# ---- block 1 ----
### Metal 3, block 1

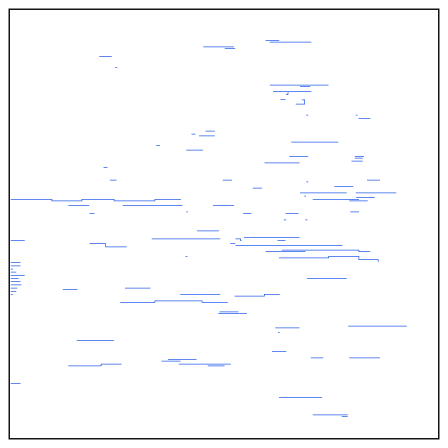

<file path="config.mk">
export PLATFORM = sky130hd
export DESIGN_NAME = softplus_pipe
export DESIGN_NICKNAME = d
export VERILOG_FILES = /design/src/rtl/softplus_pipe.sv
export SDC_FILE = /design/constraint.sdc
export NUM_CORES = 1
export LEC_CHECK = 0
export ABC_CLOCK_PERIOD_IN_PS = 3350
export CAP_MARGIN = 20
export CORE_MARGIN = 2
export CORE_UTILIZATION = 30
export DETAILED_ROUTE_END_ITERATION = 12
export PLACE_DENSITY_LB_ADDON = 0.05
export SYNTH_ARGS = -nofsm -noshare
export SYNTH_HDL_FRONTEND = slang
export SYNTH_SLANG_ARGS = --single-unit
</file>
<file path="constraint.sdc">
create_clock -name clk -period 3.35 [get_ports clk]
set_input_delay 0.67 -clock clk [delete_from_list [all_inputs] [get_ports clk]]
set_output_delay 0.67 -clock clk [all_outputs]
set_load 0.05 [all_outputs]
</file>
<file path="src/rtl/softplus_pipe.sv">
// softplus_pipe: three-stage piecewise-linear softplus, SP(x) = ln(1 + e^x).
// Signed Q4.15 in and out (20 bits, LSB = 2^-15). Uses SP(x) = max(x,0) + g(|x|),
// where g(a) = softplus(-a) is approximated by shift-add segments over five regions.
// A single global advance enable stalls every stage together; bubbles are not collapsed.
module softplus_pipe (
  input  logic        clk,
  input  logic        rst_n,
  input  logic [19:0] X_in,
  input  logic        in_valid,
  output logic        in_ready,
  output logic [19:0] SP_out,
  output logic        out_valid,
  input  logic        out_ready
);

  localparam logic [2:0] RG_0 = 3'd0;
  localparam logic [2:0] RG_1 = 3'd1;
  localparam logic [2:0] RG_2 = 3'd2;
  localparam logic [2:0] RG_3 = 3'd3;
  localparam logic [2:0] RG_4 = 3'd4;

  logic adv;

  // stage 1: magnitude, positive part, region
  logic        v1_q, v1_d;
  logic [19:0] a1_q, a1_d;
  logic [19:0] pos1_q, pos1_d;
  logic [2:0]  rg1_q, rg1_d;
  logic [19:0] abs_x;
  logic [2:0]  rg_x;

  // stage 2: correction term g
  logic        v2_q, v2_d;
  logic [19:0] pos2_q, pos2_d;
  logic [19:0] g2_q, g2_d;
  logic signed [20:0] a_x;
  logic signed [20:0] g_raw;

  // stage 3: final sum
  logic        v3_q, v3_d;
  logic [19:0] sp3_q, sp3_d;
  logic [20:0] s_sum;

  // Global advance: the tail can move if it is empty or being consumed
  always_comb begin
    adv      = !v3_q || out_ready;
    in_ready = adv;
  end

  // Stage 1 next state: saturated |x| (most-negative input maps to max positive), region select
  always_comb begin
    v1_d   = v1_q;
    a1_d   = a1_q;
    pos1_d = pos1_q;
    rg1_d  = rg1_q;
    if (X_in[19]) begin
      abs_x = (X_in == 20'h80000) ? 20'h7FFFF : (~X_in + 20'd1);
    end else begin
      abs_x = X_in;
    end
    if (abs_x < 20'h08000)      rg_x = RG_0;
    else if (abs_x < 20'h10000) rg_x = RG_1;
    else if (abs_x < 20'h20000) rg_x = RG_2;
    else if (abs_x < 20'h40000) rg_x = RG_3;
    else                        rg_x = RG_4;
    if (adv) begin
      v1_d   = in_valid;
      a1_d   = abs_x;
      pos1_d = X_in[19] ? 20'h00000 : X_in;
      rg1_d  = rg_x;
    end
  end

  // Stage 2 next state: segment evaluation of g, clamped at zero
  always_comb begin
    v2_d   = v2_q;
    pos2_d = pos2_q;
    g2_d   = g2_q;
    a_x    = $signed({1'b0, a1_q});
    case (rg1_q)
      RG_0:    g_raw = 21'sh058B9 - (a_x >>> 1) + (a_x >>> 3);
      RG_1:    g_raw = 21'sh0401A - (a_x >>> 3) - (a_x >>> 4);
      RG_2:    g_raw = 21'sh01E3F - (a_x >>> 4) + (a_x >>> 7);
      RG_3:    g_raw = 21'sh00493 - (a_x >>> 8) - (a_x >>> 11);
      default: g_raw = 21'sh00000;
    endcase
    if (adv) begin
      v2_d   = v1_q;
      pos2_d = pos1_q;
      g2_d   = g_raw[20] ? 20'h00000 : g_raw[19:0];
    end
  end

  // Stage 3 next state: sum with top saturation and a floor of one LSB so dev never sees <= 0
  always_comb begin
    v3_d  = v3_q;
    sp3_d = sp3_q;
    s_sum = {1'b0, pos2_q} + {1'b0, g2_q};
    if (adv) begin
      v3_d = v2_q;
      if (s_sum > 21'h07FFFF)  sp3_d = 20'h7FFFF;
      else if (s_sum < 21'd1)  sp3_d = 20'h00001;
      else                     sp3_d = s_sum[19:0];
    end
  end

  // Pipeline registers; reset flushes every stage asynchronously
  always_ff @(posedge clk or negedge rst_n) begin
    if (!rst_n) begin
      v1_q   <= 1'b0;
      a1_q   <= 20'h00000;
      pos1_q <= 20'h00000;
      rg1_q  <= RG_0;
      v2_q   <= 1'b0;
      pos2_q <= 20'h00000;
      g2_q   <= 20'h00000;
      v3_q   <= 1'b0;
      sp3_q  <= 20'h00000;
    end else begin
      v1_q   <= v1_d;
      a1_q   <= a1_d;
      pos1_q <= pos1_d;
      rg1_q  <= rg1_d;
      v2_q   <= v2_d;
      pos2_q <= pos2_d;
      g2_q   <= g2_d;
      v3_q   <= v3_d;
      sp3_q  <= sp3_d;
    end
  end

  // Output view of the last stage
  always_comb begin
    SP_out    = sp3_q;
    out_valid = v3_q;
  end

endmodule

</file>
# ---- block 2 ----
[src/rtl/mlp_seq_pkg.sv]
// Shared types and default widths for the MLP compute sequencer.
package mlp_seq_pkg;

  localparam int unsigned DEF_ADDR_WIDTH = 9;
  localparam int unsigned DEF_LEN_WIDTH  = 9;
  localparam int unsigned DEF_BLK_WIDTH  = 8;

  typedef enum logic [1:0] {
    ST_IDLE = 2'd0,
    ST_RUN  = 2'd1,
    ST_HOLD = 2'd2,
    ST_DONE = 2'd3
  } seq_state_t;

endpackage

[src/rtl/mlp_compute_sequencer_rst_sync.sv]
// Reset synchroniser: asserts asynchronously, releases two clock edges after i_reset_n rises.
module mlp_compute_sequencer_rst_sync (
  input  logic i_clk,
  input  logic i_reset_n,
  output logic o_reset_n
);

  logic [1:0] sync_q;

  // NOTE: sequential state is written with non-blocking assignments so every flop samples pre-edge values.
  always_ff @(posedge i_clk or negedge i_reset_n) begin
    if (!i_reset_n) sync_q <= 2'b00;
    else            sync_q <= {sync_q[0], 1'b1};
  end

  assign o_reset_n = sync_q[1];

endmodule

[src/rtl/mlp_compute_sequencer.sv]
// Issues A/B BRAM read addresses and first/pause/last accumulate controls for an
// M-block by N-step MLP job, with result-FIFO backpressure and abort.
module mlp_compute_sequencer
  import mlp_seq_pkg::*;
#(
  parameter int BRAM_A_RDADDR_WIDTH = DEF_ADDR_WIDTH,
  parameter int BRAM_B_RDADDR_WIDTH = DEF_ADDR_WIDTH,
  parameter int LEN_WIDTH           = DEF_LEN_WIDTH,
  parameter int BLK_WIDTH           = DEF_BLK_WIDTH
) (
  input  logic                           i_clk,
  input  logic                           i_reset_n,
  input  logic                           i_start,
  input  logic                           i_abort,
  input  logic [BRAM_A_RDADDR_WIDTH-1:0] i_base_a,
  input  logic [BRAM_B_RDADDR_WIDTH-1:0] i_base_b,
  input  logic [LEN_WIDTH-1:0]           i_length,
  input  logic [BLK_WIDTH-1:0]           i_num_blocks,
  input  logic                           i_result_almost_full,
  output logic [BRAM_A_RDADDR_WIDTH-1:0] o_bram_a_rdaddr,
  output logic [BRAM_B_RDADDR_WIDTH-1:0] o_bram_b_rdaddr,
  output logic                           o_first,
  output logic                           o_pause,
  output logic                           o_last,
  output logic                           o_busy,
  output logic                           o_done,
  output logic [BLK_WIDTH-1:0]           o_block_count
);

  logic rst_n;

  mlp_compute_sequencer_rst_sync u_rst_sync (
    .i_clk     (i_clk),
    .i_reset_n (i_reset_n),
    .o_reset_n (rst_n)
  );

  seq_state_t                     state;
  logic [BRAM_A_RDADDR_WIDTH-1:0] base_a_q;
  logic [BRAM_B_RDADDR_WIDTH-1:0] b_next_q;
  logic [LEN_WIDTH-1:0]           len_q;
  logic [LEN_WIDTH-1:0]           k_q;
  logic [BLK_WIDTH-1:0]           blk_q;
  logic [BLK_WIDTH-1:0]           j_q;
  logic                           issued_all_q;

  // Step about to be issued: taken straight from the inputs on accept, else from the job registers.
  logic [LEN_WIDTH-1:0]           k_c, n_c;
  logic [BLK_WIDTH-1:0]           j_c, m_c;
  logic [BRAM_A_RDADDR_WIDTH-1:0] ba_c;
  logic [BRAM_B_RDADDR_WIDTH-1:0] bb_c;
  logic                           step_last, step_final;
  logic                           accept, empty_job, do_issue;

  // NOTE: every always_comb output gets a default first so no path can infer a latch.
  always_comb begin
    k_c  = k_q;
    j_c  = j_q;
    n_c  = len_q;
    m_c  = blk_q;
    ba_c = base_a_q;
    bb_c = b_next_q;
    if (state == ST_IDLE) begin
      k_c  = '0;
      j_c  = '0;
      n_c  = i_length;
      m_c  = i_num_blocks;
      ba_c = i_base_a;
      bb_c = i_base_b;
    end
  end

  // k+1 and j+1 never exceed N and M, so the additions cannot wrap.
  assign step_last  = (k_c + LEN_WIDTH'(1)) == n_c;
  assign step_final = step_last && ((j_c + BLK_WIDTH'(1)) == m_c);
  assign accept     = (state == ST_IDLE) && i_start && !i_abort;
  assign empty_job  = (i_length == '0) || (i_num_blocks == '0);
  assign do_issue   = (accept && !empty_job) ||
                      (((state == ST_RUN) || (state == ST_HOLD)) &&
                       !i_abort && !issued_all_q && !i_result_almost_full);

  // NOTE: job registers are reset along with the outputs so no X can leak into addresses after reset.
  always_ff @(posedge i_clk or negedge rst_n) begin
    if (!rst_n) begin
      state           <= ST_IDLE;
      base_a_q        <= '0;
      b_next_q        <= '0;
      len_q           <= '0;
      k_q             <= '0;
      blk_q           <= '0;
      j_q             <= '0;
      issued_all_q    <= 1'b0;
      o_bram_a_rdaddr <= '0;
      o_bram_b_rdaddr <= '0;
      o_first         <= 1'b0;
      o_pause         <= 1'b1;
      o_last          <= 1'b0;
      o_busy          <= 1'b0;
      o_done          <= 1'b0;
      o_block_count   <= '0;
    end else begin
      o_done  <= 1'b0;
      o_first <= 1'b0;
      o_last  <= 1'b0;
      o_pause <= 1'b1;

      // A block counts once its last step has been on the outputs; an abort freezes the count.
      if (o_last && !i_abort) o_block_count <= o_block_count + BLK_WIDTH'(1);

      if (do_issue) begin
        o_bram_a_rdaddr <= ba_c + BRAM_A_RDADDR_WIDTH'(k_c);
        o_bram_b_rdaddr <= bb_c;
        o_first         <= (k_c == '0);
        o_last          <= step_last;
        o_pause         <= 1'b0;
        b_next_q        <= bb_c + BRAM_B_RDADDR_WIDTH'(1);
        k_q             <= step_last ? '0 : k_c + LEN_WIDTH'(1);
        j_q             <= step_last ? j_c + BLK_WIDTH'(1) : j_c;
        issued_all_q    <= step_final;
      end

      case (state)
        ST_IDLE: begin
          if (accept) begin
            base_a_q      <= i_base_a;
            len_q         <= i_length;
            blk_q         <= i_num_blocks;
            o_block_count <= '0;
            if (empty_job) begin
              state  <= ST_DONE;
              o_done <= 1'b1;
            end else begin
              state  <= ST_RUN;
              o_busy <= 1'b1;
            end
          end
        end
        ST_RUN, ST_HOLD: begin
          if (i_abort) begin
            state  <= ST_IDLE;
            o_busy <= 1'b0;
          end else if (issued_all_q) begin
            state  <= ST_DONE;
            o_done <= 1'b1;
            o_busy <= 1'b0;
          end else if (i_result_almost_full) begin
            state <= ST_HOLD;
          end else begin
            state <= ST_RUN;
          end
        end
        ST_DONE: state <= ST_IDLE;
        default: state <= ST_IDLE;
      endcase
    end
  end

endmodule

[config.mk]
export PLATFORM = sky130hd
export DESIGN_NAME = mlp_compute_sequencer
export DESIGN_NICKNAME = d
export VERILOG_FILES = /design/src/rtl/mlp_seq_pkg.sv /design/src/rtl/mlp_compute_sequencer_rst_sync.sv /design/src/rtl/mlp_compute_sequencer.sv
export SDC_FILE = /design/constraint.sdc
export NUM_CORES = 1
export LEC_CHECK = 0
export ABC_AREA = 1
export CORE_ASPECT_RATIO = 1.4
export CORE_MARGIN = 5
export CORE_UTILIZATION = 30
export CTS_BUF_LIST = sky130_fd_sc_hd__clkbuf_4 sky130_fd_sc_hd__clkbuf_8 sky130_fd_sc_hd__clkbuf_16
export DETAILED_ROUTE_END_ITERATION = 12
export HOLD_SLACK_MARGIN = 0.05
export PLACE_DENSITY = 0.5
export SYNTH_ARGS = -nofsm -noshare
export SYNTH_HDL_FRONTEND = slang
export SYNTH_SLANG_ARGS = --single-unit
export TNS_END_PERCENT = 50
[constraint.sdc]
create_clock -name i_clk -period 2.72 [get_ports i_clk]
set_clock_uncertainty 0.05 [all_clocks]
set_input_delay 0.544 -clock i_clk [delete_from_list [all_inputs] [get_ports i_clk]]
set_output_delay 0.544 -clock i_clk [all_outputs]
set_load 0.01 [all_outputs]
# ---- block 3 ----
--- config.mk ---
export PLATFORM = sky130hd
export DESIGN_NAME = pipeline_stall_controller_flat
export DESIGN_NICKNAME = d
export VERILOG_FILES = /design/src/rtl/pipeline_stall_controller_pkg.sv /design/src/rtl/pipeline_stall_controller_if.sv /design/src/rtl/pipeline_stall_controller_sat_counter.sv /design/src/rtl/pipeline_stall_controller.sv /design/src/flat_wrapper.sv
export SDC_FILE = /design/constraint.sdc
export NUM_CORES = 1
export LEC_CHECK = 0
export CAP_MARGIN = 15
export CORE_MARGIN = 2
export CORE_UTILIZATION = 41
export DETAILED_ROUTE_END_ITERATION = 7
export PLACE_DENSITY_LB_ADDON = 0.08
export SETUP_SLACK_MARGIN = 0.05
export SLEW_MARGIN = 15
export SYNTH_ARGS = -nofsm -noshare
export SYNTH_HDL_FRONTEND = slang
export SYNTH_SLANG_ARGS = --single-unit
--- constraint.sdc ---
create_clock -name clk -period 3 [get_ports clk]
set_clock_uncertainty 0.15 [all_clocks]
set_input_delay 0.6 -clock clk [delete_from_list [all_inputs] [get_ports clk]]
set_output_delay 0.6 -clock clk [all_outputs]
set_load 0.005 [all_outputs]
--- src/rtl/pipeline_stall_controller_pkg.sv ---
// Shared state encodings and enable bundle for the pipeline stall controller.
package risc_pipe_pkg;

    localparam int unsigned STATE_W = 3;

    typedef enum logic [STATE_W-1:0] {
        ST_RUN      = 3'd0,
        ST_STALL    = 3'd1,
        ST_FLUSH    = 3'd2,
        ST_MEM_WAIT = 3'd3,
        ST_HALTED   = 3'd4
    } pipe_state_e;

    typedef struct packed {
        logic pc_write;
        logic id_write;
        logic ifid_flush;
        logic ctrl_flush;
        logic exmem_write;
    } pipe_ctrl_t;

    localparam pipe_ctrl_t CTRL_RUN = '{pc_write: 1'b1, id_write: 1'b1, ifid_flush: 1'b0,
                                        ctrl_flush: 1'b0, exmem_write: 1'b1};
    localparam pipe_ctrl_t CTRL_STALL = '{pc_write: 1'b0, id_write: 1'b0, ifid_flush: 1'b0,
                                          ctrl_flush: 1'b1, exmem_write: 1'b1};
    localparam pipe_ctrl_t CTRL_BRANCH = '{pc_write: 1'b1, id_write: 1'b1, ifid_flush: 1'b1,
                                           ctrl_flush: 1'b1, exmem_write: 1'b1};
    localparam pipe_ctrl_t CTRL_FREEZE = '{pc_write: 1'b0, id_write: 1'b0, ifid_flush: 1'b0,
                                           ctrl_flush: 1'b0, exmem_write: 1'b0};

endpackage

--- src/rtl/pipeline_stall_controller_if.sv ---
// Hazard-side requests and pipeline-register enables between the HDU and the stall controller.
interface pipeline_stall_controller_if #(
    parameter int unsigned CNT_W = 16
);
    import risc_pipe_pkg::*;

    logic               hdu_stall;
    logic               br_taken;
    logic               mem_busy;
    logic               halt;
    logic               PCwrite;
    logic               Id_write;
    logic               ifid_flush;
    logic               ctrl_flush;
    logic               exmem_write;
    logic               stall_timeout;
    logic [STATE_W-1:0] pipe_state;
    logic [CNT_W-1:0]   stall_cnt;
    logic [CNT_W-1:0]   flush_cnt;

    modport master (
        output hdu_stall, br_taken, mem_busy, halt,
        input  PCwrite, Id_write, ifid_flush, ctrl_flush, exmem_write,
        input  stall_timeout, pipe_state, stall_cnt, flush_cnt
    );

    modport slave (
        input  hdu_stall, br_taken, mem_busy, halt,
        output PCwrite, Id_write, ifid_flush, ctrl_flush, exmem_write,
        output stall_timeout, pipe_state, stall_cnt, flush_cnt
    );

endinterface

--- src/rtl/pipeline_stall_controller_sat_counter.sv ---
// Saturating up-counter for the performance counters; only compiled when PERF_CNT_EN is defined.
`ifdef PERF_CNT_EN
module sat_counter #(
    parameter int unsigned W = 16
) (
    input  logic         clk,
    input  logic         rst,
    input  logic         inc_i,
    output logic [W-1:0] count_o
);

    logic [W-1:0] count_q, count_d;

    always_comb begin
        count_d = count_q;
        if (inc_i && (count_q != '1)) begin
            count_d = count_q + W'(1);
        end
    end

    always_ff @(posedge clk) begin
        if (rst) begin
            count_q <= '0;
        end else begin
            count_q <= count_d;
        end
    end

    assign count_o = count_q;

endmodule
`endif

--- src/rtl/pipeline_stall_controller.sv ---
// Registered FSM merging halt, mem_busy, branch redirect and load-use stall into pipeline enables.
// Optional PERF_CNT_EN adds saturating stall/flush cycle counters.
module pipeline_stall_controller
    import risc_pipe_pkg::*;
#(
    parameter int unsigned BR_PENALTY = 1,
    parameter int unsigned MAX_STALL  = 3,
    parameter int unsigned CNT_W      = 16
) (
    input  logic                        clk,
    input  logic                        rst,
    pipeline_stall_controller_if.slave  ctl
);

    localparam logic [1:0] FCNT_INIT = 2'(BR_PENALTY);
    localparam logic [2:0] SCNT_MAX  = 3'(MAX_STALL);

    pipe_state_e state_q, state_d;
    pipe_state_e resume_q, resume_d;
    pipe_state_e eff_state;
    logic [1:0]  fcnt_q, fcnt_d;
    logic [2:0]  scnt_q, scnt_d;
    logic        timeout_q, timeout_d;
    pipe_ctrl_t  ctrl;

    always_ff @(posedge clk) begin
        if (rst) begin
            state_q   <= ST_RUN;
            resume_q  <= ST_RUN;
            fcnt_q    <= '0;
            scnt_q    <= '0;
            timeout_q <= 1'b0;
        end else begin
            state_q   <= state_d;
            resume_q  <= resume_d;
            fcnt_q    <= fcnt_d;
            scnt_q    <= scnt_d;
            timeout_q <= timeout_d;
        end
    end

    always_comb begin
        ctrl      = CTRL_RUN;
        state_d   = state_q;
        resume_d  = resume_q;
        fcnt_d    = fcnt_q;
        scnt_d    = scnt_q;
        timeout_d = timeout_q;

        // The cycle memory becomes ready behaves as the interrupted state, so a frozen
        // stall or flush resumes with its held count without losing a cycle.
        eff_state = state_q;
        if ((state_q == ST_MEM_WAIT) && !ctl.mem_busy) begin
            eff_state = resume_q;
        end

        if (state_q == ST_HALTED) begin
            ctrl = CTRL_FREEZE;
        end else if (ctl.halt) begin
            ctrl    = CTRL_FREEZE;
            state_d = ST_HALTED;
        end else if (ctl.mem_busy) begin
            ctrl    = CTRL_FREEZE;
            state_d = ST_MEM_WAIT;
            if (state_q != ST_MEM_WAIT) begin
                resume_d = state_q;
            end
        end else if (ctl.br_taken) begin
            ctrl = CTRL_BRANCH;
            if (BR_PENALTY > 0) begin
                state_d = ST_FLUSH;
                fcnt_d  = FCNT_INIT;
            end else begin
                state_d = ST_RUN;
            end
        end else begin
            case (eff_state)
                ST_RUN: begin
                    state_d = ST_RUN;
                    if (ctl.hdu_stall) begin
                        ctrl    = CTRL_STALL;
                        scnt_d  = 3'd1;
                        state_d = ST_STALL;
                    end
                end
                ST_STALL: begin
                    if (!ctl.hdu_stall) begin
                        state_d = ST_RUN;
                    end else if (scnt_q >= SCNT_MAX) begin
                        timeout_d = 1'b1;
                        state_d   = ST_RUN;
                    end else begin
                        ctrl    = CTRL_STALL;
                        scnt_d  = scnt_q + 3'd1;
                        state_d = ST_STALL;
                    end
                end
                ST_FLUSH: begin
                    ctrl = CTRL_BRANCH;
                    if (fcnt_q <= 2'd1) begin
                        state_d = ST_RUN;
                    end else begin
                        fcnt_d  = fcnt_q - 2'd1;
                        state_d = ST_FLUSH;
                    end
                end
                default: begin
                    state_d = ST_RUN;
                end
            endcase
        end
    end

    assign ctl.PCwrite       = ctrl.pc_write;
    assign ctl.Id_write      = ctrl.id_write;
    assign ctl.ifid_flush    = ctrl.ifid_flush;
    assign ctl.ctrl_flush    = ctrl.ctrl_flush;
    assign ctl.exmem_write   = ctrl.exmem_write;
    assign ctl.stall_timeout = timeout_q;
    assign ctl.pipe_state    = state_q;

`ifdef PERF_CNT_EN
    logic             stall_inc;
    logic             flush_inc;
    logic [CNT_W-1:0] stall_cnt_w;
    logic [CNT_W-1:0] flush_cnt_w;

    assign stall_inc = ctrl.ctrl_flush && ((state_q == ST_RUN) || (state_q == ST_STALL));
    assign flush_inc = ctrl.ifid_flush;

    sat_counter #(.W(CNT_W)) u_stall_cnt (
        .clk     (clk),
        .rst     (rst),
        .inc_i   (stall_inc),
        .count_o (stall_cnt_w)
    );

    sat_counter #(.W(CNT_W)) u_flush_cnt (
        .clk     (clk),
        .rst     (rst),
        .inc_i   (flush_inc),
        .count_o (flush_cnt_w)
    );

    assign ctl.stall_cnt = stall_cnt_w;
    assign ctl.flush_cnt = flush_cnt_w;
`else
    assign ctl.stall_cnt = {CNT_W{1'b0}};
    assign ctl.flush_cnt = {CNT_W{1'b0}};
`endif

endmodule

--- src/flat_wrapper.sv ---
// flat-port wrapper written by rule: the top's interface ports become plain ports
module pipeline_stall_controller_flat import risc_pipe_pkg::*;
#(
    parameter int unsigned BR_PENALTY = 1,
    parameter int unsigned MAX_STALL  = 3,
    parameter int unsigned CNT_W      = 16
)
  (clk, rst, ctl_hdu_stall, ctl_br_taken, ctl_mem_busy, ctl_halt, ctl_PCwrite, ctl_Id_write, ctl_ifid_flush, ctl_ctrl_flush, ctl_exmem_write, ctl_stall_timeout, ctl_pipe_state, ctl_stall_cnt, ctl_flush_cnt);
  pipeline_stall_controller_if #(.CNT_W(CNT_W)) ctl_i ();
  input  logic clk;
  input  logic rst;
  input wire logic [$bits(ctl_i.hdu_stall)-1:0] ctl_hdu_stall;
  input wire logic [$bits(ctl_i.br_taken)-1:0] ctl_br_taken;
  input wire logic [$bits(ctl_i.mem_busy)-1:0] ctl_mem_busy;
  input wire logic [$bits(ctl_i.halt)-1:0] ctl_halt;
  output wire logic [$bits(ctl_i.PCwrite)-1:0] ctl_PCwrite;
  output wire logic [$bits(ctl_i.Id_write)-1:0] ctl_Id_write;
  output wire logic [$bits(ctl_i.ifid_flush)-1:0] ctl_ifid_flush;
  output wire logic [$bits(ctl_i.ctrl_flush)-1:0] ctl_ctrl_flush;
  output wire logic [$bits(ctl_i.exmem_write)-1:0] ctl_exmem_write;
  output wire logic [$bits(ctl_i.stall_timeout)-1:0] ctl_stall_timeout;
  output wire logic [$bits(ctl_i.pipe_state)-1:0] ctl_pipe_state;
  output wire logic [$bits(ctl_i.stall_cnt)-1:0] ctl_stall_cnt;
  output wire logic [$bits(ctl_i.flush_cnt)-1:0] ctl_flush_cnt;
  assign ctl_i.hdu_stall = ctl_hdu_stall;
  assign ctl_i.br_taken = ctl_br_taken;
  assign ctl_i.mem_busy = ctl_mem_busy;
  assign ctl_i.halt = ctl_halt;
  assign ctl_PCwrite = ctl_i.PCwrite;
  assign ctl_Id_write = ctl_i.Id_write;
  assign ctl_ifid_flush = ctl_i.ifid_flush;
  assign ctl_ctrl_flush = ctl_i.ctrl_flush;
  assign ctl_exmem_write = ctl_i.exmem_write;
  assign ctl_stall_timeout = ctl_i.stall_timeout;
  assign ctl_pipe_state = ctl_i.pipe_state;
  assign ctl_stall_cnt = ctl_i.stall_cnt;
  assign ctl_flush_cnt = ctl_i.flush_cnt;
  pipeline_stall_controller #(.BR_PENALTY(BR_PENALTY), .MAX_STALL(MAX_STALL), .CNT_W(CNT_W)) u_core (.clk(clk), .rst(rst), .ctl(ctl_i));
endmodule
# ---- block 4 ----
==> src/rtl/lcd_pkg.sv <==
// Shared constants, state encoding and address helpers for the LCD bus responder.
package lcd_pkg;

  typedef enum logic [1:0] {
    StIdle,
    StBusy,
    StClear
  } lcd_state_e;

  // Instruction opcode masks; the highest set bit selects the instruction.
  localparam logic [7:0] OpSetDdram  = 8'h80;
  localparam logic [7:0] OpSetCgram  = 8'h40;
  localparam logic [7:0] OpFuncSet   = 8'h20;
  localparam logic [7:0] OpShift     = 8'h10;
  localparam logic [7:0] OpDispCtrl  = 8'h08;
  localparam logic [7:0] OpEntryMode = 8'h04;
  localparam logic [7:0] OpHome      = 8'h02;
  localparam logic [7:0] OpClear     = 8'h01;

  localparam logic [6:0] Line1Base = 7'h00;
  localparam logic [6:0] Line2Base = 7'h40;
  localparam logic [6:0] Line1End  = 7'h27;
  localparam logic [6:0] Line2End  = 7'h67;

  localparam logic [7:0] Blank = 8'h20;

  function automatic logic has_op(input logic [7:0] db, input logic [7:0] op);
    return (db & op) != 8'h00;
  endfunction

  // Legal DDRAM addresses in 2-line mode.
  function automatic logic addr_valid(input logic [6:0] a);
    return (a <= Line1End) || ((a >= Line2Base) && (a <= Line2End));
  endfunction

  // Address counter step with the line-to-line wrap of a 2-line display.
  function automatic logic [6:0] next_addr(input logic [6:0] a, input logic inc);
    if (inc) begin
      if (a == Line1End) return Line2Base;
      else if (a == Line2End) return Line1Base;
      else return a + 7'd1;
    end else begin
      if (a == Line1Base) return Line2End;
      else if (a == Line2Base) return Line1End;
      else return a - 7'd1;
    end
  endfunction

  // True when the address maps to one of the 16 visible columns of either line.
  function automatic logic shadow_hit(input logic [6:0] a);
    return ((a & 7'h70) == Line1Base) || ((a & 7'h70) == Line2Base);
  endfunction

  function automatic logic [4:0] shadow_index(input logic [6:0] a);
    return {a[6], a[3:0]};
  endfunction

endpackage

==> src/rtl/lcd_in_sync.sv <==
// Synchronizes the asynchronous LCD bus and flags the falling edge of E.
module lcd_in_sync (
  input  logic       clk,
  input  logic       reset,
  input  logic       lcd_rs,
  input  logic       lcd_rw,
  input  logic       lcd_e,
  input  logic [7:0] lcd_db,
  output logic       fall,
  output logic       rs,
  output logic       rw,
  output logic [7:0] db
);

  // Bit layout: {rs, rw, e, db[7:0]}
  logic [10:0] sync1_q, sync2_q, dly_q;

  // Two synchronizer flops followed by one delay flop holding the last E-high sample.
  always_ff @(posedge clk or posedge reset) begin
    if (reset) begin
      sync1_q <= '0;
      sync2_q <= '0;
      dly_q   <= '0;
    end else begin
      sync1_q <= {lcd_rs, lcd_rw, lcd_e, lcd_db};
      sync2_q <= sync1_q;
      dly_q   <= sync2_q;
    end
  end

  assign fall = !sync2_q[8] && dly_q[8];
  assign rs   = dly_q[10];
  assign rw   = dly_q[9];
  assign db   = dly_q[7:0];

endmodule

==> src/rtl/lcd_bus_responder.sv <==
// Device end of an HD44780-style 8-bit bus: decodes transfers, emulates busy
// timing and keeps a 2x16 shadow of the visible DDRAM.
module lcd_bus_responder
  import lcd_pkg::*;
#(
  parameter int unsigned BUSY_SHORT = 4000,
  parameter int unsigned BUSY_LONG  = 152000
) (
  input  logic        clk,
  input  logic        reset,
  input  logic        LCD_RS,
  input  logic        LCD_RW,
  input  logic        LCD_E,
  input  logic [7:0]  LCD_DB,
  input  logic [4:0]  rd_idx,
  output logic [7:0]  rd_char,
  output logic        busy,
  output logic [6:0]  ddram_addr,
  output logic        display_on,
  output logic        viol,
  output logic [15:0] xfer_cnt
);

  // Counters are loaded with N-1 so busy stays high for exactly N cycles.
  localparam logic [17:0] CntShort = 18'(BUSY_SHORT - 1);
  localparam logic [17:0] CntLong  = 18'(BUSY_LONG - 1);

  logic       fall, rs, rw;
  logic [7:0] db;

  lcd_in_sync u_in_sync (
    .clk    (clk),
    .reset  (reset),
    .lcd_rs (LCD_RS),
    .lcd_rw (LCD_RW),
    .lcd_e  (LCD_E),
    .lcd_db (LCD_DB),
    .fall   (fall),
    .rs     (rs),
    .rw     (rw),
    .db     (db)
  );

  lcd_state_e  state_q, state_d;
  logic [17:0] cnt_q, cnt_d;
  logic [4:0]  clr_idx_q, clr_idx_d;
  logic [6:0]  addr_q, addr_d;
  logic        id_q, id_d;
  logic        cg_q, cg_d;
  logic        disp_q, disp_d;
  logic        viol_q, viol_d;
  logic [15:0] xfer_q, xfer_d;

  logic [7:0]  shadow_q [32];
  logic [7:0]  rd_char_q;
  logic        wr_en;
  logic [4:0]  wr_idx;
  logic [7:0]  wr_data;

  // Next-state, instruction decode and the single shadow write port.
  always_comb begin
    state_d   = state_q;
    cnt_d     = cnt_q;
    clr_idx_d = clr_idx_q;
    addr_d    = addr_q;
    id_d      = id_q;
    cg_d      = cg_q;
    disp_d    = disp_q;
    viol_d    = viol_q;
    xfer_d    = xfer_q;
    wr_en     = 1'b0;
    wr_idx    = clr_idx_q;
    wr_data   = Blank;

    unique case (state_q)
      StIdle: begin
        if (fall && !rw) begin
          xfer_d  = xfer_q + 16'd1;
          state_d = StBusy;
          cnt_d   = CntShort;
          if (rs) begin
            if (!cg_q && shadow_hit(addr_q)) begin
              wr_en   = 1'b1;
              wr_idx  = shadow_index(addr_q);
              wr_data = db;
            end
            addr_d = next_addr(addr_q, id_q);
          end else if (has_op(db, OpSetDdram)) begin
            if (addr_valid(db[6:0])) addr_d = db[6:0];
            else viol_d = 1'b1;
            cg_d = 1'b0;
          end else if (has_op(db, OpSetCgram)) begin
            cg_d = 1'b1;
          end else if (has_op(db, OpFuncSet)) begin
            // Only the 8-bit interface (DL=1) is supported.
            if (!db[4]) viol_d = 1'b1;
          end else if (has_op(db, OpShift)) begin
            if (!db[3]) addr_d = next_addr(addr_q, db[2]);
          end else if (has_op(db, OpDispCtrl)) begin
            disp_d = db[2];
          end else if (has_op(db, OpEntryMode)) begin
            id_d = db[1];
          end else if (has_op(db, OpHome)) begin
            addr_d = Line1Base;
            cnt_d  = CntLong;
          end else if (has_op(db, OpClear)) begin
            addr_d    = Line1Base;
            id_d      = 1'b1;
            cg_d      = 1'b0;
            cnt_d     = CntLong;
            clr_idx_d = 5'd0;
            state_d   = StClear;
          end
        end
      end
      StBusy: begin
        if (fall) viol_d = 1'b1;
        if (cnt_q == '0) state_d = StIdle;
        else cnt_d = cnt_q - 18'd1;
      end
      StClear: begin
        if (fall) viol_d = 1'b1;
        wr_en     = 1'b1;
        clr_idx_d = clr_idx_q + 5'd1;
        if (cnt_q != '0) cnt_d = cnt_q - 18'd1;
        if (clr_idx_q == 5'd31) state_d = (cnt_q == '0) ? StIdle : StBusy;
      end
      default: state_d = StIdle;
    endcase
  end

  // Control state registers.
  always_ff @(posedge clk or posedge reset) begin
    if (reset) begin
      state_q   <= StIdle;
      cnt_q     <= '0;
      clr_idx_q <= '0;
      addr_q    <= Line1Base;
      id_q      <= 1'b1;
      cg_q      <= 1'b0;
      disp_q    <= 1'b0;
      viol_q    <= 1'b0;
      xfer_q    <= '0;
    end else begin
      state_q   <= state_d;
      cnt_q     <= cnt_d;
      clr_idx_q <= clr_idx_d;
      addr_q    <= addr_d;
      id_q      <= id_d;
      cg_q      <= cg_d;
      disp_q    <= disp_d;
      viol_q    <= viol_d;
      xfer_q    <= xfer_d;
    end
  end

  // Shadow array and registered read port; a same-cycle write is seen one cycle later.
  always_ff @(posedge clk or posedge reset) begin
    if (reset) begin
      for (int i = 0; i < 32; i++) shadow_q[i] <= Blank;
      rd_char_q <= Blank;
    end else begin
      if (wr_en) shadow_q[wr_idx] <= wr_data;
      rd_char_q <= shadow_q[rd_idx];
    end
  end

  assign rd_char    = rd_char_q;
  assign busy       = (state_q != StIdle);
  assign ddram_addr = addr_q;
  assign display_on = disp_q;
  assign viol       = viol_q;
  assign xfer_cnt   = xfer_q;

endmodule

==> config.mk <==
export PLATFORM = sky130hd
export DESIGN_NAME = lcd_bus_responder
export DESIGN_NICKNAME = d
export VERILOG_FILES = /design/src/rtl/lcd_pkg.sv /design/src/rtl/lcd_in_sync.sv /design/src/rtl/lcd_bus_responder.sv
export SDC_FILE = /design/constraint.sdc
export NUM_CORES = 1
export LEC_CHECK = 0
export CAP_MARGIN = 0
export CORE_MARGIN = 1
export CORE_UTILIZATION = 55
export CTS_CLUSTER_DIAMETER = 150
export DETAILED_ROUTE_END_ITERATION = 16
export GPL_ROUTABILITY_DRIVEN = 0
export PLACE_DENSITY = 0.79
export SLEW_MARGIN = 25
export SYNTH_ARGS = -nofsm -noshare
export SYNTH_HDL_FRONTEND = slang
export SYNTH_HIERARCHICAL = 1
export SYNTH_SLANG_ARGS = --single-unit
==> constraint.sdc <==
create_clock -name clk -period 15.2 [get_ports clk]
set_input_delay 3.8 -clock clk [delete_from_list [all_inputs] [get_ports clk]]
set_output_delay 3.8 -clock clk [all_outputs]
set_load 0.05 [all_outputs]
### Metal 3, block 4

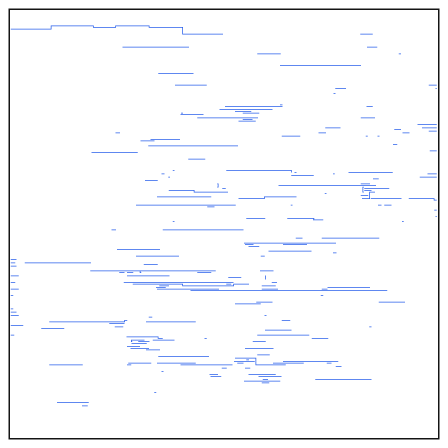
The longest straight run is 81.0 µm. The layer carries 1,790 µm of wire.
total number of vias: 10,304
met3 usage: 3.522%

==> GITHUB_STEP_SUMMARY, block 4 <==
## Synthesis and layout report

| Metric | Value |
|---|---|
| Adder Area Share | `0.7439%` |
| Share of cells above drive strength 1 | `40.61%` |
| Top-area cell share | `46.86%` |
| Setup crit start kind | `register` |
| Worst-Margin Slew | `1.042 ns` |
| Reg clk slew, reported paths | `0.06 ns` |
| Cell Type Count | `74` |
| Post-route cell area | `18,690 µm²` |
| Top Layer Used | `met4` |
| Core area | `29,870 µm²` |
| CP endpoint | `busy` |
| Post-synth EDFFs | `0` |
| Critical path required time | `11.40 ns` |
| Syn nets | `1,236` |
| Hold slack | `0.3448 ns` |
| DRC viols | `0` |
| Worst hold path cell count | `0` |
| Reg-to-reg startpoint | `state_q[0]$_DFFE_PP0P_` |
| Final Max Tran Viols | `0` |
| Die X | `176.9 µm` |
| Ys cells | `1,208` |
| Normalized max-slew margin | `30.50%` |
| Chip Height | `176.9 µm` |
| Outcome | `finished, final reports clean` |
| Setup TNS | `0 ns` |
| Largest area contributor in the netlist | `dfrtp_1` |
| Latest clock arrival within the worst-skew pair | `0.53 ns` |
| Worst setup startpoint | `state_q[0]$_DFFE_PP0P_` |
==> block 4: registers in the layout, indices dropped and copies added (netlist names) <==
name               flops
state_q                2
shadow_q             256
xfer_cnt              16
clr_idx_q              5
rd_char                8
display_on             1
ddram_addr             7
viol                   1
cg_q                   1
u_in_sync/dly_q       11
u_in_sync/sync1_q     11
u_in_sync/sync2_q     11
id_q                   1
cnt_q                 18
==> block 4: routing by layer <==
layer	GRT usage [%]	vias up
met4	7.399	0
met3	3.522	67
met5	0	-
met1	35.00	5405
met2	41.39	307
li1	-	4525
==> block 4: layout make-up <==
class / count / share of cell area [%]
Inverter: 19 / 0.4217
Clock buffer: 45 / 5.489
Clock inverter: 20 / 1.064
Multi-Input combinational cell: 750 / 40.44
Tap cell: 390 / 2.610
Timing Repair Buffer: 58 / 3.025
Sequential cell: 349 / 46.95
==> block 4: where the power goes <==
group          switching (mW)  internal [mW]
sequential             0.0708          0.966
clock                   0.372          0.534
combinational           0.217          0.116
total                   0.659           1.62
==> block 4: worst max-delay path: stages, from the launching register on <==
cell             delay (ns)
dfrtp_1                0.39
inv_1                  0.09
ha_1                   0.28
inv_1                  0.16
clkdlybuf4s50_1        0.82
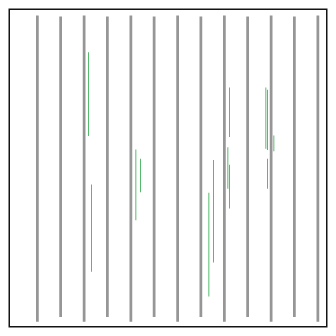
*Metal 4, block 1*
Supply wires on this layer in grey.
12 nets have wire on it. The wires run mostly vertical. The layer holds 1.2% of the routed length. The layer carries 451 µm of wire.
total number of vias: 9,766
DRT Wirelength: 36.75 mm

Notes on 'Metal 3' of block 1 above:
74 nets have wire on it. The wires run mostly horizontal.
met3 usage: 2.694%

==> GITHUB_STEP_SUMMARY, block 1 <==
## Synthesis and layout report

| Metric | Value |
|---|---|
| Outcome | `finished, violations left` |
| Failing checks | `negative setup slack` |
| PD cells | `977.0 nW/µm²` |
| Worst-Margin Slew | `0.7104 ns` |
| Final tally of setup violations | `20` |
| Post-route worst setup slack | `-0.2728 ns` |
| Placed insts | `1,807` |
| RSZ-0062 raised after global routing | `true` |
| Final Max Tran Viols | `0` |
| Crit-path max FO | `5` |
| Gr usage total | `22.29%` |
| Cycle use final | `108.1%` |
| Normalized max-slew margin | `52.64%` |
| CP peak stage delay | `0.40 ns` |
| Critical path required time | `3.57 ns` |
| Vias per cell | `5.302` |
| Mux cell area share | `0.4402%` |
| FF-to-FF End | `g2_q[1]$_DFFE_PN0P_` |
| Total gr overflow | `0` |
| Cell Type Count | `88` |
| Post-CTS sizing | `38` |
| Hold slack | `0.3050 ns` |
| Largest net degree at the start of global routing | `45` |
| Hold Fails Final Rpt | `0` |
| Lkg Pwr | `5.839 nW` |
| Clk buf depth | `2` |
| CP Cell Sequence | `inv_2, ha_4, nand4b_1, a211oi_2, buf_4, xnor2_2, ha_1, a21o_1, a21o_1, a221o_1, o21ai_2, a21boi_2, a211oi_4, nand4b_4, o22ai_1` |
[block 1: worst min-delay path by stage]
stage | slack [ns] | depth (start not counted) | startpoint | end
after global placement | 0.44 | 2 | v2_q$_DFFE_PN0P_ | v2_q$_DFFE_PN0P_
after detailed placement | 0.45 | 2 | v2_q$_DFFE_PN0P_ | v2_q$_DFFE_PN0P_
after floorplan | 0.37 | 0 | rst_n | SP_out[0]$_DFFE_PN0P_
after CTS | 0.32 | 1 | rst_n | v1_q$_DFFE_PN0P_
final | 0.31 | 1 | rst_n | v2_q$_DFFE_PN0P_
after global routing | 0.35 | 1 | rst_n | out_valid$_DFFE_PN0P_
[block 1: where the power goes]
group	total, mW	switching, mW	internal (mW)
sequential	1.87	0.272	1.60
combinational	9.85	5.28	4.57
clock	1.04	0.530	0.513
total	12.8	6.08	6.68
[block 1: sequential cells by signal (all words and copies together), names as in the netlist]
register and flops:
SP_out 20, g2_q 20, a1_q 19, pos1_q 19
pos2_q 19, rg1_q 3, out_valid 1, v1_q 1
v2_q 1
[block 1: metal layers]
layer  share of wire, %  wire length, µm  global-route usage [%]
met5                  0                0                       0
met1                 51            18570                   32.48
met3                2.7             1003                   2.694
met2                 46            16720                   35.73
met4                1.2              450                   3.840
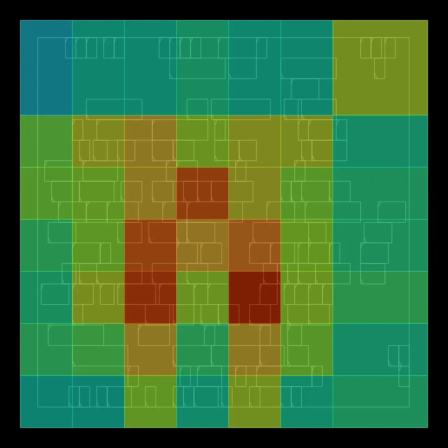
*Routing congestion, block 3*
gr usage total: 15.59%
met1 Resource Use GR: 18.90%

==> GITHUB_STEP_SUMMARY, block 3 <==
## Synthesis and layout report

| Metric | Value |
|---|---|
| Outcome | `finished, final reports clean` |
| Core area | `2410 µm²` |
| FF-to-FF End | `u_core.scnt_q[0]$_SDFFE_PP0P_` |
| Die X | `53.96 µm` |
| Pre-Place Util | `42.47%` |
| Pre-antenna DRT Iters | `2` |
| Worst Hold End | `u_core.scnt_q[1]$_SDFFE_PP0P_` |
| Post-CTS sizing | `7` |
| Critical path required time | `2.25 ns` |
| Max-cap violations | `0` |
| Hold buffers post-CTS | `0` |
| Registers, synthesis | `12` |
| Largest area contributor in the netlist | `buf_4` |
| Share of cells above drive strength 1 | `19.31%` |
| M1 wire length | `847 µm` |
| Comb. pwr | `87.3 µW` |
| Top cell category | `multi-input combinational cells` |
| CTS sink count | `12` |
block 3: cells in the final DEF (no fill, tap or decap), drive strengths merged, types with 2 or more instances in the layout:
master and n:
conb 32, buf 12, dfxtp 12, nor2 10, clkdlybuf4s50 9, inv 8
a21oi 7, nand2 5, dlygate4sd2 5, clkbuf 4, nor3b 4, ha 3
nand3 3, nand2b 2, nor2b 2, a211oi 2, nor3 2, mux2i 2
or4b 2
block 3: worst max-delay path, cell delays in order (launching register included):
cell and delay, ns:
dfxtp_2 0.34, ha_1 0.19, ha_1 0.17, a211o_1 0.28, a31oi_2 0.21, buf_4 0.13
and2_1 0.12, nor2_1 0.05, dlygate4sd2_1 0.25
block 3: kinds of logic (layout without fill, tap and decap cells):
kind of cell / after synthesis / in the layout
buf+inv: 44 / 38
compound gates: 21 / 21
mux: 2 / 2
flops: 12 / 12
simple gates: 37 / 37
fa+ha+maj: 3 / 3
other cells: 1 / 32
block 3: sequential cells by signal, summed over array words and instances, names as in the netlist:
| signal | count |
|---|---|
| u_core.fcnt_q | 2 |
| u_core.scnt_q | 3 |
| u_core.ctl.stall_timeout | 1 |
| u_core.ctl.pipe_state | 3 |
| u_core.resume_q | 3 |
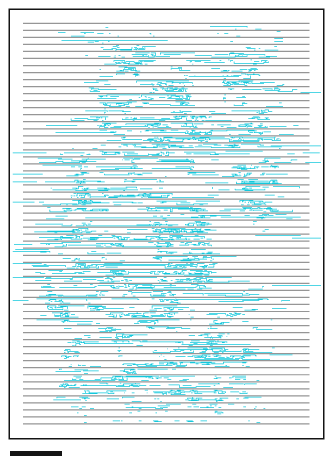
*Metal 1, block 2*
The bar under the picture is 20 µm long. Supply wires on this layer in grey.
The layer carries 6,000 µm of wire. 804 nets have wire on it. The wires run mostly horizontal. The layer holds 45% of the routed length. The longest straight run is 48.3 µm.
DRT Wirelength: 13.42 mm
total number of vias: 4,796
met1 Resource Use GR: 18.08%

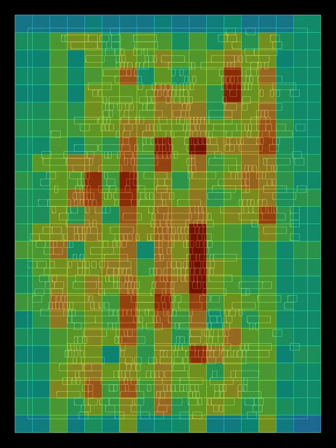
*Routing congestion, block 2*
met2 Usage GRT: 23.40%
Most Crowded Layer GR: met2
Finished Core Util: 38.43%

==> GITHUB_STEP_SUMMARY, block 2 <==
## Synthesis and layout report

| Metric | Value |
|---|---|
| Number of global-route vias before repair | `4,802` |
| Main logic family | `simple AND/OR/NAND/NOR gates` |
| Tap cells | `236` |
| Psw | `2.988 mW` |
| Syn Std Cell Area | `5191 µm²` |
| Comb. pwr | `3.57 mW` |
| Critical-path top delay cell | `dfrtp_1` |
| Outcome | `finished, final reports clean` |
| CP Cell Sequence | `inv_1, ha_4, buf_6, nand2_1, o21ai_1, inv_1, fa_2, o21ai_2, nand2_1, nand2_1, a21oi_1, or2_2, a31oi_1` |
| Nonclk inv count | `94` |
| CTS tree | `yes` |
| Syn nets | `775` |
| Antenna violations before repair | `0` |
| Simple-Gate Area Share | `29.33%` |
| Total gr overflow | `0` |
| Clk power | `1.36 mW` |
| Compound Share, Synth | `12.08%` |
| Ant diodes | `0` |
| Iter 0 DRT Violations | `271` |
| Hold buffers post-CTS | `0` |
| # clk buffers | `10` |
| RSZ-0062 raised after global routing | `true` |
| Top cell category | `multi-input combinational cells` |
-- block 2: sequential cells by signal (all words and copies together), names as in the netlist, 8 cells and up --
signal,count
b_next_q,9
base_a_q,9
k_q,9
len_q,9
o_bram_a_rdaddr,9
o_bram_b_rdaddr,9
blk_q,8
j_q,8
o_block_count,8
-- block 2: final timing paths --
| path | start | end | slack, ns | cells past startpoint |
|---|---|---|---|---|
| worst min register to register | u_rst_sync.sync_q[1]$_DFF_PN0_ | blk_q[5]$_DFFE_PN0P_ | 0.30 | 1 |
| min in group i_clk | u_rst_sync.sync_q[0]$_DFF_PN0_ | u_rst_sync.sync_q[1]$_DFF_PN0_ | 0.31 | 0 |
| worst max register to register | state[1]$_DFFE_PN0N_ | o_bram_a_rdaddr[6]$_DFFE_PN0N_ | 0.16 | 13 |
| worst min-delay path | u_rst_sync.sync_q[1]$_DFF_PN0_ | blk_q[5]$_DFFE_PN0P_ | 0.30 | 1 |
| worst max-delay path | state[1]$_DFFE_PN0N_ | o_bram_a_rdaddr[6]$_DFFE_PN0N_ | 0.16 | 13 |
| max in group asynchronous | u_rst_sync.sync_q[1]$_DFF_PN0_ | o_pause$_DFF_PN1_ | 1.92 | 1 |

# ---- block 5 ----
**src/rtl/shift_pipe.sv**
```systemverilog
// Pipelined barrel shifter: SLL/SRL/SRA/ROL with a runtime amount, one register stage per
// amount bit, valid/ready on both sides and a global stall.
module shift_pipe #(
  parameter int unsigned WIDTH = 16,
  parameter int unsigned AMT_W = 8
) (
  input  logic             clk,
  input  logic             rst_n,
  input  logic             flush,
  input  logic             in_valid,
  output logic             in_ready,
  input  logic [WIDTH-1:0] in_data,
  input  logic [AMT_W-1:0] in_amt,
  input  logic [1:0]       in_mode,
  output logic             out_valid,
  input  logic             out_ready,
  output logic [WIDTH-1:0] out_data,
  output logic             out_zero
);

  localparam int unsigned LOG2W = $clog2(WIDTH);

  typedef enum logic [1:0] {ModeSll = 2'b00, ModeSrl = 2'b01, ModeSra = 2'b10, ModeRol = 2'b11}
    mode_e;

  logic             stall;
  logic             oversize;
  logic [WIDTH-1:0] pre_data;
  logic [LOG2W-1:0] pre_amt;

  logic [WIDTH-1:0] stage_in  [LOG2W];
  mode_e            mode_in   [LOG2W];
  logic [LOG2W-1:0] amt_in    [LOG2W];
  logic [WIDTH-1:0] stage_out [LOG2W];

  logic [WIDTH-1:0] data_q [LOG2W];
  mode_e            mode_q [LOG2W-1];
  logic [LOG2W-1:0] amt_q  [LOG2W-1];
  logic [LOG2W-1:0] valid_q;
  logic             zero_q;

  logic unused_amt;

  function automatic logic [WIDTH-1:0] shift_by(input logic [WIDTH-1:0] d, input mode_e m,
                                                input int unsigned sh);
    logic [WIDTH-1:0] r;
    r = d;
    unique case (m)
      ModeSll: r = d << sh;
      ModeSrl: r = d >> sh;
      ModeSra: r = $signed(d) >>> sh;
      ModeRol: r = (d << sh) | (d >> (WIDTH - sh));
    endcase
    return r;
  endfunction

  assign stall     = out_valid && !out_ready;
  assign in_ready  = !stall;
  assign out_valid = valid_q[LOG2W-1];
  assign out_data  = data_q[LOG2W-1];
  assign out_zero  = zero_q;

  always_comb begin
    oversize = |in_amt[AMT_W-1:LOG2W];
    pre_data = in_data;
    pre_amt  = in_amt[LOG2W-1:0];
    if (oversize) begin
      unique case (mode_e'(in_mode))
        ModeSll, ModeSrl: begin
          pre_data = '0;
          pre_amt  = '0;
        end
        // WIDTH is a power of two, so WIDTH-1 is all ones in LOG2W bits.
        ModeSra: pre_amt = '1;
        ModeRol: pre_amt = in_amt[LOG2W-1:0];
      endcase
    end
  end

  for (genvar k = 0; k < LOG2W; k++) begin : g_stage
    if (k == 0) begin : g_first
      assign stage_in[k] = pre_data;
      assign mode_in[k]  = mode_e'(in_mode);
      assign amt_in[k]   = pre_amt;
    end else begin : g_rest
      assign stage_in[k] = data_q[k-1];
      assign mode_in[k]  = mode_q[k-1];
      assign amt_in[k]   = amt_q[k-1];
    end
    assign stage_out[k] = amt_in[k][k] ? shift_by(stage_in[k], mode_in[k], 1 << k) : stage_in[k];
  end

  // Only the top amount bit is consumed by the final stage.
  assign unused_amt = ^amt_in[LOG2W-1];

  always_ff @(posedge clk or negedge rst_n) begin
    if (!rst_n) begin
      valid_q <= '0;
    end else if (flush) begin
      valid_q <= '0;
    end else if (!stall) begin
      valid_q <= {valid_q[LOG2W-2:0], in_valid};
    end
  end

  always_ff @(posedge clk or negedge rst_n) begin
    if (!rst_n) begin
      zero_q <= 1'b0;
      for (int k = 0; k < LOG2W; k++) data_q[k] <= '0;
      for (int k = 0; k < LOG2W - 1; k++) begin
        mode_q[k] <= ModeSll;
        amt_q[k]  <= '0;
      end
    end else if (!stall) begin
      zero_q <= (stage_out[LOG2W-1] == '0);
      for (int k = 0; k < LOG2W; k++) data_q[k] <= stage_out[k];
      for (int k = 0; k < LOG2W - 1; k++) begin
        mode_q[k] <= mode_in[k];
        amt_q[k]  <= amt_in[k];
      end
    end
  end

endmodule

```
**config.mk**
```make
export PLATFORM = sky130hd
export DESIGN_NAME = shift_pipe
export DESIGN_NICKNAME = d
export VERILOG_FILES = /design/src/rtl/shift_pipe.sv
export SDC_FILE = /design/constraint.sdc
export NUM_CORES = 1
export LEC_CHECK = 0
export CORE_UTILIZATION = 50
export DETAILED_ROUTE_END_ITERATION = 8
export PLACE_DENSITY = 0.78
export SETUP_SLACK_MARGIN = 0.4
export SLEW_MARGIN = 20
export SYNTH_ARGS = -nofsm -noshare
export SYNTH_HDL_FRONTEND = slang
export SYNTH_SLANG_ARGS = --single-unit
```
**constraint.sdc**
```tcl
create_clock -name clk -period 1.96 [get_ports clk]
set_clock_uncertainty 0.15 [all_clocks]
set_input_delay 0.294 -clock clk [delete_from_list [all_inputs] [get_ports clk]]
set_output_delay 0.294 -clock clk [all_outputs]
set_load 0.005 [all_outputs]
```
# ---- block 6 ----
==> config.mk <==
export PLATFORM = sky130hd
export DESIGN_NAME = pipe_stage_buf
export DESIGN_NICKNAME = d
export VERILOG_FILES = /design/src/rtl/pipe_stage_buf.sv
export SDC_FILE = /design/constraint.sdc
export NUM_CORES = 1
export LEC_CHECK = 0
export ABC_AREA = 1
export CORE_MARGIN = 3
export CORE_UTILIZATION = 40
export CTS_CLUSTER_SIZE = 14
export DETAILED_ROUTE_END_ITERATION = 8
export PLACE_DENSITY = 0.76
export SYNTH_ARGS = -nofsm -noshare
export SYNTH_HDL_FRONTEND = slang
export SYNTH_SLANG_ARGS = --single-unit
==> constraint.sdc <==
create_clock -name clk -period 5.5 [get_ports clk]
set_input_delay 0.825 -clock clk [delete_from_list [all_inputs] [get_ports clk]]
set_output_delay 0.825 -clock clk [all_outputs]
set_load 0.05 [all_outputs]
==> src/rtl/pipe_stage_buf.sv <==
`default_nettype none
// ============================================================================
//  Module      : pipe_stage_buf
//  Description : DEPTH-entry in-order FIFO pipeline stage with valid/ready
//                handshakes on both sides, synchronous flush for redirects,
//                occupancy output and a sticky overflow flag.
//  Ports       : clk          - clock, all state updates on the rising edge
//                reset        - asynchronous reset, active low
//                in_valid     - upstream presents in_data
//                in_data      - upstream payload [DATA_W-1:0]
//                in_ready     - buffer accepts in_data this cycle
//                out_valid    - out_data holds the oldest entry
//                out_data     - oldest entry [DATA_W-1:0]
//                out_ready    - downstream consumes out_data this cycle
//                flush        - discard every held entry
//                count        - entries currently held [CNT_W-1:0]
//                overflow_err - sticky: a write was attempted while full
//  Revision    : 1.0 - initial release
// ============================================================================
module pipe_stage_buf #(
    parameter int DATA_W = 64,
    parameter int DEPTH  = 2,
    parameter int CNT_W  = $clog2(DEPTH + 1)
) (
    input  logic              clk,
    input  logic              reset,
    input  logic              in_valid,
    input  logic [DATA_W-1:0] in_data,
    output logic              in_ready,
    output logic              out_valid,
    output logic [DATA_W-1:0] out_data,
    input  logic              out_ready,
    input  logic              flush,
    output logic [CNT_W-1:0]  count,
    output logic              overflow_err
);

    // A single-entry buffer still needs a 1-bit pointer to index its array.
    localparam int               PTR_W      = (DEPTH > 1) ? $clog2(DEPTH) : 1;
    localparam logic [PTR_W-1:0] c_last_ptr = PTR_W'(DEPTH - 1);
    localparam logic [CNT_W-1:0] c_depth    = CNT_W'(DEPTH);

    logic [DATA_W-1:0] r_mem [DEPTH];
    logic [PTR_W-1:0]  r_wr_ptr;
    logic [PTR_W-1:0]  r_rd_ptr;
    logic [CNT_W-1:0]  r_count;
    logic              r_overflow;

    logic              w_in_ready;
    logic              w_out_valid;
    logic              w_push;
    logic              w_pop;
    logic [PTR_W-1:0]  w_wr_ptr_nxt;
    logic [PTR_W-1:0]  w_rd_ptr_nxt;

    // Ready/valid come purely from the occupancy register, so a full buffer
    // refuses input even in a cycle where the downstream side pops.
    assign w_in_ready  = (r_count < c_depth);
    assign w_out_valid = (r_count != '0);

    assign w_push = in_valid  & w_in_ready  & ~flush;
    assign w_pop  = out_ready & w_out_valid & ~flush;

    // Explicit wrap keeps non-power-of-two depths inside the array.
    assign w_wr_ptr_nxt = (r_wr_ptr == c_last_ptr) ? '0 : r_wr_ptr + 1'b1;
    assign w_rd_ptr_nxt = (r_rd_ptr == c_last_ptr) ? '0 : r_rd_ptr + 1'b1;

    always_ff @(posedge clk or negedge reset) begin
        if (!reset) begin
            r_wr_ptr   <= '0;
            r_rd_ptr   <= '0;
            r_count    <= '0;
            r_overflow <= 1'b0;
        end else begin
            if (flush) begin
                r_wr_ptr <= '0;
                r_rd_ptr <= '0;
                r_count  <= '0;
            end else begin
                if (w_push) begin
                    r_wr_ptr <= w_wr_ptr_nxt;
                end
                if (w_pop) begin
                    r_rd_ptr <= w_rd_ptr_nxt;
                end
                case ({w_push, w_pop})
                    2'b10:   r_count <= r_count + 1'b1;
                    2'b01:   r_count <= r_count - 1'b1;
                    default: r_count <= r_count;
                endcase
            end
            // Sticky until reset; a flush cycle never counts as an overflow.
            if (in_valid && !w_in_ready && !flush) begin
                r_overflow <= 1'b1;
            end
        end
    end

    // Payload storage carries no reset: uncounted entries are don't-care.
    always_ff @(posedge clk) begin
        if (w_push) begin
            r_mem[r_wr_ptr] <= in_data;
        end
    end

    assign in_ready     = w_in_ready;
    assign out_valid    = w_out_valid;
    assign out_data     = r_mem[r_rd_ptr];
    assign count        = r_count;
    assign overflow_err = r_overflow;

endmodule
`default_nettype wire

# ---- block 7 ----
File: src/rtl/deslocador_multiciclo.sv
// Multi-mode shift/rotate register: parallel load, then bit-serial shift by a programmable distance.
// Optional macro DESLOC_ROTATE_EN enables rotate codes 100/101; otherwise they behave as HOLD.
//
// state | meaning
// IDLE  | waiting for load or start; accepts one of them per cycle, load wins
// SHIFT | one shift step per clock until the step counter reaches its last step
// DONE  | operation finished; done is raised on the following edge, then back to IDLE

module deslocador_multiciclo #(
    parameter  int size  = 8,
    localparam int AMT_W = $clog2(size) + 1
) (
    input  logic               clk,
    input  logic               rst_n,
    input  logic               load,
    input  logic [size-1:0]    E,
    input  logic               start,
    input  logic [2:0]         mode,
    input  logic [AMT_W-1:0]   amt,
    input  logic               Er,
    input  logic               El,
    output logic [size-1:0]    Y,
    output logic               sout,
    output logic               busy,
    output logic               done
);

    typedef enum logic [1:0] {
        IDLE  = 2'd0,
        SHIFT = 2'd1,
        DONE  = 2'd2
    } state_t;

    localparam logic [AMT_W-1:0] SIZE_AMT = AMT_W'(size);
    localparam logic [AMT_W-1:0] ONE_AMT  = AMT_W'(1);

    state_t           state;
    logic [AMT_W-1:0] cnt;
    logic [2:0]       mode_q;
    logic [AMT_W-1:0] amt_sat;

    // Distances beyond the word width saturate, so a full rotate returns the word.
    always_comb begin
        amt_sat = amt;
        if (amt > SIZE_AMT)
            amt_sat = SIZE_AMT;
    end

    always_ff @(posedge clk or negedge rst_n) begin
        if (!rst_n) begin
            state  <= IDLE;
            Y      <= '0;
            sout   <= 1'b0;
            busy   <= 1'b0;
            done   <= 1'b0;
            cnt    <= '0;
            mode_q <= 3'b000;
        end else begin
            // done lags the DONE state by one edge and never overlaps busy.
            done <= (state == DONE);
            case (state)
                IDLE: begin
                    if (load) begin
                        Y <= E;
                    end else if (start) begin
                        mode_q <= mode;
                        cnt    <= amt_sat;
                        if (amt == '0) begin
                            state <= DONE;
                        end else begin
                            state <= SHIFT;
                            busy  <= 1'b1;
                        end
                    end
                end
                SHIFT: begin
                    case (mode_q)
                        3'b000: begin
                            Y    <= {Y[size-2:0], Er};
                            sout <= Y[size-1];
                        end
                        3'b001: begin
                            Y    <= {El, Y[size-1:1]};
                            sout <= Y[0];
                        end
                        3'b010: begin
                            Y    <= {Y[size-1], Y[size-1:1]};
                            sout <= Y[0];
                        end
`ifdef DESLOC_ROTATE_EN
                        3'b100: begin
                            Y    <= {Y[size-2:0], Y[size-1]};
                            sout <= Y[size-1];
                        end
                        3'b101: begin
                            Y    <= {Y[0], Y[size-1:1]};
                            sout <= Y[0];
                        end
`endif
                        default: begin
                            Y    <= Y;
                            sout <= sout;
                        end
                    endcase
                    cnt <= cnt - ONE_AMT;
                    if (cnt == ONE_AMT) begin
                        state <= DONE;
                        busy  <= 1'b0;
                    end
                end
                DONE: begin
                    state <= IDLE;
                end
                default: begin
                    state <= IDLE;
                    busy  <= 1'b0;
                end
            endcase
        end
    end

endmodule

File: config.mk
export PLATFORM = sky130hd
export DESIGN_NAME = deslocador_multiciclo
export DESIGN_NICKNAME = d
export VERILOG_FILES = /design/src/rtl/deslocador_multiciclo.sv
export SDC_FILE = /design/constraint.sdc
export NUM_CORES = 1
export LEC_CHECK = 0
export CORE_ASPECT_RATIO = 1.2
export CORE_MARGIN = 2
export CORE_UTILIZATION = 25
export DETAILED_ROUTE_END_ITERATION = 10
export PLACE_DENSITY = 0.49
export SLEW_MARGIN = 20
export SYNTH_ARGS = -nofsm -noshare
export SYNTH_HDL_FRONTEND = slang
export SYNTH_SLANG_ARGS = --single-unit
export TNS_END_PERCENT = 20
File: constraint.sdc
create_clock -name clk -period 1.78 [get_ports clk]
set_input_delay 0.178 -clock clk [delete_from_list [all_inputs] [get_ports clk]]
set_output_delay 0.178 -clock clk [all_outputs]
set_load 0.005 [all_outputs]

## Gallery

Routing congestion.
image #1
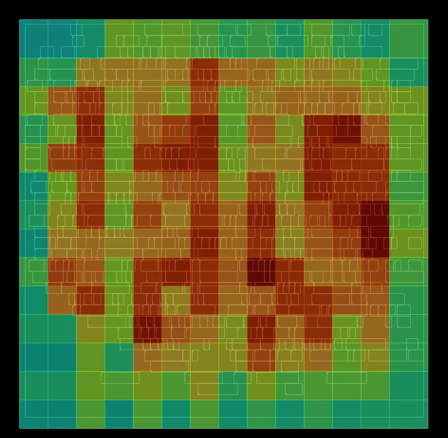
image #2
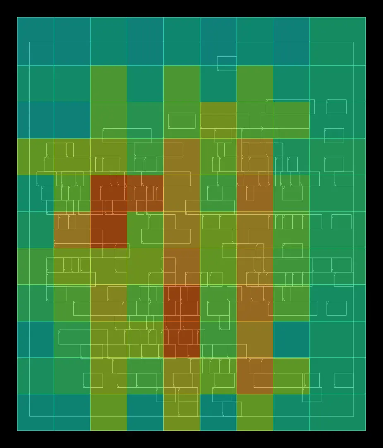
image #3
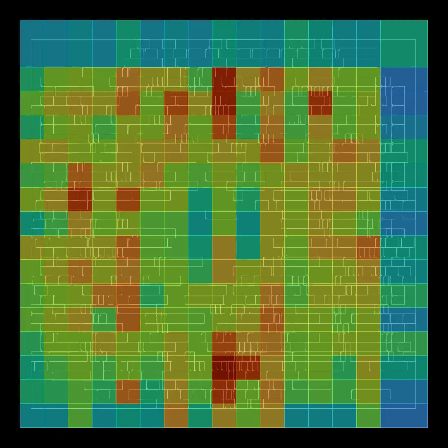
image #3 -> block 6
image #1 -> block 5
image #2 -> block 7
Of these, lowest utilization: image #2
Of these, highest track usage: image #1

### Metal 1, block 7

The bar under the picture is 20 µm long. Supply wires on this layer in grey.
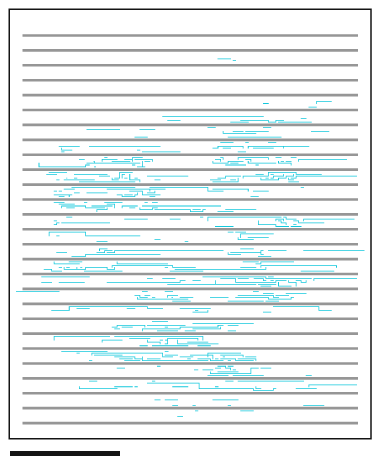
The layer carries 1,330 µm of wire. 165 nets have wire on it. The layer holds 47% of the routed length. The wires run mostly horizontal.
met1 Resource Use GR: 14.61%
DRT Wirelength: 2.850 mm

==> GITHUB_STEP_SUMMARY, block 7 <==
## Synthesis and layout report

| Metric | Value |
|---|---|
| Outcome | `finished, final reports clean` |
| # clk buffers | `4` |
| Max Clk Rate | `634.0 MHz` |
| Pre-antenna DRT Iters | `4` |
| Final ANT Viol Nets | `0` |
| CP peak stage delay | `0.46 ns` |
| Post-CTS sizing | `0` |
| Psw | `1.201 mW` |
| Fillers | `440` |
| Worst Path Buf+Inv | `1` |
| Synth Instances | `125` |
| Hold buffers post-CTS | `0` |
| Synth Area per Inst | `9.149 µm²` |
| Flop share of the area | `30.96%` |
| Logic area | `598.1 µm²` |
| Placed insts | `216` |
| Top-level I/O count | `32` |
| H-tree depth | `1` |
| CP Data Arrival Time | `1.78 ns` |
| GPL Wtd Cong | `0.8266` |
| Clock group share of total power | `11.8%` |
| Num CTS Buffers | `3` |
| Pre-Place Util | `26.43%` |
-- block 7: metrics by stage --
step           power, mW  util (%)  hold slack [ns]  worst slack (ns)  cell area, µm²
2_1_floorplan      2.027         -          -0.1176            0.3292            1144
3_3_place_gp       2.652     36.09           0.4754           0.04422            1562
3_5_place_dp       2.681     36.09           0.4777          0.006319            1562
4_1_cts            3.041     37.36           0.2735            0.1757            1617
5_1_grt            3.282     37.36           0.2952           0.02946            1617
6_report           3.001     37.36           0.2604            0.2028            1617
-- block 7: cell families after synthesis --
kind of cell             Yosys count  synth area share (%)
AND-OR/OR-AND                     35                 21.88
adder cells (fa/ha/maj)            2                 2.188
multiplexers                       7                 6.346
flip-flops                        20                 43.76
AND/OR/NAND/NOR                   51                 21.12
XOR/XNOR                           1                0.7660
buffers and inverters              9                 3.938
-- block 7: cells in the final DEF (no fill, tap or decap), drive strengths merged, types with 2 or more instances in the layout --
master,count
clkdlybuf4s50,31
nand2,24
dfrtp,20
nor2,12
buf,9
a21oi,8
o22a,6
mux2i,5
o21ai,5
nor2b,4
clkbuf,4
inv,4
nand2b,2
mux2,2
and3,2
o32a,2
a21o,2
a22oi,2
a221oi,2
ha,2
nor3,2
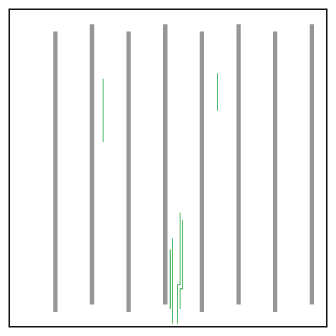
*Metal 4, block 6*
Supply wires on this layer in grey.
6 nets have wire on it. The wires run mostly vertical. The layer carries 165 µm of wire. The layer holds 1.6% of the routed length. The longest straight run is 31.3 µm.
total number of vias: 3,156
DRT Wirelength: 10.45 mm

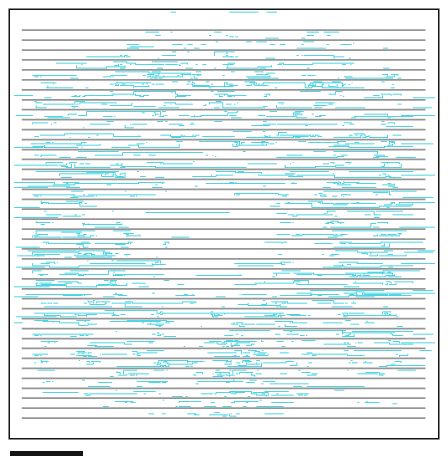
*Metal 1, block 6*
The bar under the picture is 20 µm long. Supply wires on this layer in grey.
516 nets have wire on it. The wires run mostly horizontal.
met1 Resource Use GR: 18.99%

==> GITHUB_STEP_SUMMARY, block 6 <==
## Synthesis and layout report

| Metric | Value |
|---|---|
| R2R setup slack | `3.06 ns` |
| Critical path required time | `4.68 ns` |
| Hold Fails Final Rpt | `0` |
| Crit. End Element | `primary output` |
| Iter 0 DRT Violations | `168` |
| Worst-Margin Slew | `1.164 ns` |
| Critical-path top delay cell | `inv_2` |
| PD cells | `433.9 nW/µm²` |
| Pre-Place Util | `42.10%` |
| Total gr overflow | `0` |
| Chip Height | `117.0 µm` |
| Critical path type | `register to primary output` |
| DRC viols | `0` |
| H-tree depth | `4` |
| Gr usage total | `16.07%` |
| Fin cells | `676` |
| Synth Area per Inst | `13.15 µm²` |
| Outcome | `finished, final reports clean` |
| Reg-to-reg startpoint | `count[1]$_DFFE_PN0P_` |
| Antenna violations before repair | `0` |
| Largest net degree at the start of global routing | `67` |
| Worst hold path cell count | `1` |
-- block 6: metal layers --
metal	share of wire (%)	global-route usage, %	up-vias
met1	41	18.99	1479
met4	1.6	7.110	0
li1	-	-	1556
met3	5.7	5.090	12
met5	0	0	-
met2	52	27.04	109
-- block 6: final cells by class --
cell class                 count  share of cell area (%)
timing repair buffer         140                   19.66
tap                          143                   2.524
sequential                   133                   56.01
clock buffer                  17                   6.002
clock inverter                15                   2.966
inverter                       8                  0.4237
multi-input combinational    220                   12.41
-- block 6: logic make-up after synthesis --
logic type / count (synthesis)
AND-OR/OR-AND: 6
buffers and inverters: 22
flip-flops: 133
AND/OR/NAND/NOR: 214
-- block 6: state kept, by name, summed over array words and instances, names as in the netlist --
name          flops
overflow_err      1
r_rd_ptr          1
r_mem           128
r_wr_ptr          1
count             2
-- block 6: report_power, final --
part / leakage, nW / total, mW / internal (mW) / switching, mW
combinational: 1.19 / 0.690 / 0.219 / 0.471
clock: 0.308 / 1.19 / 0.799 / 0.394
sequential: 1.24 / 1.19 / 1.17 / 0.0184
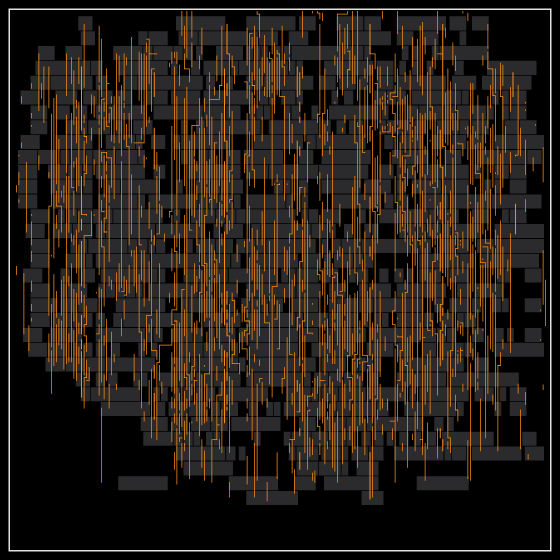
*Metal 2, block 5*
The wires run mostly vertical. The layer holds 53% of the routed length.
DRT Wirelength: 11.89 mm
met2 Usage GRT: 44.65%
total number of vias: 4,290

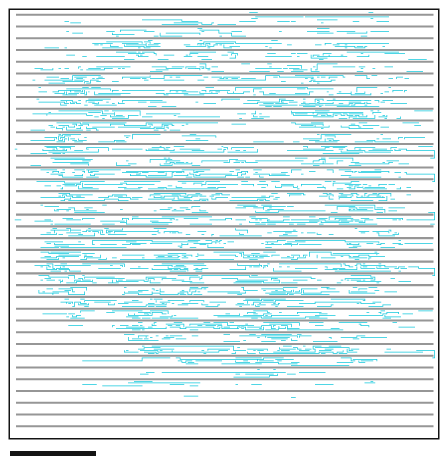
*Metal 1, block 5*
The bar under the picture is 20 µm long. Supply wires on this layer in grey.
The layer holds 39% of the routed length. 585 nets have wire on it.
met1 Resource Use GR: 28.53%

==> GITHUB_STEP_SUMMARY, block 5 <==
## Synthesis and layout report

| Metric | Value |
|---|---|
| Die X | `99.02 µm` |
| Top Layer Used | `met4` |
| Gr usage total | `24.55%` |
| Clock group share of total power | `23.7%` |
| Most numerous logic cell after layout | `nand2_1` |
| Ys cells | `560` |
| PD cells | `761.7 nW/µm²` |
| WP depth | `6` |
| Num CTS Buffers | `9` |
| Hold slack | `0.2802 ns` |
| Pre-antenna DRT Iters | `5` |
| Logic area | `2560 µm²` |
| Number of global-route vias before repair | `4,148` |
| Synth Area per Inst | `8.403 µm²` |
| IO buf count | `49` |
| MI comb cells | `415` |
| Hold Fails Final Rpt | `0` |
| Crit-path max FO | `8` |
| # clk buffers | `13` |
| Lkg Pwr | `2.652 nW` |
| Pre-Place Util | `51.17%` |
| Logic pwr share | `28.1%` |
| First-pass GRT wire length | `19.22 mm` |
| Outcome | `finished, final reports clean` |
| Switch share | `32.77%` |
| Largest area contributor in the netlist | `dfrtp_1` |
| Vias per cell | `5.813` |
| CTS tree | `yes` |
| GPL Wtd Cong | `0.8705` |
| Chip Height | `99.02 µm` |
| Metal3 WL | `523 µm` |
| Largest net degree at the start of global routing | `47` |
| NonClk Buf Share | `18.10%` |
| Core area | `9196 µm²` |
| Top-level I/O count | `50` |
| Post-route worst setup slack | `0.3092 ns` |
| Fraction of area in multi-input gates | `42.56%` |
| Pint | `3.080 mW` |
| Buffers, non-clock | `109` |
| Syn Std Cell Area | `4706 µm²` |
| Peak supply drop | `0.3992 mV` |
| H-tree depth | `3` |
| Syn nets | `591` |
| Post-synth EDFFs | `0` |
| Min Tclk post-route | `1.651 ns` |
| DRC viols | `0` |
| Routed len/inst | `16.11 µm` |
| Clock root buffer | `clkbuf_8` |
## block 5: logic make-up (layout without fill, tap and decap cells)
group,Yosys count,count (layout),share of synthesized area (%)
buffers and inverters,64,131,7.551
and+or+nand+nor,205,205,18.13
xor gates and xnor gates,3,3,1.755
muxes,42,42,9.147
AOI/OAI and AO/OA,165,165,20.34
DFF,81,81,43.07
## block 5: worst reg2reg max path, cell delays in order (launching register included)
cell	delay, ns
dfrtp_2	0.45
buf_4	0.16
mux2i_1	0.18
o211ai_1	0.10
o21ai_0	0.12
nand4_1	0.19
o31ai_1	0.22
## block 5: repair_timing
item,in CTS,in global routing
hold buffers,1,0
setup endpoints to repair,72,53
pin swaps,8,12
gates resized,74,72
cloned,2,0
buffers inserted,20,8
endpoints found under the hold margin,31,0
## block 5: power by group through the flow
stage                     Sequential, mW  Clock [mW]  Combinational [mW]
final                               2.21        1.09                1.29
after global routing                2.24        1.16                1.41
after floorplan                     2.11           0               0.780
after global placement              2.20           0                1.04
after detailed placement            2.22           0                1.08
after CTS                           2.18        1.10                1.17
## block 5: sequential cells by signal, summed over array words and instances, names as in the netlist
register and flops:
out_zero 1, out_data 16, amt_in 6, mode_in 6
data_q 48, valid_q 4

# ---- block 8 ----
### Routing congestion, block 8

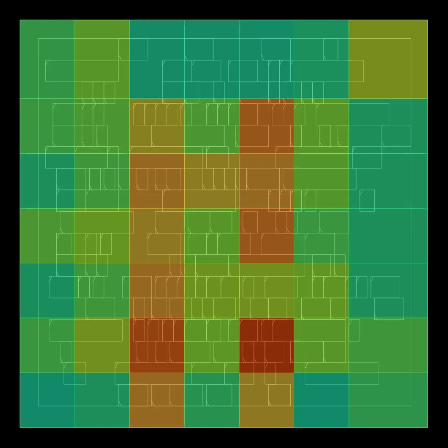

`src/rtl/uart_tx_arbiter_pkg.sv`:
```
// uart_tx_arbiter_pkg: FSM state codes, default watchdog timeout and grant-id width helper.
package uart_tx_arbiter_pkg;
  localparam logic [1:0] ST_IDLE      = 2'd0;
  localparam logic [1:0] ST_WAIT_BUSY = 2'd1;
  localparam logic [1:0] ST_WAIT_DONE = 2'd2;
  localparam int DEF_BUSY_TIMEOUT = 16;
  function automatic int id_w(input int n);
    return (n < 2) ? 1 : $clog2(n);
  endfunction
endpackage

```
`src/rtl/uart_tx_arbiter_if.sv`:
```
// uart_tx_arbiter_if: producer-side byte handshake plus the uart_tx write/busy link.
interface uart_tx_arbiter_if #(parameter int NUM_REQ = 2);
  logic [NUM_REQ-1:0]   req_valid;
  logic [8*NUM_REQ-1:0] req_data;
  logic [NUM_REQ-1:0]   req_last;
  logic [NUM_REQ-1:0]   req_ready;
  logic                 uart_write_en;
  logic [7:0]           uart_data;
  logic                 uart_busy;
  modport slave (
    input  req_valid, req_data, req_last, uart_busy,
    output req_ready, uart_write_en, uart_data
  );
  modport master (
    output req_valid, req_data, req_last, uart_busy,
    input  req_ready, uart_write_en, uart_data
  );
endinterface

```
`src/rtl/uart_tx_arbiter_rr_pick.sv`:
```
// uart_arb_rr_pick: combinational rotate-priority picker, first set request at or after ptr (mod N).
module uart_arb_rr_pick
  import uart_tx_arbiter_pkg::*;
#(
  parameter int N = 2
) (
  input  logic [N-1:0]        req,
  input  logic [id_w(N)-1:0]  ptr,
  output logic [id_w(N)-1:0]  sel,
  output logic                any
);
  localparam int IW = id_w(N);
  logic [IW-1:0] idx;
  // Scan from farthest to nearest so the entry closest to ptr wins.
  always_comb begin
    sel = '0;
    any = 1'b0;
    idx = '0;
    for (int k = N - 1; k >= 0; k--) begin
      idx = IW'((int'(ptr) + k) % N);
      if (req[idx]) begin
        sel = idx;
        any = 1'b1;
      end
    end
  end
endmodule

```
`src/rtl/uart_tx_arbiter.sv`:
```
// uart_tx_arbiter: message-granular round-robin sharing of one uart_tx among NUM_REQ byte producers.
// Optional busy-rise watchdog enabled by defining UART_ARB_WATCHDOG_EN.
module uart_tx_arbiter
  import uart_tx_arbiter_pkg::*;
#(
  parameter int NUM_REQ      = 2,
  parameter int BUSY_TIMEOUT = DEF_BUSY_TIMEOUT
) (
  input  logic                      clk,
  input  logic                      rst_n,
  uart_tx_arbiter_if.slave          bus,
  output logic [id_w(NUM_REQ)-1:0]  grant_id,
  output logic                      locked,
  output logic                      err_timeout
);
  localparam int IW = id_w(NUM_REQ);

  if (NUM_REQ < 1 || BUSY_TIMEOUT < 1) begin : g_bad_cfg
    $error("uart_tx_arbiter: NUM_REQ and BUSY_TIMEOUT must be >= 1");
  end

  logic [1:0]    state_q, state_d;
  logic          locked_q, locked_d;
  logic [IW-1:0] owner_q, owner_d;
  logic [IW-1:0] rr_ptr_q, rr_ptr_d;
  logic [IW-1:0] grant_q, grant_d;
  logic [7:0]    data_q, data_d;
  logic          write_en_q, write_en_d;
  logic          err_q, err_d;
  logic [IW-1:0] pick_sel, sel, sel_next;
  logic          pick_any, cand, go, sel_last, timeout;

  uart_arb_rr_pick #(.N(NUM_REQ)) u_pick (
    .req (bus.req_valid),
    .ptr (rr_ptr_q),
    .sel (pick_sel),
    .any (pick_any)
  );

  // A held lock pins the choice to the owner even when it has nothing to send.
  assign sel      = locked_q ? owner_q : pick_sel;
  assign cand     = locked_q ? bus.req_valid[owner_q] : pick_any;
  assign go       = (state_q == ST_IDLE) && !bus.uart_busy && cand;
  assign sel_last = bus.req_last[sel];
  assign sel_next = (sel == IW'(NUM_REQ - 1)) ? '0 : sel + 1'b1;

  assign bus.req_ready     = go ? (NUM_REQ'(1) << sel) : '0;
  assign bus.uart_write_en = write_en_q;
  assign bus.uart_data     = data_q;
  assign grant_id          = grant_q;
  assign locked            = locked_q;
  assign err_timeout       = err_q;

`ifdef UART_ARB_WATCHDOG_EN
  localparam int CW = $clog2(BUSY_TIMEOUT + 1);
  logic [CW-1:0] wd_q, wd_d;
  assign timeout = (state_q == ST_WAIT_BUSY) && !bus.uart_busy && (wd_q == CW'(BUSY_TIMEOUT - 1));
  assign wd_d    = ((state_q == ST_WAIT_BUSY) && !bus.uart_busy && !timeout) ? wd_q + 1'b1 : '0;
  always_ff @(posedge clk or negedge rst_n)
    if (!rst_n) wd_q <= '0;
    else        wd_q <= wd_d;
`else
  assign timeout = 1'b0;
`endif

  always_comb begin
    state_d    = go ? ST_WAIT_BUSY
               : (state_q == ST_WAIT_BUSY && bus.uart_busy) ? ST_WAIT_DONE
               : ((state_q == ST_WAIT_BUSY && timeout) || (state_q == ST_WAIT_DONE && !bus.uart_busy)) ? ST_IDLE
               : state_q;
    write_en_d = go;
    data_d     = go ? bus.req_data[{sel, 3'b000} +: 8] : data_q;
    grant_d    = go ? sel : grant_q;
    owner_d    = go ? sel : owner_q;
    locked_d   = go ? !sel_last : locked_q;
    rr_ptr_d   = (go && sel_last) ? sel_next : rr_ptr_q;
    err_d      = err_q | timeout;
  end

  always_ff @(posedge clk or negedge rst_n)
    if (!rst_n) begin
      state_q    <= ST_IDLE;
      locked_q   <= 1'b0;
      owner_q    <= '0;
      rr_ptr_q   <= '0;
      grant_q    <= '0;
      data_q     <= '0;
      write_en_q <= 1'b0;
      err_q      <= 1'b0;
    end else begin
      state_q    <= state_d;
      locked_q   <= locked_d;
      owner_q    <= owner_d;
      rr_ptr_q   <= rr_ptr_d;
      grant_q    <= grant_d;
      data_q     <= data_d;
      write_en_q <= write_en_d;
      err_q      <= err_d;
    end
endmodule

```
`src/flat_wrapper.sv`:
```
// flat-port wrapper written by rule: the top's interface ports become plain ports
module uart_tx_arbiter_flat import uart_tx_arbiter_pkg::*;
#(
  parameter int NUM_REQ      = 2,
  parameter int BUSY_TIMEOUT = DEF_BUSY_TIMEOUT
)
  (clk, rst_n, grant_id, locked, err_timeout, bus_req_valid, bus_req_data, bus_req_last, bus_uart_busy, bus_req_ready, bus_uart_write_en, bus_uart_data);
  uart_tx_arbiter_if #(.NUM_REQ(NUM_REQ)) bus_i ();
  input  logic clk;
  input  logic rst_n;
  output logic [id_w(NUM_REQ)-1:0] grant_id;
  output logic locked;
  output logic err_timeout;
  input wire logic [$bits(bus_i.req_valid)-1:0] bus_req_valid;
  input wire logic [$bits(bus_i.req_data)-1:0] bus_req_data;
  input wire logic [$bits(bus_i.req_last)-1:0] bus_req_last;
  input wire logic [$bits(bus_i.uart_busy)-1:0] bus_uart_busy;
  output wire logic [$bits(bus_i.req_ready)-1:0] bus_req_ready;
  output wire logic [$bits(bus_i.uart_write_en)-1:0] bus_uart_write_en;
  output wire logic [$bits(bus_i.uart_data)-1:0] bus_uart_data;
  assign bus_i.req_valid = bus_req_valid;
  assign bus_i.req_data = bus_req_data;
  assign bus_i.req_last = bus_req_last;
  assign bus_i.uart_busy = bus_uart_busy;
  assign bus_req_ready = bus_i.req_ready;
  assign bus_uart_write_en = bus_i.uart_write_en;
  assign bus_uart_data = bus_i.uart_data;
  uart_tx_arbiter #(.NUM_REQ(NUM_REQ), .BUSY_TIMEOUT(BUSY_TIMEOUT)) u_core (.clk(clk), .rst_n(rst_n), .bus(bus_i), .grant_id(grant_id), .locked(locked), .err_timeout(err_timeout));
endmodule
```
`config.mk`:
```
export PLATFORM = sky130hd
export DESIGN_NAME = uart_tx_arbiter_flat
export DESIGN_NICKNAME = d
export VERILOG_FILES = /design/src/rtl/uart_tx_arbiter_pkg.sv /design/src/rtl/uart_tx_arbiter_if.sv /design/src/rtl/uart_tx_arbiter_rr_pick.sv /design/src/rtl/uart_tx_arbiter.sv /design/src/flat_wrapper.sv
export SDC_FILE = /design/constraint.sdc
export NUM_CORES = 1
export LEC_CHECK = 0
export ABC_AREA = 1
export CORE_MARGIN = 2
export CORE_UTILIZATION = 35
export DETAILED_ROUTE_END_ITERATION = 8
export GPL_TIMING_DRIVEN = 0
export HOLD_SLACK_MARGIN = 0.06
export PLACE_DENSITY_LB_ADDON = 0.12
export SLEW_MARGIN = 5
export SYNTH_ARGS = -nofsm -noshare
export SYNTH_HDL_FRONTEND = slang
export SYNTH_HIERARCHICAL = 1
export SYNTH_SLANG_ARGS = --single-unit
export TNS_END_PERCENT = 50
```
`constraint.sdc`:
```
create_clock -name clk -period 1.1 [get_ports clk]
set_input_delay 0.11 -clock clk [delete_from_list [all_inputs] [get_ports clk]]
set_output_delay 0.11 -clock clk [all_outputs]
set_load 0.02 [all_outputs]
```
# ---- block 9 ----
**config.mk**
```make
export PLATFORM = sky130hd
export DESIGN_NAME = mem_stage_memwb
export DESIGN_NICKNAME = d
export VERILOG_FILES = /design/src/rtl/mem_stage_memwb_pkg.sv /design/src/rtl/mem_stage_memwb_pipe_reg.sv /design/src/rtl/mem_stage_memwb.sv
export SDC_FILE = /design/constraint.sdc
export NUM_CORES = 1
export LEC_CHECK = 0
export CAP_MARGIN = 15
export CORE_MARGIN = 3
export CORE_UTILIZATION = 41
export CTS_CLUSTER_DIAMETER = 60
export DETAILED_ROUTE_END_ITERATION = 7
export PLACE_DENSITY = 0.9
export SLEW_MARGIN = 25
export SYNTH_ARGS = -nofsm -noshare
export SYNTH_HDL_FRONTEND = slang
export SYNTH_HIERARCHICAL = 1
export SYNTH_SLANG_ARGS = --single-unit
```
**constraint.sdc**
```tcl
create_clock -name Clk -period 6.1 [get_ports Clk]
set_input_delay 0.915 -clock Clk [delete_from_list [all_inputs] [get_ports Clk]]
set_output_delay 0.915 -clock Clk [all_outputs]
set_load 0.005 [all_outputs]
```
**src/rtl/mem_stage_memwb_pkg.sv**
```systemverilog
// Shared types and constants for the MEM stage and MEM/WB register.
package mem_stage_memwb_pkg;

    localparam logic [0:0] IDLE     = 1'b0;
    localparam logic [0:0] WAIT_ACK = 1'b1;

    localparam logic [31:0] TIMEOUT_POISON = 32'hDEADBEEF;

    typedef struct packed {
        logic reg_write;
        logic mem_to_reg;
        logic dbl;
        logic addi;
    } wb_ctrl_t;

    localparam wb_ctrl_t CTRL_BUBBLE = '0;

    typedef struct packed {
        logic [31:0] read_data;
        logic [31:0] alu_result;
        logic [31:0] alu2;
        logic [4:0]  write_reg;
        logic [31:0] instr;
    } wb_data_t;

endpackage

```
**src/rtl/mem_stage_memwb_pipe_reg.sv**
```systemverilog
// MEM/WB capture register: loads every cycle; a bubble clears the controls
// and leaves the data fields untouched.
module memwb_pipe_reg
    import mem_stage_memwb_pkg::*;
(
    input  logic     Clk,
    input  logic     Reset,
    input  logic     bubble_i,
    input  wb_ctrl_t ctrl_i,
    input  wb_data_t data_i,
    output wb_ctrl_t ctrl_o,
    output wb_data_t data_o
);

    wb_ctrl_t ctrl_q;
    wb_data_t data_q;

    always_ff @(posedge Clk or posedge Reset) begin
        if (Reset) begin
            ctrl_q <= '0;
            data_q <= '0;
        end else if (bubble_i) begin
            ctrl_q <= CTRL_BUBBLE;
        end else begin
            ctrl_q <= ctrl_i;
            data_q <= data_i;
        end
    end

    assign ctrl_o = ctrl_q;
    assign data_o = data_q;

endmodule

```
**src/rtl/mem_stage_memwb.sv**
```systemverilog
// MEM stage with load handshake, upstream stall and MEM/WB register.
// Optional load timeout enabled by defining MEMWB_TIMEOUT_EN.
module mem_stage_memwb
    import mem_stage_memwb_pkg::*;
#(
    parameter int unsigned TIMEOUT_CYCLES = 16,
    parameter int unsigned STALL_CNT_W    = 32
) (
    input  logic                   Clk,
    input  logic                   Reset,
    input  logic                   EXMEM_MemRead,
    input  logic                   EXMEM_MemtoReg,
    input  logic                   EXMEM_RegWrite,
    input  logic                   EXMEM_Double,
    input  logic                   EXMEM_addi,
    input  logic [31:0]            EXMEM_ALUResult,
    input  logic [31:0]            EXMEM_ALU2,
    input  logic [4:0]             EXMEM_WriteReg,
    input  logic [31:0]            EXMEM_Instr,
    output logic                   DMem_Req,
    output logic [31:0]            DMem_Addr,
    input  logic [31:0]            DMem_RData,
    input  logic                   DMem_Ack,
    output logic                   MemStall,
    output logic                   MEMWB_RegWrite,
    output logic                   MEMWB_MemtoReg,
    output logic                   MEMWB_Double,
    output logic                   MEMWB_addi,
    output logic [31:0]            MEMWB_ReadData,
    output logic [31:0]            MEMWB_ALUResult,
    output logic [31:0]            MEMWB_ALU2,
    output logic [4:0]             MEMWB_WriteReg,
    output logic [31:0]            MEMWB_Instr,
    output logic [STALL_CNT_W-1:0] StallCount,
    output logic                   MEMWB_Timeout
);

    logic [0:0]             state_q, state_d;
    logic                   bubble;
    logic                   tmo_expired;
    logic [STALL_CNT_W-1:0] stall_cnt_q;
    wb_ctrl_t               ctrl_in, ctrl_out;
    wb_data_t               data_in, data_out;

    assign DMem_Req  = (state_q == IDLE && EXMEM_MemRead) || (state_q == WAIT_ACK);
    assign DMem_Addr = EXMEM_ALUResult;
    assign MemStall  = DMem_Req && !DMem_Ack;

    always_comb begin
        state_d = state_q;
        bubble  = 1'b0;
        ctrl_in = '{reg_write:  EXMEM_RegWrite,
                    mem_to_reg: EXMEM_MemtoReg,
                    dbl:        EXMEM_Double,
                    addi:       EXMEM_addi};
        data_in = '{read_data:  32'h0,
                    alu_result: EXMEM_ALUResult,
                    alu2:       EXMEM_ALU2,
                    write_reg:  EXMEM_WriteReg,
                    instr:      EXMEM_Instr};
        case (state_q)
            IDLE: begin
                if (EXMEM_MemRead) begin
                    if (DMem_Ack) begin
                        data_in.read_data = DMem_RData;
                    end else begin
                        bubble  = 1'b1;
                        state_d = WAIT_ACK;
                    end
                end
            end
            default: begin
                if (DMem_Ack) begin
                    data_in.read_data = DMem_RData;
                    state_d           = IDLE;
                end else if (tmo_expired) begin
                    // Abandon the load: deliver poison that is never written back.
                    data_in.read_data = TIMEOUT_POISON;
                    ctrl_in.reg_write = 1'b0;
                    state_d           = IDLE;
                end else begin
                    bubble = 1'b1;
                end
            end
        endcase
    end

    always_ff @(posedge Clk or posedge Reset) begin
        if (Reset) begin
            state_q     <= IDLE;
            stall_cnt_q <= '0;
        end else begin
            state_q <= state_d;
            if (MemStall && stall_cnt_q != '1) begin
                stall_cnt_q <= stall_cnt_q + STALL_CNT_W'(1);
            end
        end
    end

`ifdef MEMWB_TIMEOUT_EN
    logic [31:0] tmo_cnt_q;
    logic        tmo_flag_q;

    assign tmo_expired = (tmo_cnt_q == TIMEOUT_CYCLES - 1);

    always_ff @(posedge Clk or posedge Reset) begin
        if (Reset) begin
            tmo_cnt_q  <= '0;
            tmo_flag_q <= 1'b0;
        end else begin
            if (state_q == IDLE) begin
                tmo_cnt_q <= '0;
            end else if (!DMem_Ack) begin
                tmo_cnt_q <= tmo_cnt_q + 32'd1;
            end
            if (state_q == WAIT_ACK && !DMem_Ack && tmo_expired) begin
                tmo_flag_q <= 1'b1;
            end
        end
    end

    assign MEMWB_Timeout = tmo_flag_q;
`else
    logic unused_tmo_cfg;

    assign unused_tmo_cfg = ^{TIMEOUT_CYCLES, TIMEOUT_POISON};
    assign tmo_expired    = 1'b0;
    assign MEMWB_Timeout  = 1'b0;
`endif

    memwb_pipe_reg u_pipe_reg (
        .Clk      (Clk),
        .Reset    (Reset),
        .bubble_i (bubble),
        .ctrl_i   (ctrl_in),
        .data_i   (data_in),
        .ctrl_o   (ctrl_out),
        .data_o   (data_out)
    );

    assign MEMWB_RegWrite  = ctrl_out.reg_write;
    assign MEMWB_MemtoReg  = ctrl_out.mem_to_reg;
    assign MEMWB_Double    = ctrl_out.dbl;
    assign MEMWB_addi      = ctrl_out.addi;
    assign MEMWB_ReadData  = data_out.read_data;
    assign MEMWB_ALUResult = data_out.alu_result;
    assign MEMWB_ALU2      = data_out.alu2;
    assign MEMWB_WriteReg  = data_out.write_reg;
    assign MEMWB_Instr     = data_out.instr;
    assign StallCount      = stall_cnt_q;

endmodule
```

==> layout pictures side by side <==
Metal 1.
picture 1
The bar under the picture is 20 µm long. Supply wires on this layer in grey.
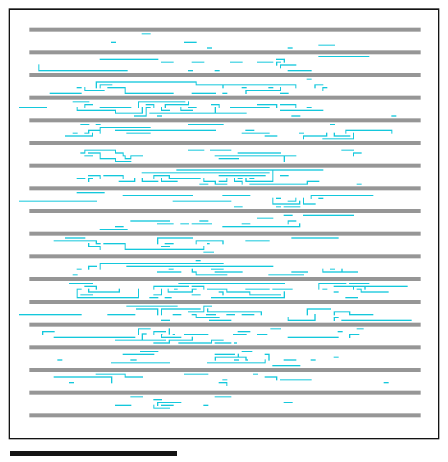
picture 2
The bar under the picture is 50 µm long. Supply wires on this layer in grey.
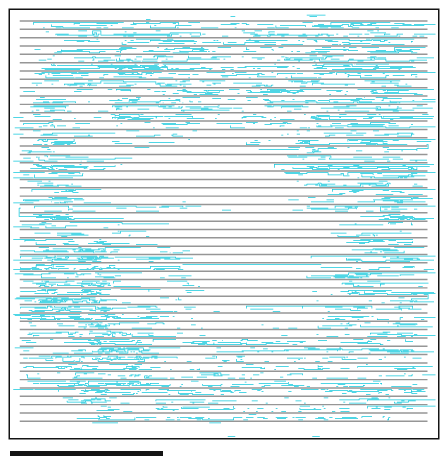
Picture 2 is block 9.
Picture 1 is block 8.

Key to picture 1:
The layer carries 824 µm of wire. The longest straight run is 17.5 µm. The layer holds 41% of the routed length. The wires run mostly horizontal. 153 nets have wire on it.

### Wire density map, block 8

10 x 10 tiles, from dark blue (low) to red (high), scaled to the fullest tile. Values are wire area over tile area, all layers added.
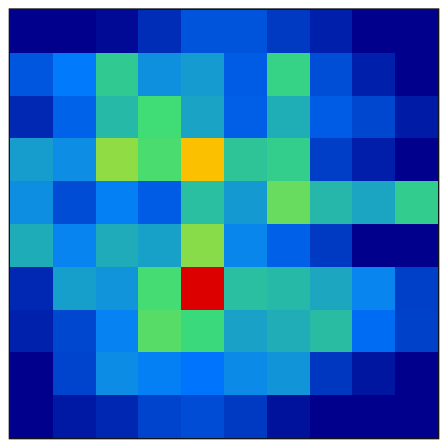
The mean over all tiles is 0.12. The emptiest ninth of the die: upper right. The densest ninth of the die: centre. The fullest tile reaches 0.50. 9.0% of the tiles are over half the peak.
routed len/inst: 10.57 µm
DRT Wirelength: 2.009 mm

## Picture notes: 'Routing congestion' of block 8
gr usage total: 15.88%
met2 Usage GRT: 26.84%
Most Crowded Layer GR: met2
met3 usage: 4.094%

==> GITHUB_STEP_SUMMARY, block 8 <==
## Synthesis and layout report

| Metric | Value |
|---|---|
| Outcome | `finished, violations left` |
| Failing checks | `negative setup slack` |
| Normalized max-slew margin | `56.07%` |
| Post-place setup slack | `-0.9712 ns` |
| Crit. End Element | `primary output` |
| Nets | `186` |
| PD cells | `2530 nW/µm²` |
| Placed insts | `176` |
| Final Max Tran Viols | `0` |
| Setup TNS | `-3.545 ns` |
| Syn nets | `136` |
| Area of the die | `2632 µm²` |
| Clock group share of total power | `11.9%` |
| Hold Fails Final Rpt | `0` |
| Top cells excl fill/tap | `nand2_1 (62), clkdlybuf4s50_1 (21), dfrtp_1 (12), inv_1 (10)` |
| Iter 0 DRT Violations | `7` |
| Flop share of the area | `27.09%` |
| Final ANT Viol Nets | `0` |
| Total number of vias | `836` |
| OpenROAD warnings | `29` |
| Lkg Pwr | `0.7029 nW` |
| Fraction of area in multi-input gates | `29.01%` |
| Top cell category | `non-clock buffers` |
| Vias per cell | `4.400` |
| Logic pwr share | `60.8%` |
| Reg-to-reg startpoint | `u_core/grant_id$_DFFE_PN0P_` |
| Setup crit start kind | `register` |
| Share of cells above drive strength 1 | `28.40%` |
| Post-route worst setup slack | `-0.4465 ns` |
| Synth Area per Inst | `6.931 µm²` |
| NonClk Buf Share | `34.49%` |
| Final tally of setup violations | `15` |
==> block 8: state kept, by name (all words and copies together), names as in the netlist <==
signal / flops
u_core/grant_id: 1
u_core/bus.uart_write_en: 1
u_core/locked: 1
u_core/bus.uart_data: 8
u_core/state_q: 2
u_core/rr_ptr_q: 1
==> block 8: cell families (layout without fill, tap and decap cells) <==
kind of cell / after synthesis / in the layout / synth area share (%)
flops: 14 / 14 / 44.73
compound gates: 3 / 3 / 1.916
buf+inv: 17 / 66 / 11.02
other cells: 1 / 1 / 0.4788
simple gates: 78 / 78 / 41.85
==> block 8: cell usage after synthesis <==
cell type,instances,area (µm²)
a21oi_1,2,10.01
buf_4,2,15.01
buf_6,2,22.52
conb_1,1,3.750
dfrtp_1,14,350.3
inv_1,10,37.54
inv_2,3,11.26
nand2_1,64,240.2
nand2_2,1,6.260
nand3_1,2,10.01
nand3_2,2,20.02
nor2_1,4,15.01
nor2_2,3,18.77
nor2_4,1,11.26
o21ai_0,1,5.000
or2_1,1,6.260
==> block 8: critical path: cells and delay by family, from the launching register on <==
| family | cells | cell delay, ns |
|---|---|---|
| buffers and inverters | 3 | 0.31 |
| flip-flops | 1 | 0.42 |
| AND/OR/NAND/NOR | 4 | 0.42 |
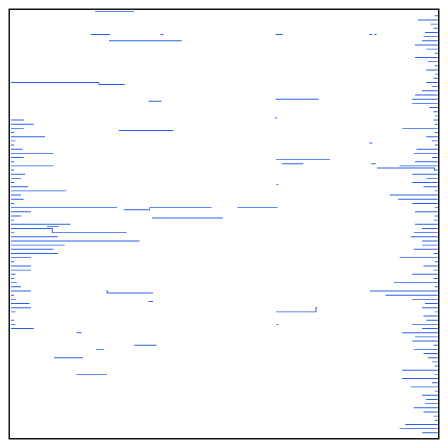
*Metal 3, block 9*
The layer holds 5.8% of the routed length. 164 nets have wire on it. The longest straight run is 41.6 µm. The wires run mostly horizontal.
met3 usage: 5.120%
total number of vias: 5,246
DRT Wirelength: 20.06 mm

==> GITHUB_STEP_SUMMARY, block 9 <==
## Synthesis and layout report

| Metric | Value |
|---|---|
| Outcome | `finished, final reports clean` |
| Synth Area per Inst | `13.93 µm²` |
| Adder Area Share | `0.1710%` |
| Final tally of setup violations | `0` |
| Post-route cell area | `11,220 µm²` |
| Top cell category | `sequential cells` |
| Clk buf depth | `2` |
| Final Total Pwr | `3.009 mW` |
| Peak supply drop | `0.2029 mV` |
| Comb. pwr | `555 µW` |
| Ys cells | `525` |
| Clock group share of total power | `38.1%` |
| Hold buffers post-CTS | `0` |
| Iter 0 DRT Violations | `163` |
| Hpwl dp | `14.87 mm` |
| Gr usage total | `20.30%` |
| Registers, synthesis | `170` |
| Biggest consumer | `sequential cells` |
| Latest clock arrival within the worst-skew pair | `0.42 ns` |
==> block 9: registers in the layout, summed over array words and instances, names as in the netlist <==
register           flops
StallCount            32
u_pipe_reg/data_o    133
state_q                1
u_pipe_reg/ctrl_o      4
==> block 9: worst max-delay path: stages <==
cell	delay, ns
clkdlybuf4s50_1	0.53
o21ba_2	0.29
clkdlybuf4s50_1	0.55
==> block 9: final timing paths <==
kind,startpoint,cells past startpoint,to
min in group asynchronous,Reset,3,StallCount[27]$_DFFE_PP0P_
worst min register to register,u_pipe_reg/data_o[70]$_DFFE_PP0N_,1,u_pipe_reg/data_o[70]$_DFFE_PP0N_
worst max-delay path,EXMEM_MemRead,3,MemStall
worst min-delay path,u_pipe_reg/data_o[70]$_DFFE_PP0N_,1,u_pipe_reg/data_o[70]$_DFFE_PP0N_
worst max register to register,StallCount[20]$_DFFE_PP0P_,5,StallCount[1]$_DFFE_PP0P_
max in group asynchronous,Reset,3,u_pipe_reg/data_o[63]$_DFFE_PP0N_

# ---- block 10 ----
### Metal 4, block 10

Supply wires on this layer in grey.
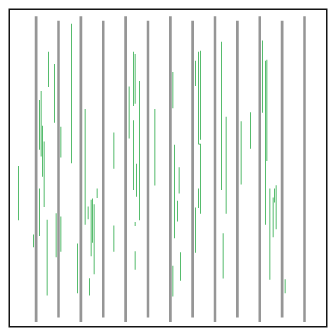

--- src/rtl/sobel_pkg.sv ---
// Purpose: shared constants and state encoding for the Sobel write-back path.
// Latency: n/a (declarations only).
// Backpressure: n/a.
package sobel_pkg;

  localparam int IMG_ROWS = 540;
  localparam int IMG_COLS = 540;
  // The 3x3 kernel loses one pixel on every border.
  localparam int OUT_ROWS = IMG_ROWS - 2;
  localparam int OUT_COLS = IMG_COLS - 2;
  localparam int ADDR_W   = 19;

  typedef enum logic [1:0] {
    IDLE  = 2'd0,
    RUN   = 2'd1,
    DRAIN = 2'd2,
    DONE  = 2'd3
  } state_e;

endpackage

--- src/rtl/sobel_wb_fifo.sv ---
// Purpose: register-array FIFO with show-ahead head, generic width/depth.
// Latency: an entry pushed in cycle N is visible on head_dat in cycle N+1.
// Backpressure: push is accepted when not full, or when full with a pop in the same cycle.
// Ports: clk/rst (sync, active-high); push_vld/push_dat write side;
//        pop_rdy consumes the head; head_dat/full/empty/count status.
module sobel_wb_fifo #(
  parameter int WIDTH = 27,
  parameter int DEPTH = 16
) (
  input  logic                     clk,
  input  logic                     rst,
  input  logic                     push_vld,
  input  logic [WIDTH-1:0]         push_dat,
  input  logic                     pop_rdy,
  output logic [WIDTH-1:0]         head_dat,
  output logic                     full,
  output logic                     empty,
  output logic [$clog2(DEPTH):0]   count
);

  localparam int PTR_W = $clog2(DEPTH);
  localparam int CNT_W = PTR_W + 1;

  logic [WIDTH-1:0] mem_q [DEPTH];
  logic [PTR_W-1:0] wr_ptr_q, wr_ptr_d;
  logic [PTR_W-1:0] rd_ptr_q, rd_ptr_d;
  logic [CNT_W-1:0] cnt_q, cnt_d;
  logic             do_push, do_pop;

  always_comb begin
    do_pop  = pop_rdy & (cnt_q != '0);
    // When full, the slot being written is the one being popped this cycle;
    // the head is read combinationally before the edge, so this is safe.
    do_push = push_vld & ((cnt_q != CNT_W'(DEPTH)) | do_pop);
    // Power-of-two depth: pointers wrap by natural overflow.
    wr_ptr_d = wr_ptr_q + PTR_W'(do_push);
    rd_ptr_d = rd_ptr_q + PTR_W'(do_pop);
    cnt_d    = cnt_q + CNT_W'(do_push) - CNT_W'(do_pop);
  end

  always_ff @(posedge clk) begin
    if (rst) begin
      wr_ptr_q <= '0;
      rd_ptr_q <= '0;
      cnt_q    <= '0;
    end else begin
      wr_ptr_q <= wr_ptr_d;
      rd_ptr_q <= rd_ptr_d;
      cnt_q    <= cnt_d;
    end
  end

  always_ff @(posedge clk) begin
    if (do_push) begin
      mem_q[wr_ptr_q] <= push_dat;
    end
  end

  assign head_dat = mem_q[rd_ptr_q];
  assign full     = (cnt_q == CNT_W'(DEPTH));
  assign empty    = (cnt_q == '0);
  assign count    = cnt_q;

endmodule

--- src/rtl/sobel_wb.sv ---
// Purpose: buffers the Sobel core pixel stream and writes it to frame memory with linear addresses.
// Latency: pixel accepted in cycle N is presented on MEM_WE_O/MEM_WDATA_O in cycle N+1.
// Backpressure: none toward the core; pixels arriving with the FIFO full are dropped and flagged on OVF_O.
// Ports: CLK/RST (sync, active-high); START_I arms a frame; PIXEL_I/PIXEL_EN_I core stream;
//        MEM_WE_O/MEM_ADDR_O/MEM_WDATA_O/MEM_READY_I memory write port;
//        BUSY_O (not IDLE), DONE_O (one-cycle frame end), OVF_O (sticky drop flag).
module sobel_wb #(
  parameter int                OUT_COLS   = sobel_pkg::OUT_COLS,
  parameter int                OUT_ROWS   = sobel_pkg::OUT_ROWS,
  parameter int                FIFO_DEPTH = 16,
  parameter int                ADDR_W     = sobel_pkg::ADDR_W,
  parameter logic [ADDR_W-1:0] BASE_ADDR  = '0
) (
  input  logic              CLK,
  input  logic              RST,
  input  logic              START_I,
  input  logic [7:0]        PIXEL_I,
  input  logic              PIXEL_EN_I,
  input  logic              MEM_READY_I,
  output logic              MEM_WE_O,
  output logic [ADDR_W-1:0] MEM_ADDR_O,
  output logic [7:0]        MEM_WDATA_O,
  output logic              BUSY_O,
  output logic              DONE_O,
  output logic              OVF_O
);

  import sobel_pkg::*;

  localparam int                TOTAL    = OUT_COLS * OUT_ROWS;
  localparam int                CNT_W    = $clog2(FIFO_DEPTH) + 1;
  localparam int                ENT_W    = ADDR_W + 8;
  // Terminate on the last counted pixel so in_cnt never needs to hold TOTAL
  // itself (TOTAL may equal 2^ADDR_W).
  localparam logic [ADDR_W-1:0] LAST_IDX = ADDR_W'(TOTAL - 1);

  state_e            state_q, state_d;
  logic [ADDR_W-1:0] in_cnt_q, in_cnt_d;
  logic [ADDR_W-1:0] addr_q, addr_d;
  logic              ovf_q, ovf_d;
  logic              busy_q, busy_d;
  logic              done_q, done_d;

  logic              pix_vld, push_vld, drop, wr_vld, wr_fire;
  logic [ENT_W-1:0]  head_dat;
  logic [ADDR_W-1:0] head_off;
  logic [7:0]        head_pix;
  logic              fifo_full, fifo_empty;
  logic [CNT_W-1:0]  fifo_cnt;

  // Each entry carries its pixel index, so a dropped pixel leaves a hole in
  // memory instead of shifting every later pixel down by one.
  sobel_wb_fifo #(
    .WIDTH (ENT_W),
    .DEPTH (FIFO_DEPTH)
  ) u_fifo (
    .clk      (CLK),
    .rst      (RST),
    .push_vld (push_vld),
    .push_dat ({in_cnt_q, PIXEL_I}),
    .pop_rdy  (wr_fire),
    .head_dat (head_dat),
    .full     (fifo_full),
    .empty    (fifo_empty),
    .count    (fifo_cnt)
  );

  assign head_off = head_dat[ENT_W-1:8];
  assign head_pix = head_dat[7:0];

  always_comb begin
    wr_vld   = ((state_q == RUN) | (state_q == DRAIN)) & ~fifo_empty;
    wr_fire  = wr_vld & MEM_READY_I;
    pix_vld  = (state_q == RUN) & PIXEL_EN_I;
    push_vld = pix_vld & (~fifo_full | wr_fire);
    drop     = pix_vld & ~push_vld;
  end

  always_comb begin
    state_d  = state_q;
    in_cnt_d = in_cnt_q;
    addr_d   = addr_q;
    ovf_d    = ovf_q;
    unique case (state_q)
      IDLE: begin
        if (START_I) begin
          state_d  = RUN;
          in_cnt_d = '0;
          addr_d   = BASE_ADDR;
          ovf_d    = 1'b0;
        end
      end
      RUN: begin
        if (pix_vld) begin
          in_cnt_d = in_cnt_q + ADDR_W'(1);
          if (in_cnt_q == LAST_IDX) begin
            state_d = DRAIN;
          end
        end
        if (drop) begin
          ovf_d = 1'b1;
        end
      end
      DRAIN: begin
        if (fifo_cnt == '0) begin
          state_d = DONE;
        end
      end
      DONE: begin
        state_d = IDLE;
      end
      default: state_d = IDLE;
    endcase
    // Address follows the entry just written so the idle address points one
    // past the last written location.
    if (wr_fire) begin
      addr_d = BASE_ADDR + head_off + ADDR_W'(1);
    end
    busy_d = (state_d != IDLE);
    done_d = (state_d == DONE);
  end

  always_ff @(posedge CLK) begin
    if (RST) begin
      state_q  <= IDLE;
      in_cnt_q <= '0;
      addr_q   <= BASE_ADDR;
      ovf_q    <= 1'b0;
      busy_q   <= 1'b0;
      done_q   <= 1'b0;
    end else begin
      state_q  <= state_d;
      in_cnt_q <= in_cnt_d;
      addr_q   <= addr_d;
      ovf_q    <= ovf_d;
      busy_q   <= busy_d;
      done_q   <= done_d;
    end
  end

  assign MEM_WE_O    = wr_vld;
  assign MEM_ADDR_O  = fifo_empty ? addr_q : (BASE_ADDR + head_off);
  assign MEM_WDATA_O = fifo_empty ? 8'd0 : head_pix;
  assign BUSY_O      = busy_q;
  assign DONE_O      = done_q;
  assign OVF_O       = ovf_q;

endmodule

--- config.mk ---
export PLATFORM = sky130hd
export DESIGN_NAME = sobel_wb
export DESIGN_NICKNAME = d
export VERILOG_FILES = /design/src/rtl/sobel_pkg.sv /design/src/rtl/sobel_wb_fifo.sv /design/src/rtl/sobel_wb.sv
export SDC_FILE = /design/constraint.sdc
export NUM_CORES = 1
export LEC_CHECK = 0
export ABC_AREA = 1
export CAP_MARGIN = 25
export CORE_MARGIN = 2
export CORE_UTILIZATION = 62
export DETAILED_ROUTE_END_ITERATION = 10
export PLACE_DENSITY_LB_ADDON = 0.15
export SKIP_CTS_REPAIR_TIMING = 1
export SLEW_MARGIN = 20
export SYNTH_ARGS = -nofsm -noshare
export SYNTH_HDL_FRONTEND = slang
export SYNTH_HIERARCHICAL = 1
export SYNTH_SLANG_ARGS = --single-unit
--- constraint.sdc ---
create_clock -name CLK -period 5.6 [get_ports CLK]
set_clock_uncertainty 0.1 [all_clocks]
set_input_delay 1.12 -clock CLK [delete_from_list [all_inputs] [get_ports CLK]]
set_output_delay 1.12 -clock CLK [all_outputs]
set_load 0.03 [all_outputs]
# ---- block 11 ----
$ cat src/rtl/multicycle_control_fsm_pkg.sv
// multicycle_control_fsm_pkg: opcodes, funct codes, ALU codes, state encodings and control word
// for the multicycle MIPS controller; ILLEGAL_OP_TRAP_EN selects TRAP vs NOP for unknown opcodes.
package multicycle_control_fsm_pkg;

    localparam logic [5:0] OP_LW    = 6'b100011;
    localparam logic [5:0] OP_SW    = 6'b101011;
    localparam logic [5:0] OP_RTYPE = 6'b000000;
    localparam logic [5:0] OP_ADDI  = 6'b001000;
    localparam logic [5:0] OP_BEQ   = 6'b000100;
    localparam logic [5:0] OP_J     = 6'b000010;

    localparam logic [5:0] FN_ADD = 6'b100000;
    localparam logic [5:0] FN_SUB = 6'b100010;
    localparam logic [5:0] FN_SLT = 6'b101010;
    localparam logic [5:0] FN_MUL = 6'b011100;

    localparam logic [2:0] ALU_ADD = 3'b010;
    localparam logic [2:0] ALU_SUB = 3'b110;
    localparam logic [2:0] ALU_SLT = 3'b111;
    localparam logic [2:0] ALU_MUL = 3'b011;

    localparam logic [1:0] AOP_ADD   = 2'b00;
    localparam logic [1:0] AOP_SUB   = 2'b01;
    localparam logic [1:0] AOP_FUNCT = 2'b10;

    localparam logic [1:0] SRCB_REG = 2'b00;
    localparam logic [1:0] SRCB_4   = 2'b01;
    localparam logic [1:0] SRCB_IMM = 2'b10;
    localparam logic [1:0] SRCB_BR  = 2'b11;

    localparam logic [1:0] PC_ALU    = 2'b00;
    localparam logic [1:0] PC_ALUOUT = 2'b01;
    localparam logic [1:0] PC_JUMP   = 2'b10;

    typedef enum logic [3:0] {
        S_FETCH  = 4'd0,
        S_DECODE = 4'd1,
        S_MEMADR = 4'd2,
        S_MEMRD  = 4'd3,
        S_MEMWB  = 4'd4,
        S_MEMWR  = 4'd5,
        S_EXEC   = 4'd6,
        S_ALUWB  = 4'd7,
        S_ADDIEX = 4'd8,
        S_ADDIWB = 4'd9,
        S_BRANCH = 4'd10,
        S_JUMP   = 4'd11,
        S_TRAP   = 4'd12
    } state_t;

    typedef struct packed {
        logic       pc_write;
        logic       branch;
        logic       iord;
        logic       mem_write;
        logic       ir_write;
        logic       mem_to_reg;
        logic       reg_dst;
        logic       reg_write;
        logic       alu_src_a;
        logic [1:0] alu_src_b;
        logic [1:0] alu_op;
        logic [1:0] pc_src;
    } ctrl_t;

    // Case defaults catch X/Z opcodes, so the state register never sees X.
    function automatic state_t decode_next(input logic [5:0] op);
        case (op)
            OP_LW, OP_SW: return S_MEMADR;
            OP_RTYPE:     return S_EXEC;
            OP_ADDI:      return S_ADDIEX;
            OP_BEQ:       return S_BRANCH;
            OP_J:         return S_JUMP;
`ifdef ILLEGAL_OP_TRAP_EN
            default:      return S_TRAP;
`else
            default:      return S_FETCH;
`endif
        endcase
    endfunction

    function automatic state_t mem_next(input logic [5:0] op);
        case (op)
            OP_LW:   return S_MEMRD;
            default: return S_MEMWR;
        endcase
    endfunction

endpackage

$ cat src/rtl/multicycle_control_fsm_alu_decoder.sv
// alu_decoder: maps {alu_op, funct} to alu_ctrl; funct_illegal exists only with ILLEGAL_OP_TRAP_EN.
module alu_decoder
    import multicycle_control_fsm_pkg::*;
(
    input  logic [1:0] alu_op,
    input  logic [5:0] funct,
    output logic [2:0] alu_ctrl
`ifdef ILLEGAL_OP_TRAP_EN
    ,
    output logic       funct_illegal
`endif
);

    logic [2:0] fn_ctrl;

    always_comb begin
        case (funct)
            FN_SUB:  fn_ctrl = ALU_SUB;
            FN_SLT:  fn_ctrl = ALU_SLT;
            FN_MUL:  fn_ctrl = ALU_MUL;
            default: fn_ctrl = ALU_ADD;
        endcase
        alu_ctrl = alu_op == AOP_SUB ? ALU_SUB : alu_op == AOP_FUNCT ? fn_ctrl : ALU_ADD;
    end

`ifdef ILLEGAL_OP_TRAP_EN
    assign funct_illegal = alu_op == AOP_FUNCT && !(funct inside {FN_ADD, FN_SUB, FN_SLT, FN_MUL});
`endif

endmodule

$ cat src/rtl/multicycle_control_fsm.sv
// multicycle_control_fsm: Moore controller for a shared-ALU multicycle MIPS datapath.
// ILLEGAL_OP_TRAP_EN: unknown opcode/funct enters a sticky TRAP state instead of acting as NOP/ADD.
module multicycle_control_fsm
    import multicycle_control_fsm_pkg::*;
#(
    parameter int STATE_W = 4
) (
    input  logic               clk,
    input  logic               rst,
    input  logic [5:0]         opcode,
    input  logic [5:0]         funct,
    input  logic               zero,
    output logic               pc_en,
    output logic               iord,
    output logic               mem_write,
    output logic               ir_write,
    output logic               mem_to_reg,
    output logic               reg_dst,
    output logic               reg_write,
    output logic               alu_src_a,
    output logic [1:0]         alu_src_b,
    output logic [2:0]         alu_ctrl,
    output logic [1:0]         pc_src,
    output logic               illegal_op,
    output logic [STATE_W-1:0] state_dbg
);

    state_t     state_q, state_d;
    ctrl_t      raw, ctrl;
    logic [2:0] dec_ctrl;
`ifdef ILLEGAL_OP_TRAP_EN
    logic       funct_illegal;
`endif

    always_ff @(posedge clk or posedge rst) begin
        if (rst) state_q <= S_FETCH;
        else     state_q <= state_d;
    end

    // Unlisted encodings (and TRAP when the trap is compiled out) recover to FETCH.
    always_comb begin
        state_d = S_FETCH;
        case (state_q)
            S_FETCH:  state_d = S_DECODE;
            S_DECODE: state_d = decode_next(opcode);
            S_MEMADR: state_d = mem_next(opcode);
            S_MEMRD:  state_d = S_MEMWB;
`ifdef ILLEGAL_OP_TRAP_EN
            S_EXEC:   state_d = funct_illegal ? S_TRAP : S_ALUWB;
            S_TRAP:   state_d = S_TRAP;
`else
            S_EXEC:   state_d = S_ALUWB;
`endif
            S_ADDIEX: state_d = S_ADDIWB;
            default:  state_d = S_FETCH;
        endcase
    end

    always_comb begin
        raw = '0;
        case (state_q)
            S_FETCH: begin
                raw.ir_write  = 1'b1;
                raw.alu_src_b = SRCB_4;
                raw.pc_src    = PC_ALU;
                raw.pc_write  = 1'b1;
            end
            S_DECODE: raw.alu_src_b = SRCB_BR;
            S_MEMADR, S_ADDIEX: begin
                raw.alu_src_a = 1'b1;
                raw.alu_src_b = SRCB_IMM;
            end
            S_MEMRD: raw.iord = 1'b1;
            S_MEMWB: begin
                raw.mem_to_reg = 1'b1;
                raw.reg_write  = 1'b1;
            end
            S_MEMWR: begin
                raw.iord      = 1'b1;
                raw.mem_write = 1'b1;
            end
            S_EXEC: begin
                raw.alu_src_a = 1'b1;
                raw.alu_src_b = SRCB_REG;
                raw.alu_op    = AOP_FUNCT;
            end
            S_ALUWB: begin
                raw.reg_dst   = 1'b1;
                raw.reg_write = 1'b1;
                raw.alu_op    = AOP_FUNCT;
            end
            S_ADDIWB: raw.reg_write = 1'b1;
            S_BRANCH: begin
                raw.alu_src_a = 1'b1;
                raw.alu_src_b = SRCB_REG;
                raw.alu_op    = AOP_SUB;
                raw.pc_src    = PC_ALUOUT;
                raw.branch    = 1'b1;
            end
            S_JUMP: begin
                raw.pc_src   = PC_JUMP;
                raw.pc_write = 1'b1;
            end
            default: raw = '0;
        endcase
    end

    alu_decoder u_alu_decoder (
        .alu_op        (raw.alu_op),
        .funct         (funct),
        .alu_ctrl      (dec_ctrl)
`ifdef ILLEGAL_OP_TRAP_EN
        ,
        .funct_illegal (funct_illegal)
`endif
    );

    // Reset forces every output low even though FETCH would otherwise assert strobes.
    assign ctrl       = rst ? '0 : raw;
    assign alu_ctrl   = rst ? 3'b000 : dec_ctrl;
    assign pc_en      = ctrl.pc_write | (ctrl.branch & zero);
    assign iord       = ctrl.iord;
    assign mem_write  = ctrl.mem_write;
    assign ir_write   = ctrl.ir_write;
    assign mem_to_reg = ctrl.mem_to_reg;
    assign reg_dst    = ctrl.reg_dst;
    assign reg_write  = ctrl.reg_write;
    assign alu_src_a  = ctrl.alu_src_a;
    assign alu_src_b  = ctrl.alu_src_b;
    assign pc_src     = ctrl.pc_src;
    assign state_dbg  = STATE_W'(state_q);

`ifdef ILLEGAL_OP_TRAP_EN
    assign illegal_op = !rst && state_q == S_TRAP;
`else
    assign illegal_op = 1'b0;
`endif

endmodule

$ cat config.mk
export PLATFORM = sky130hd
export DESIGN_NAME = multicycle_control_fsm
export DESIGN_NICKNAME = d
export VERILOG_FILES = /design/src/rtl/multicycle_control_fsm_pkg.sv /design/src/rtl/multicycle_control_fsm_alu_decoder.sv /design/src/rtl/multicycle_control_fsm.sv
export SDC_FILE = /design/constraint.sdc
export NUM_CORES = 1
export LEC_CHECK = 0
export CELL_PAD_IN_SITES_DETAIL_PLACEMENT = 1
export CELL_PAD_IN_SITES_GLOBAL_PLACEMENT = 2
export CORE_ASPECT_RATIO = 1.5
export CORE_UTILIZATION = 19
export DETAILED_ROUTE_END_ITERATION = 10
export PLACE_DENSITY = 0.83
export SLEW_MARGIN = 40
export SYNTH_ARGS = -nofsm -noshare
export SYNTH_HDL_FRONTEND = slang
export SYNTH_SLANG_ARGS = --single-unit
$ cat constraint.sdc
create_clock -name clk -period 4.1 [get_ports clk]
set_input_delay 0.41 -clock clk [delete_from_list [all_inputs] [get_ports clk]]
set_output_delay 0.41 -clock clk [all_outputs]
set_load 0.02 [all_outputs]
### Metal 3, block 11

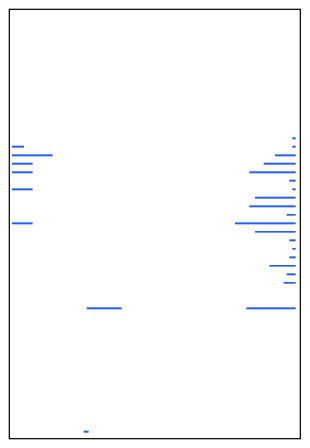
The longest straight run is 9.40 µm. 26 nets have wire on it. The wires run mostly horizontal.
met3 usage: 2.375%
DRT Wirelength: 1.832 mm
total number of vias: 655

==> GITHUB_STEP_SUMMARY, block 11 <==
## Synthesis and layout report

| Metric | Value |
|---|---|
| Outcome | `finished, final reports clean` |
| Commonest cells in the netlist | `nor2_1 (6), clkbuf_1 (4), dfrtp_1 (4), nor3_1 (4)` |
| Largest area contributor in the netlist | `dfrtp_1` |
| First-pass GRT wire length | `2.911 mm` |
| Worst-Margin Slew | `0.6166 ns` |
| Placed Area | `884.6 µm²` |
| Num CTS Buffers | `3` |
| CP Data Arrival Time | `2.41 ns` |
| Post-place setup slack | `1.279 ns` |
| Critical path required time | `3.69 ns` |
| Chip Area, Yosys | `559.3 µm²` |
| Tap cells | `37` |
| Peak supply drop | `0.1526 mV` |
| Nonclk inv count | `3` |
| Hold Fails Final Rpt | `0` |
| Ys async rst share | `100.0%` |
| Clk buf depth | `2` |
| Most Crowded Layer GR | `met2` |
| Logic area | `396.6 µm²` |
| R2r worst-path depth | `2` |
| Cycle use final | `68.76%` |
| Top Layer Used | `met4` |
| Total gr overflow | `0` |
| Hpwl dp | `1.391 mm` |
| Share of cells above drive strength 1 | `7.143%` |
| Sequential share of the synthesized area | `17.90%` |
| Routed len/inst | `13.57 µm` |
| Post-route worst setup slack | `1.281 ns` |
| DRC viols | `0` |
| Latest clock arrival within the worst-skew pair | `0.21 ns` |
| Post-route cell area | `925.9 µm²` |
| Cell Type Count | `43` |
| Pre-antenna DRT Iters | `4` |
| Iter 0 DRT Violations | `2` |
| Final Max Tran Viols | `0` |
| Normalized max-slew margin | `58.89%` |
| GPL Wtd Cong | `0.7273` |
| Worst Hold Class | `input pin to async pin` |
| Post-synth EDFFs | `0` |
| Fin cells | `135` |
| MI comb cells | `55` |
| Placed insts | `132` |
| Met1 Resource Use GR | `13.00%` |
==> block 11: power by group <==
group | internal (mW) | total, mW | leakage (nW) | switching (mW)
logic | 0.0872 | 0.161 | 0.239 | 0.0743
clock network | 0.0624 | 0.0808 | 0.0216 | 0.0184
registers | 0.0469 | 0.0876 | 0.0532 | 0.0407
total | 0.196 | 0.330 | 0.314 | 0.133
==> block 11: layout by cell type, fill, tap and decap left out, types with 2 or more instances in the layout <==
cell / n
a2111oi_0: 2
clkbuf_8: 3
inv_1: 3
a21oi_1: 2
nor2_1: 6
nor4b_1: 3
nand3_1: 2
dfrtp_1: 4
o21ai_0: 2
nand2_1: 2
clkdlybuf4s50_1: 33
xor2_1: 2
or4bb_1: 2
nor3_1: 4
nor4_1: 2
==> block 11: critical path, stage by stage <==
cell and delay [ns]:
clkdlybuf4s50_1 0.60, or4b_4 0.62, o21bai_1 0.16, clkdlybuf4s50_1 0.62
==> block 11: cell families after synthesis <==
family	after synthesis	synth area share (%)
simple gates	31	37.81
buf+inv	12	11.18
other cells	1	0.6705
compound gates	20	27.74
xor+xnor	3	4.699
flops	4	17.90
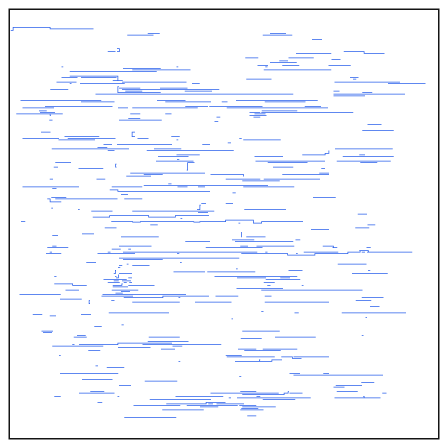
*Metal 3, block 10*
The layer holds 7.9% of the routed length. The longest straight run is 88.3 µm. 122 nets have wire on it. The layer carries 4,180 µm of wire. The wires run mostly horizontal.
total number of vias: 15,673
met3 usage: 4.659%
DRT Wirelength: 52.83 mm

## Picture notes: 'Metal 4' of block 10
31 nets have wire on it. The wires run mostly vertical. The longest straight run is 99.3 µm.

==> GITHUB_STEP_SUMMARY, block 10 <==
## Synthesis and layout report

| Metric | Value |
|---|---|
| Setup crit start kind | `register` |
| Critical path required time | `4.38 ns` |
| Worst setup startpoint | `u_fifo/rd_ptr_q[0]$_SDFF_PP0_` |
| Outcome | `finished, final reports clean` |
| CTS sink count | `488` |
| Placed insts | `2,719` |
| Most Crowded Layer GR | `met2` |
| Cycle use final | `86.39%` |
| CP peak stage delay | `0.70 ns` |
| Critical path type | `register to primary output` |
| Syn Std Cell Area | `21,860 µm²` |
| Number of global-route vias before repair | `15,253` |
| Post-synth EDFFs | `432` |
| Crit-path max FO | `115` |
| Simple-Gate Area Share | `22.74%` |
| Chip Height | `191.8 µm` |
| Hold slack | `0.3651 ns` |
| Synth Area per Inst | `9.558 µm²` |
| FF-to-FF End | `u_fifo/mem_q[3][18]$_DFFE_PP_` |
| Pre-Place Util | `63.12%` |
| Top-area cell share | `59.35%` |
| R2r worst-path depth | `12` |
| M1 wire length | `21.42 mm` |
| R2R setup slack | `1.50 ns` |
| Iter 0 DRT Violations | `1,455` |
| Reg clk slew, reported paths | `0.06 ns` |
| Mux cell area share | `0.1030%` |
| Hold Fails Final Rpt | `0` |
| Top cells excl fill/tap | `nand2_1 (717), edfxtp_1 (432), inv_1 (400), nand3_1 (352), nor2_1 (66)` |
| H-tree depth | `2` |
| Post-place setup slack | `1.189 ns` |
| Worst Hold End | `addr_q[13]$_SDFFE_PP0P_` |
| Final Total Pwr | `8.928 mW` |
| Final tally of setup violations | `0` |
| Top Registers | `u_fifo/mem_q (432), addr_q (19), in_cnt_q (19)` |
| Most numerous logic cell after layout | `nand2_1` |
| Num CTS Buffers | `49` |
==> block 10: synthesized netlist by cell type (3+ instances only) <==
cell type / instances
a21oi_1: 42
buf_1: 13
buf_2: 43
buf_4: 19
buf_6: 3
clkbuf_1: 22
dfxtp_1: 56
edfxtp_1: 432
ha_1: 14
inv_1: 400
nand2_1: 717
nand2_2: 4
nand3_1: 352
nand4_1: 7
nor2_1: 67
nor2_2: 3
nor3_1: 24
o21ai_0: 42
xor2_1: 3
==> block 10: power breakdown <==
| group | switching (mW) | internal [mW] |
|---|---|---|
| Combinational | 1.07 | 0.506 |
| Sequential | 0.0395 | 3.98 |
| Clock | 1.34 | 1.98 |
| Total | 2.46 | 6.47 |
==> block 10: area by class of cell <==
class | instances | share of cell area, %
Clock inverter | 29 | 1.237
Timing Repair Buffer | 78 | 2.961
Inverter | 405 | 6.266
Sequential cell | 488 | 57.84
Tap cell | 455 | 2.335
Multi-Input combinational cell | 1294 | 23.81
Clock buffer | 63 | 5.543


==> notes/layouts.md <==
Pictures saved along the way, in no particular order.

Metal 3.
panel A
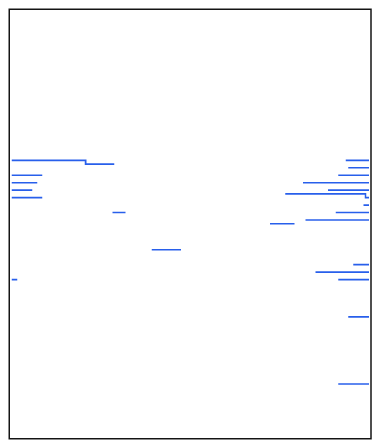
panel B
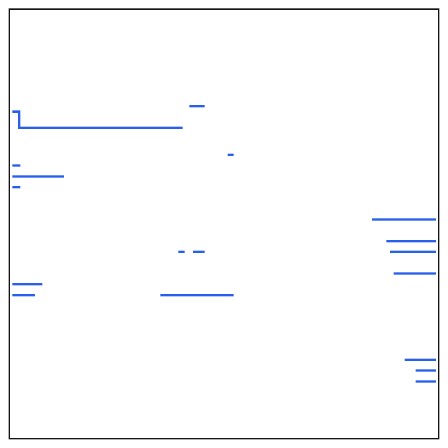
panel C
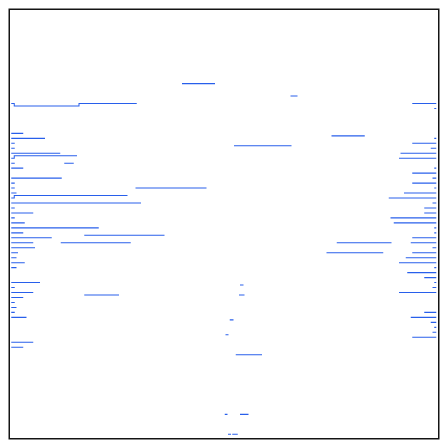
panel D
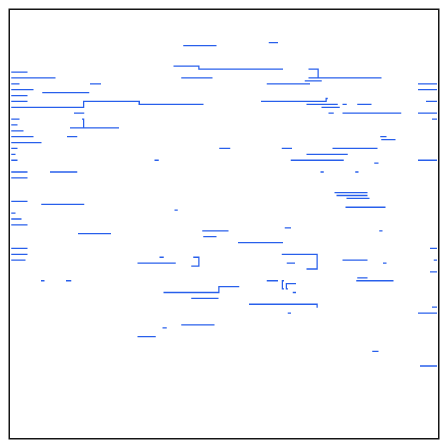
panel E
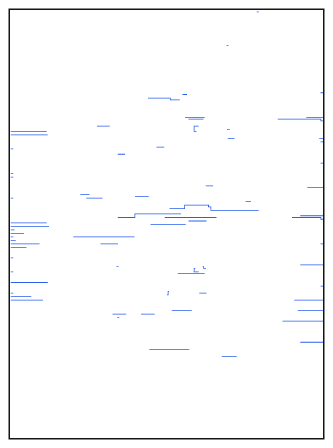
panel F
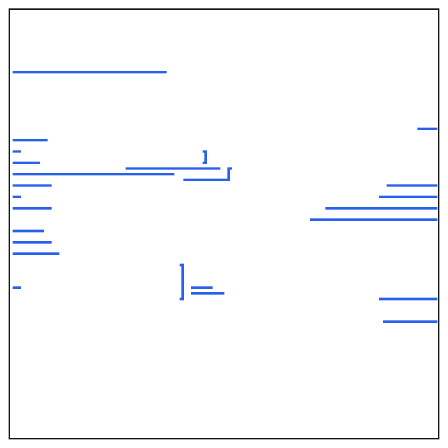
Panel A comes from block 7.
Panel D comes from block 5.
Panel E comes from block 2.
Panel B comes from block 3.
Panel F comes from block 8.
Panel C comes from block 6.

Key to panel A:
22 nets have wire on it. The layer holds 4.9% of the routed length. The longest straight run is 14.5 µm. The layer carries 141 µm of wire. The wires run mostly horizontal.


==> screenshots <==
Metal 4.
Supply wires on this layer in grey.
Plate I
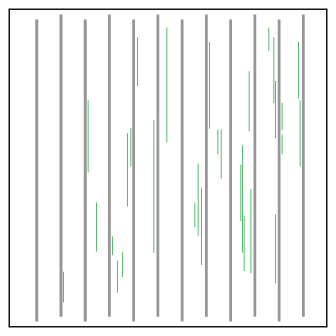
Plate II
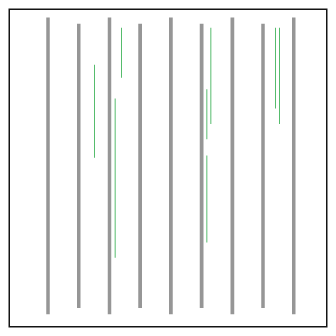
Plate III
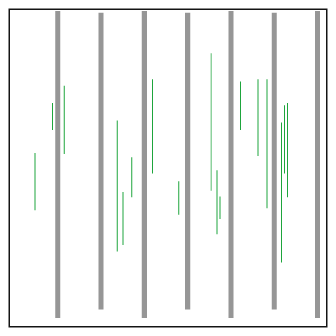
| from | picture |
|---|---|
| block 9 | Plate II |
| block 4 | Plate I |
| block 5 | Plate III |

Power and IR drop assume default switching activity.
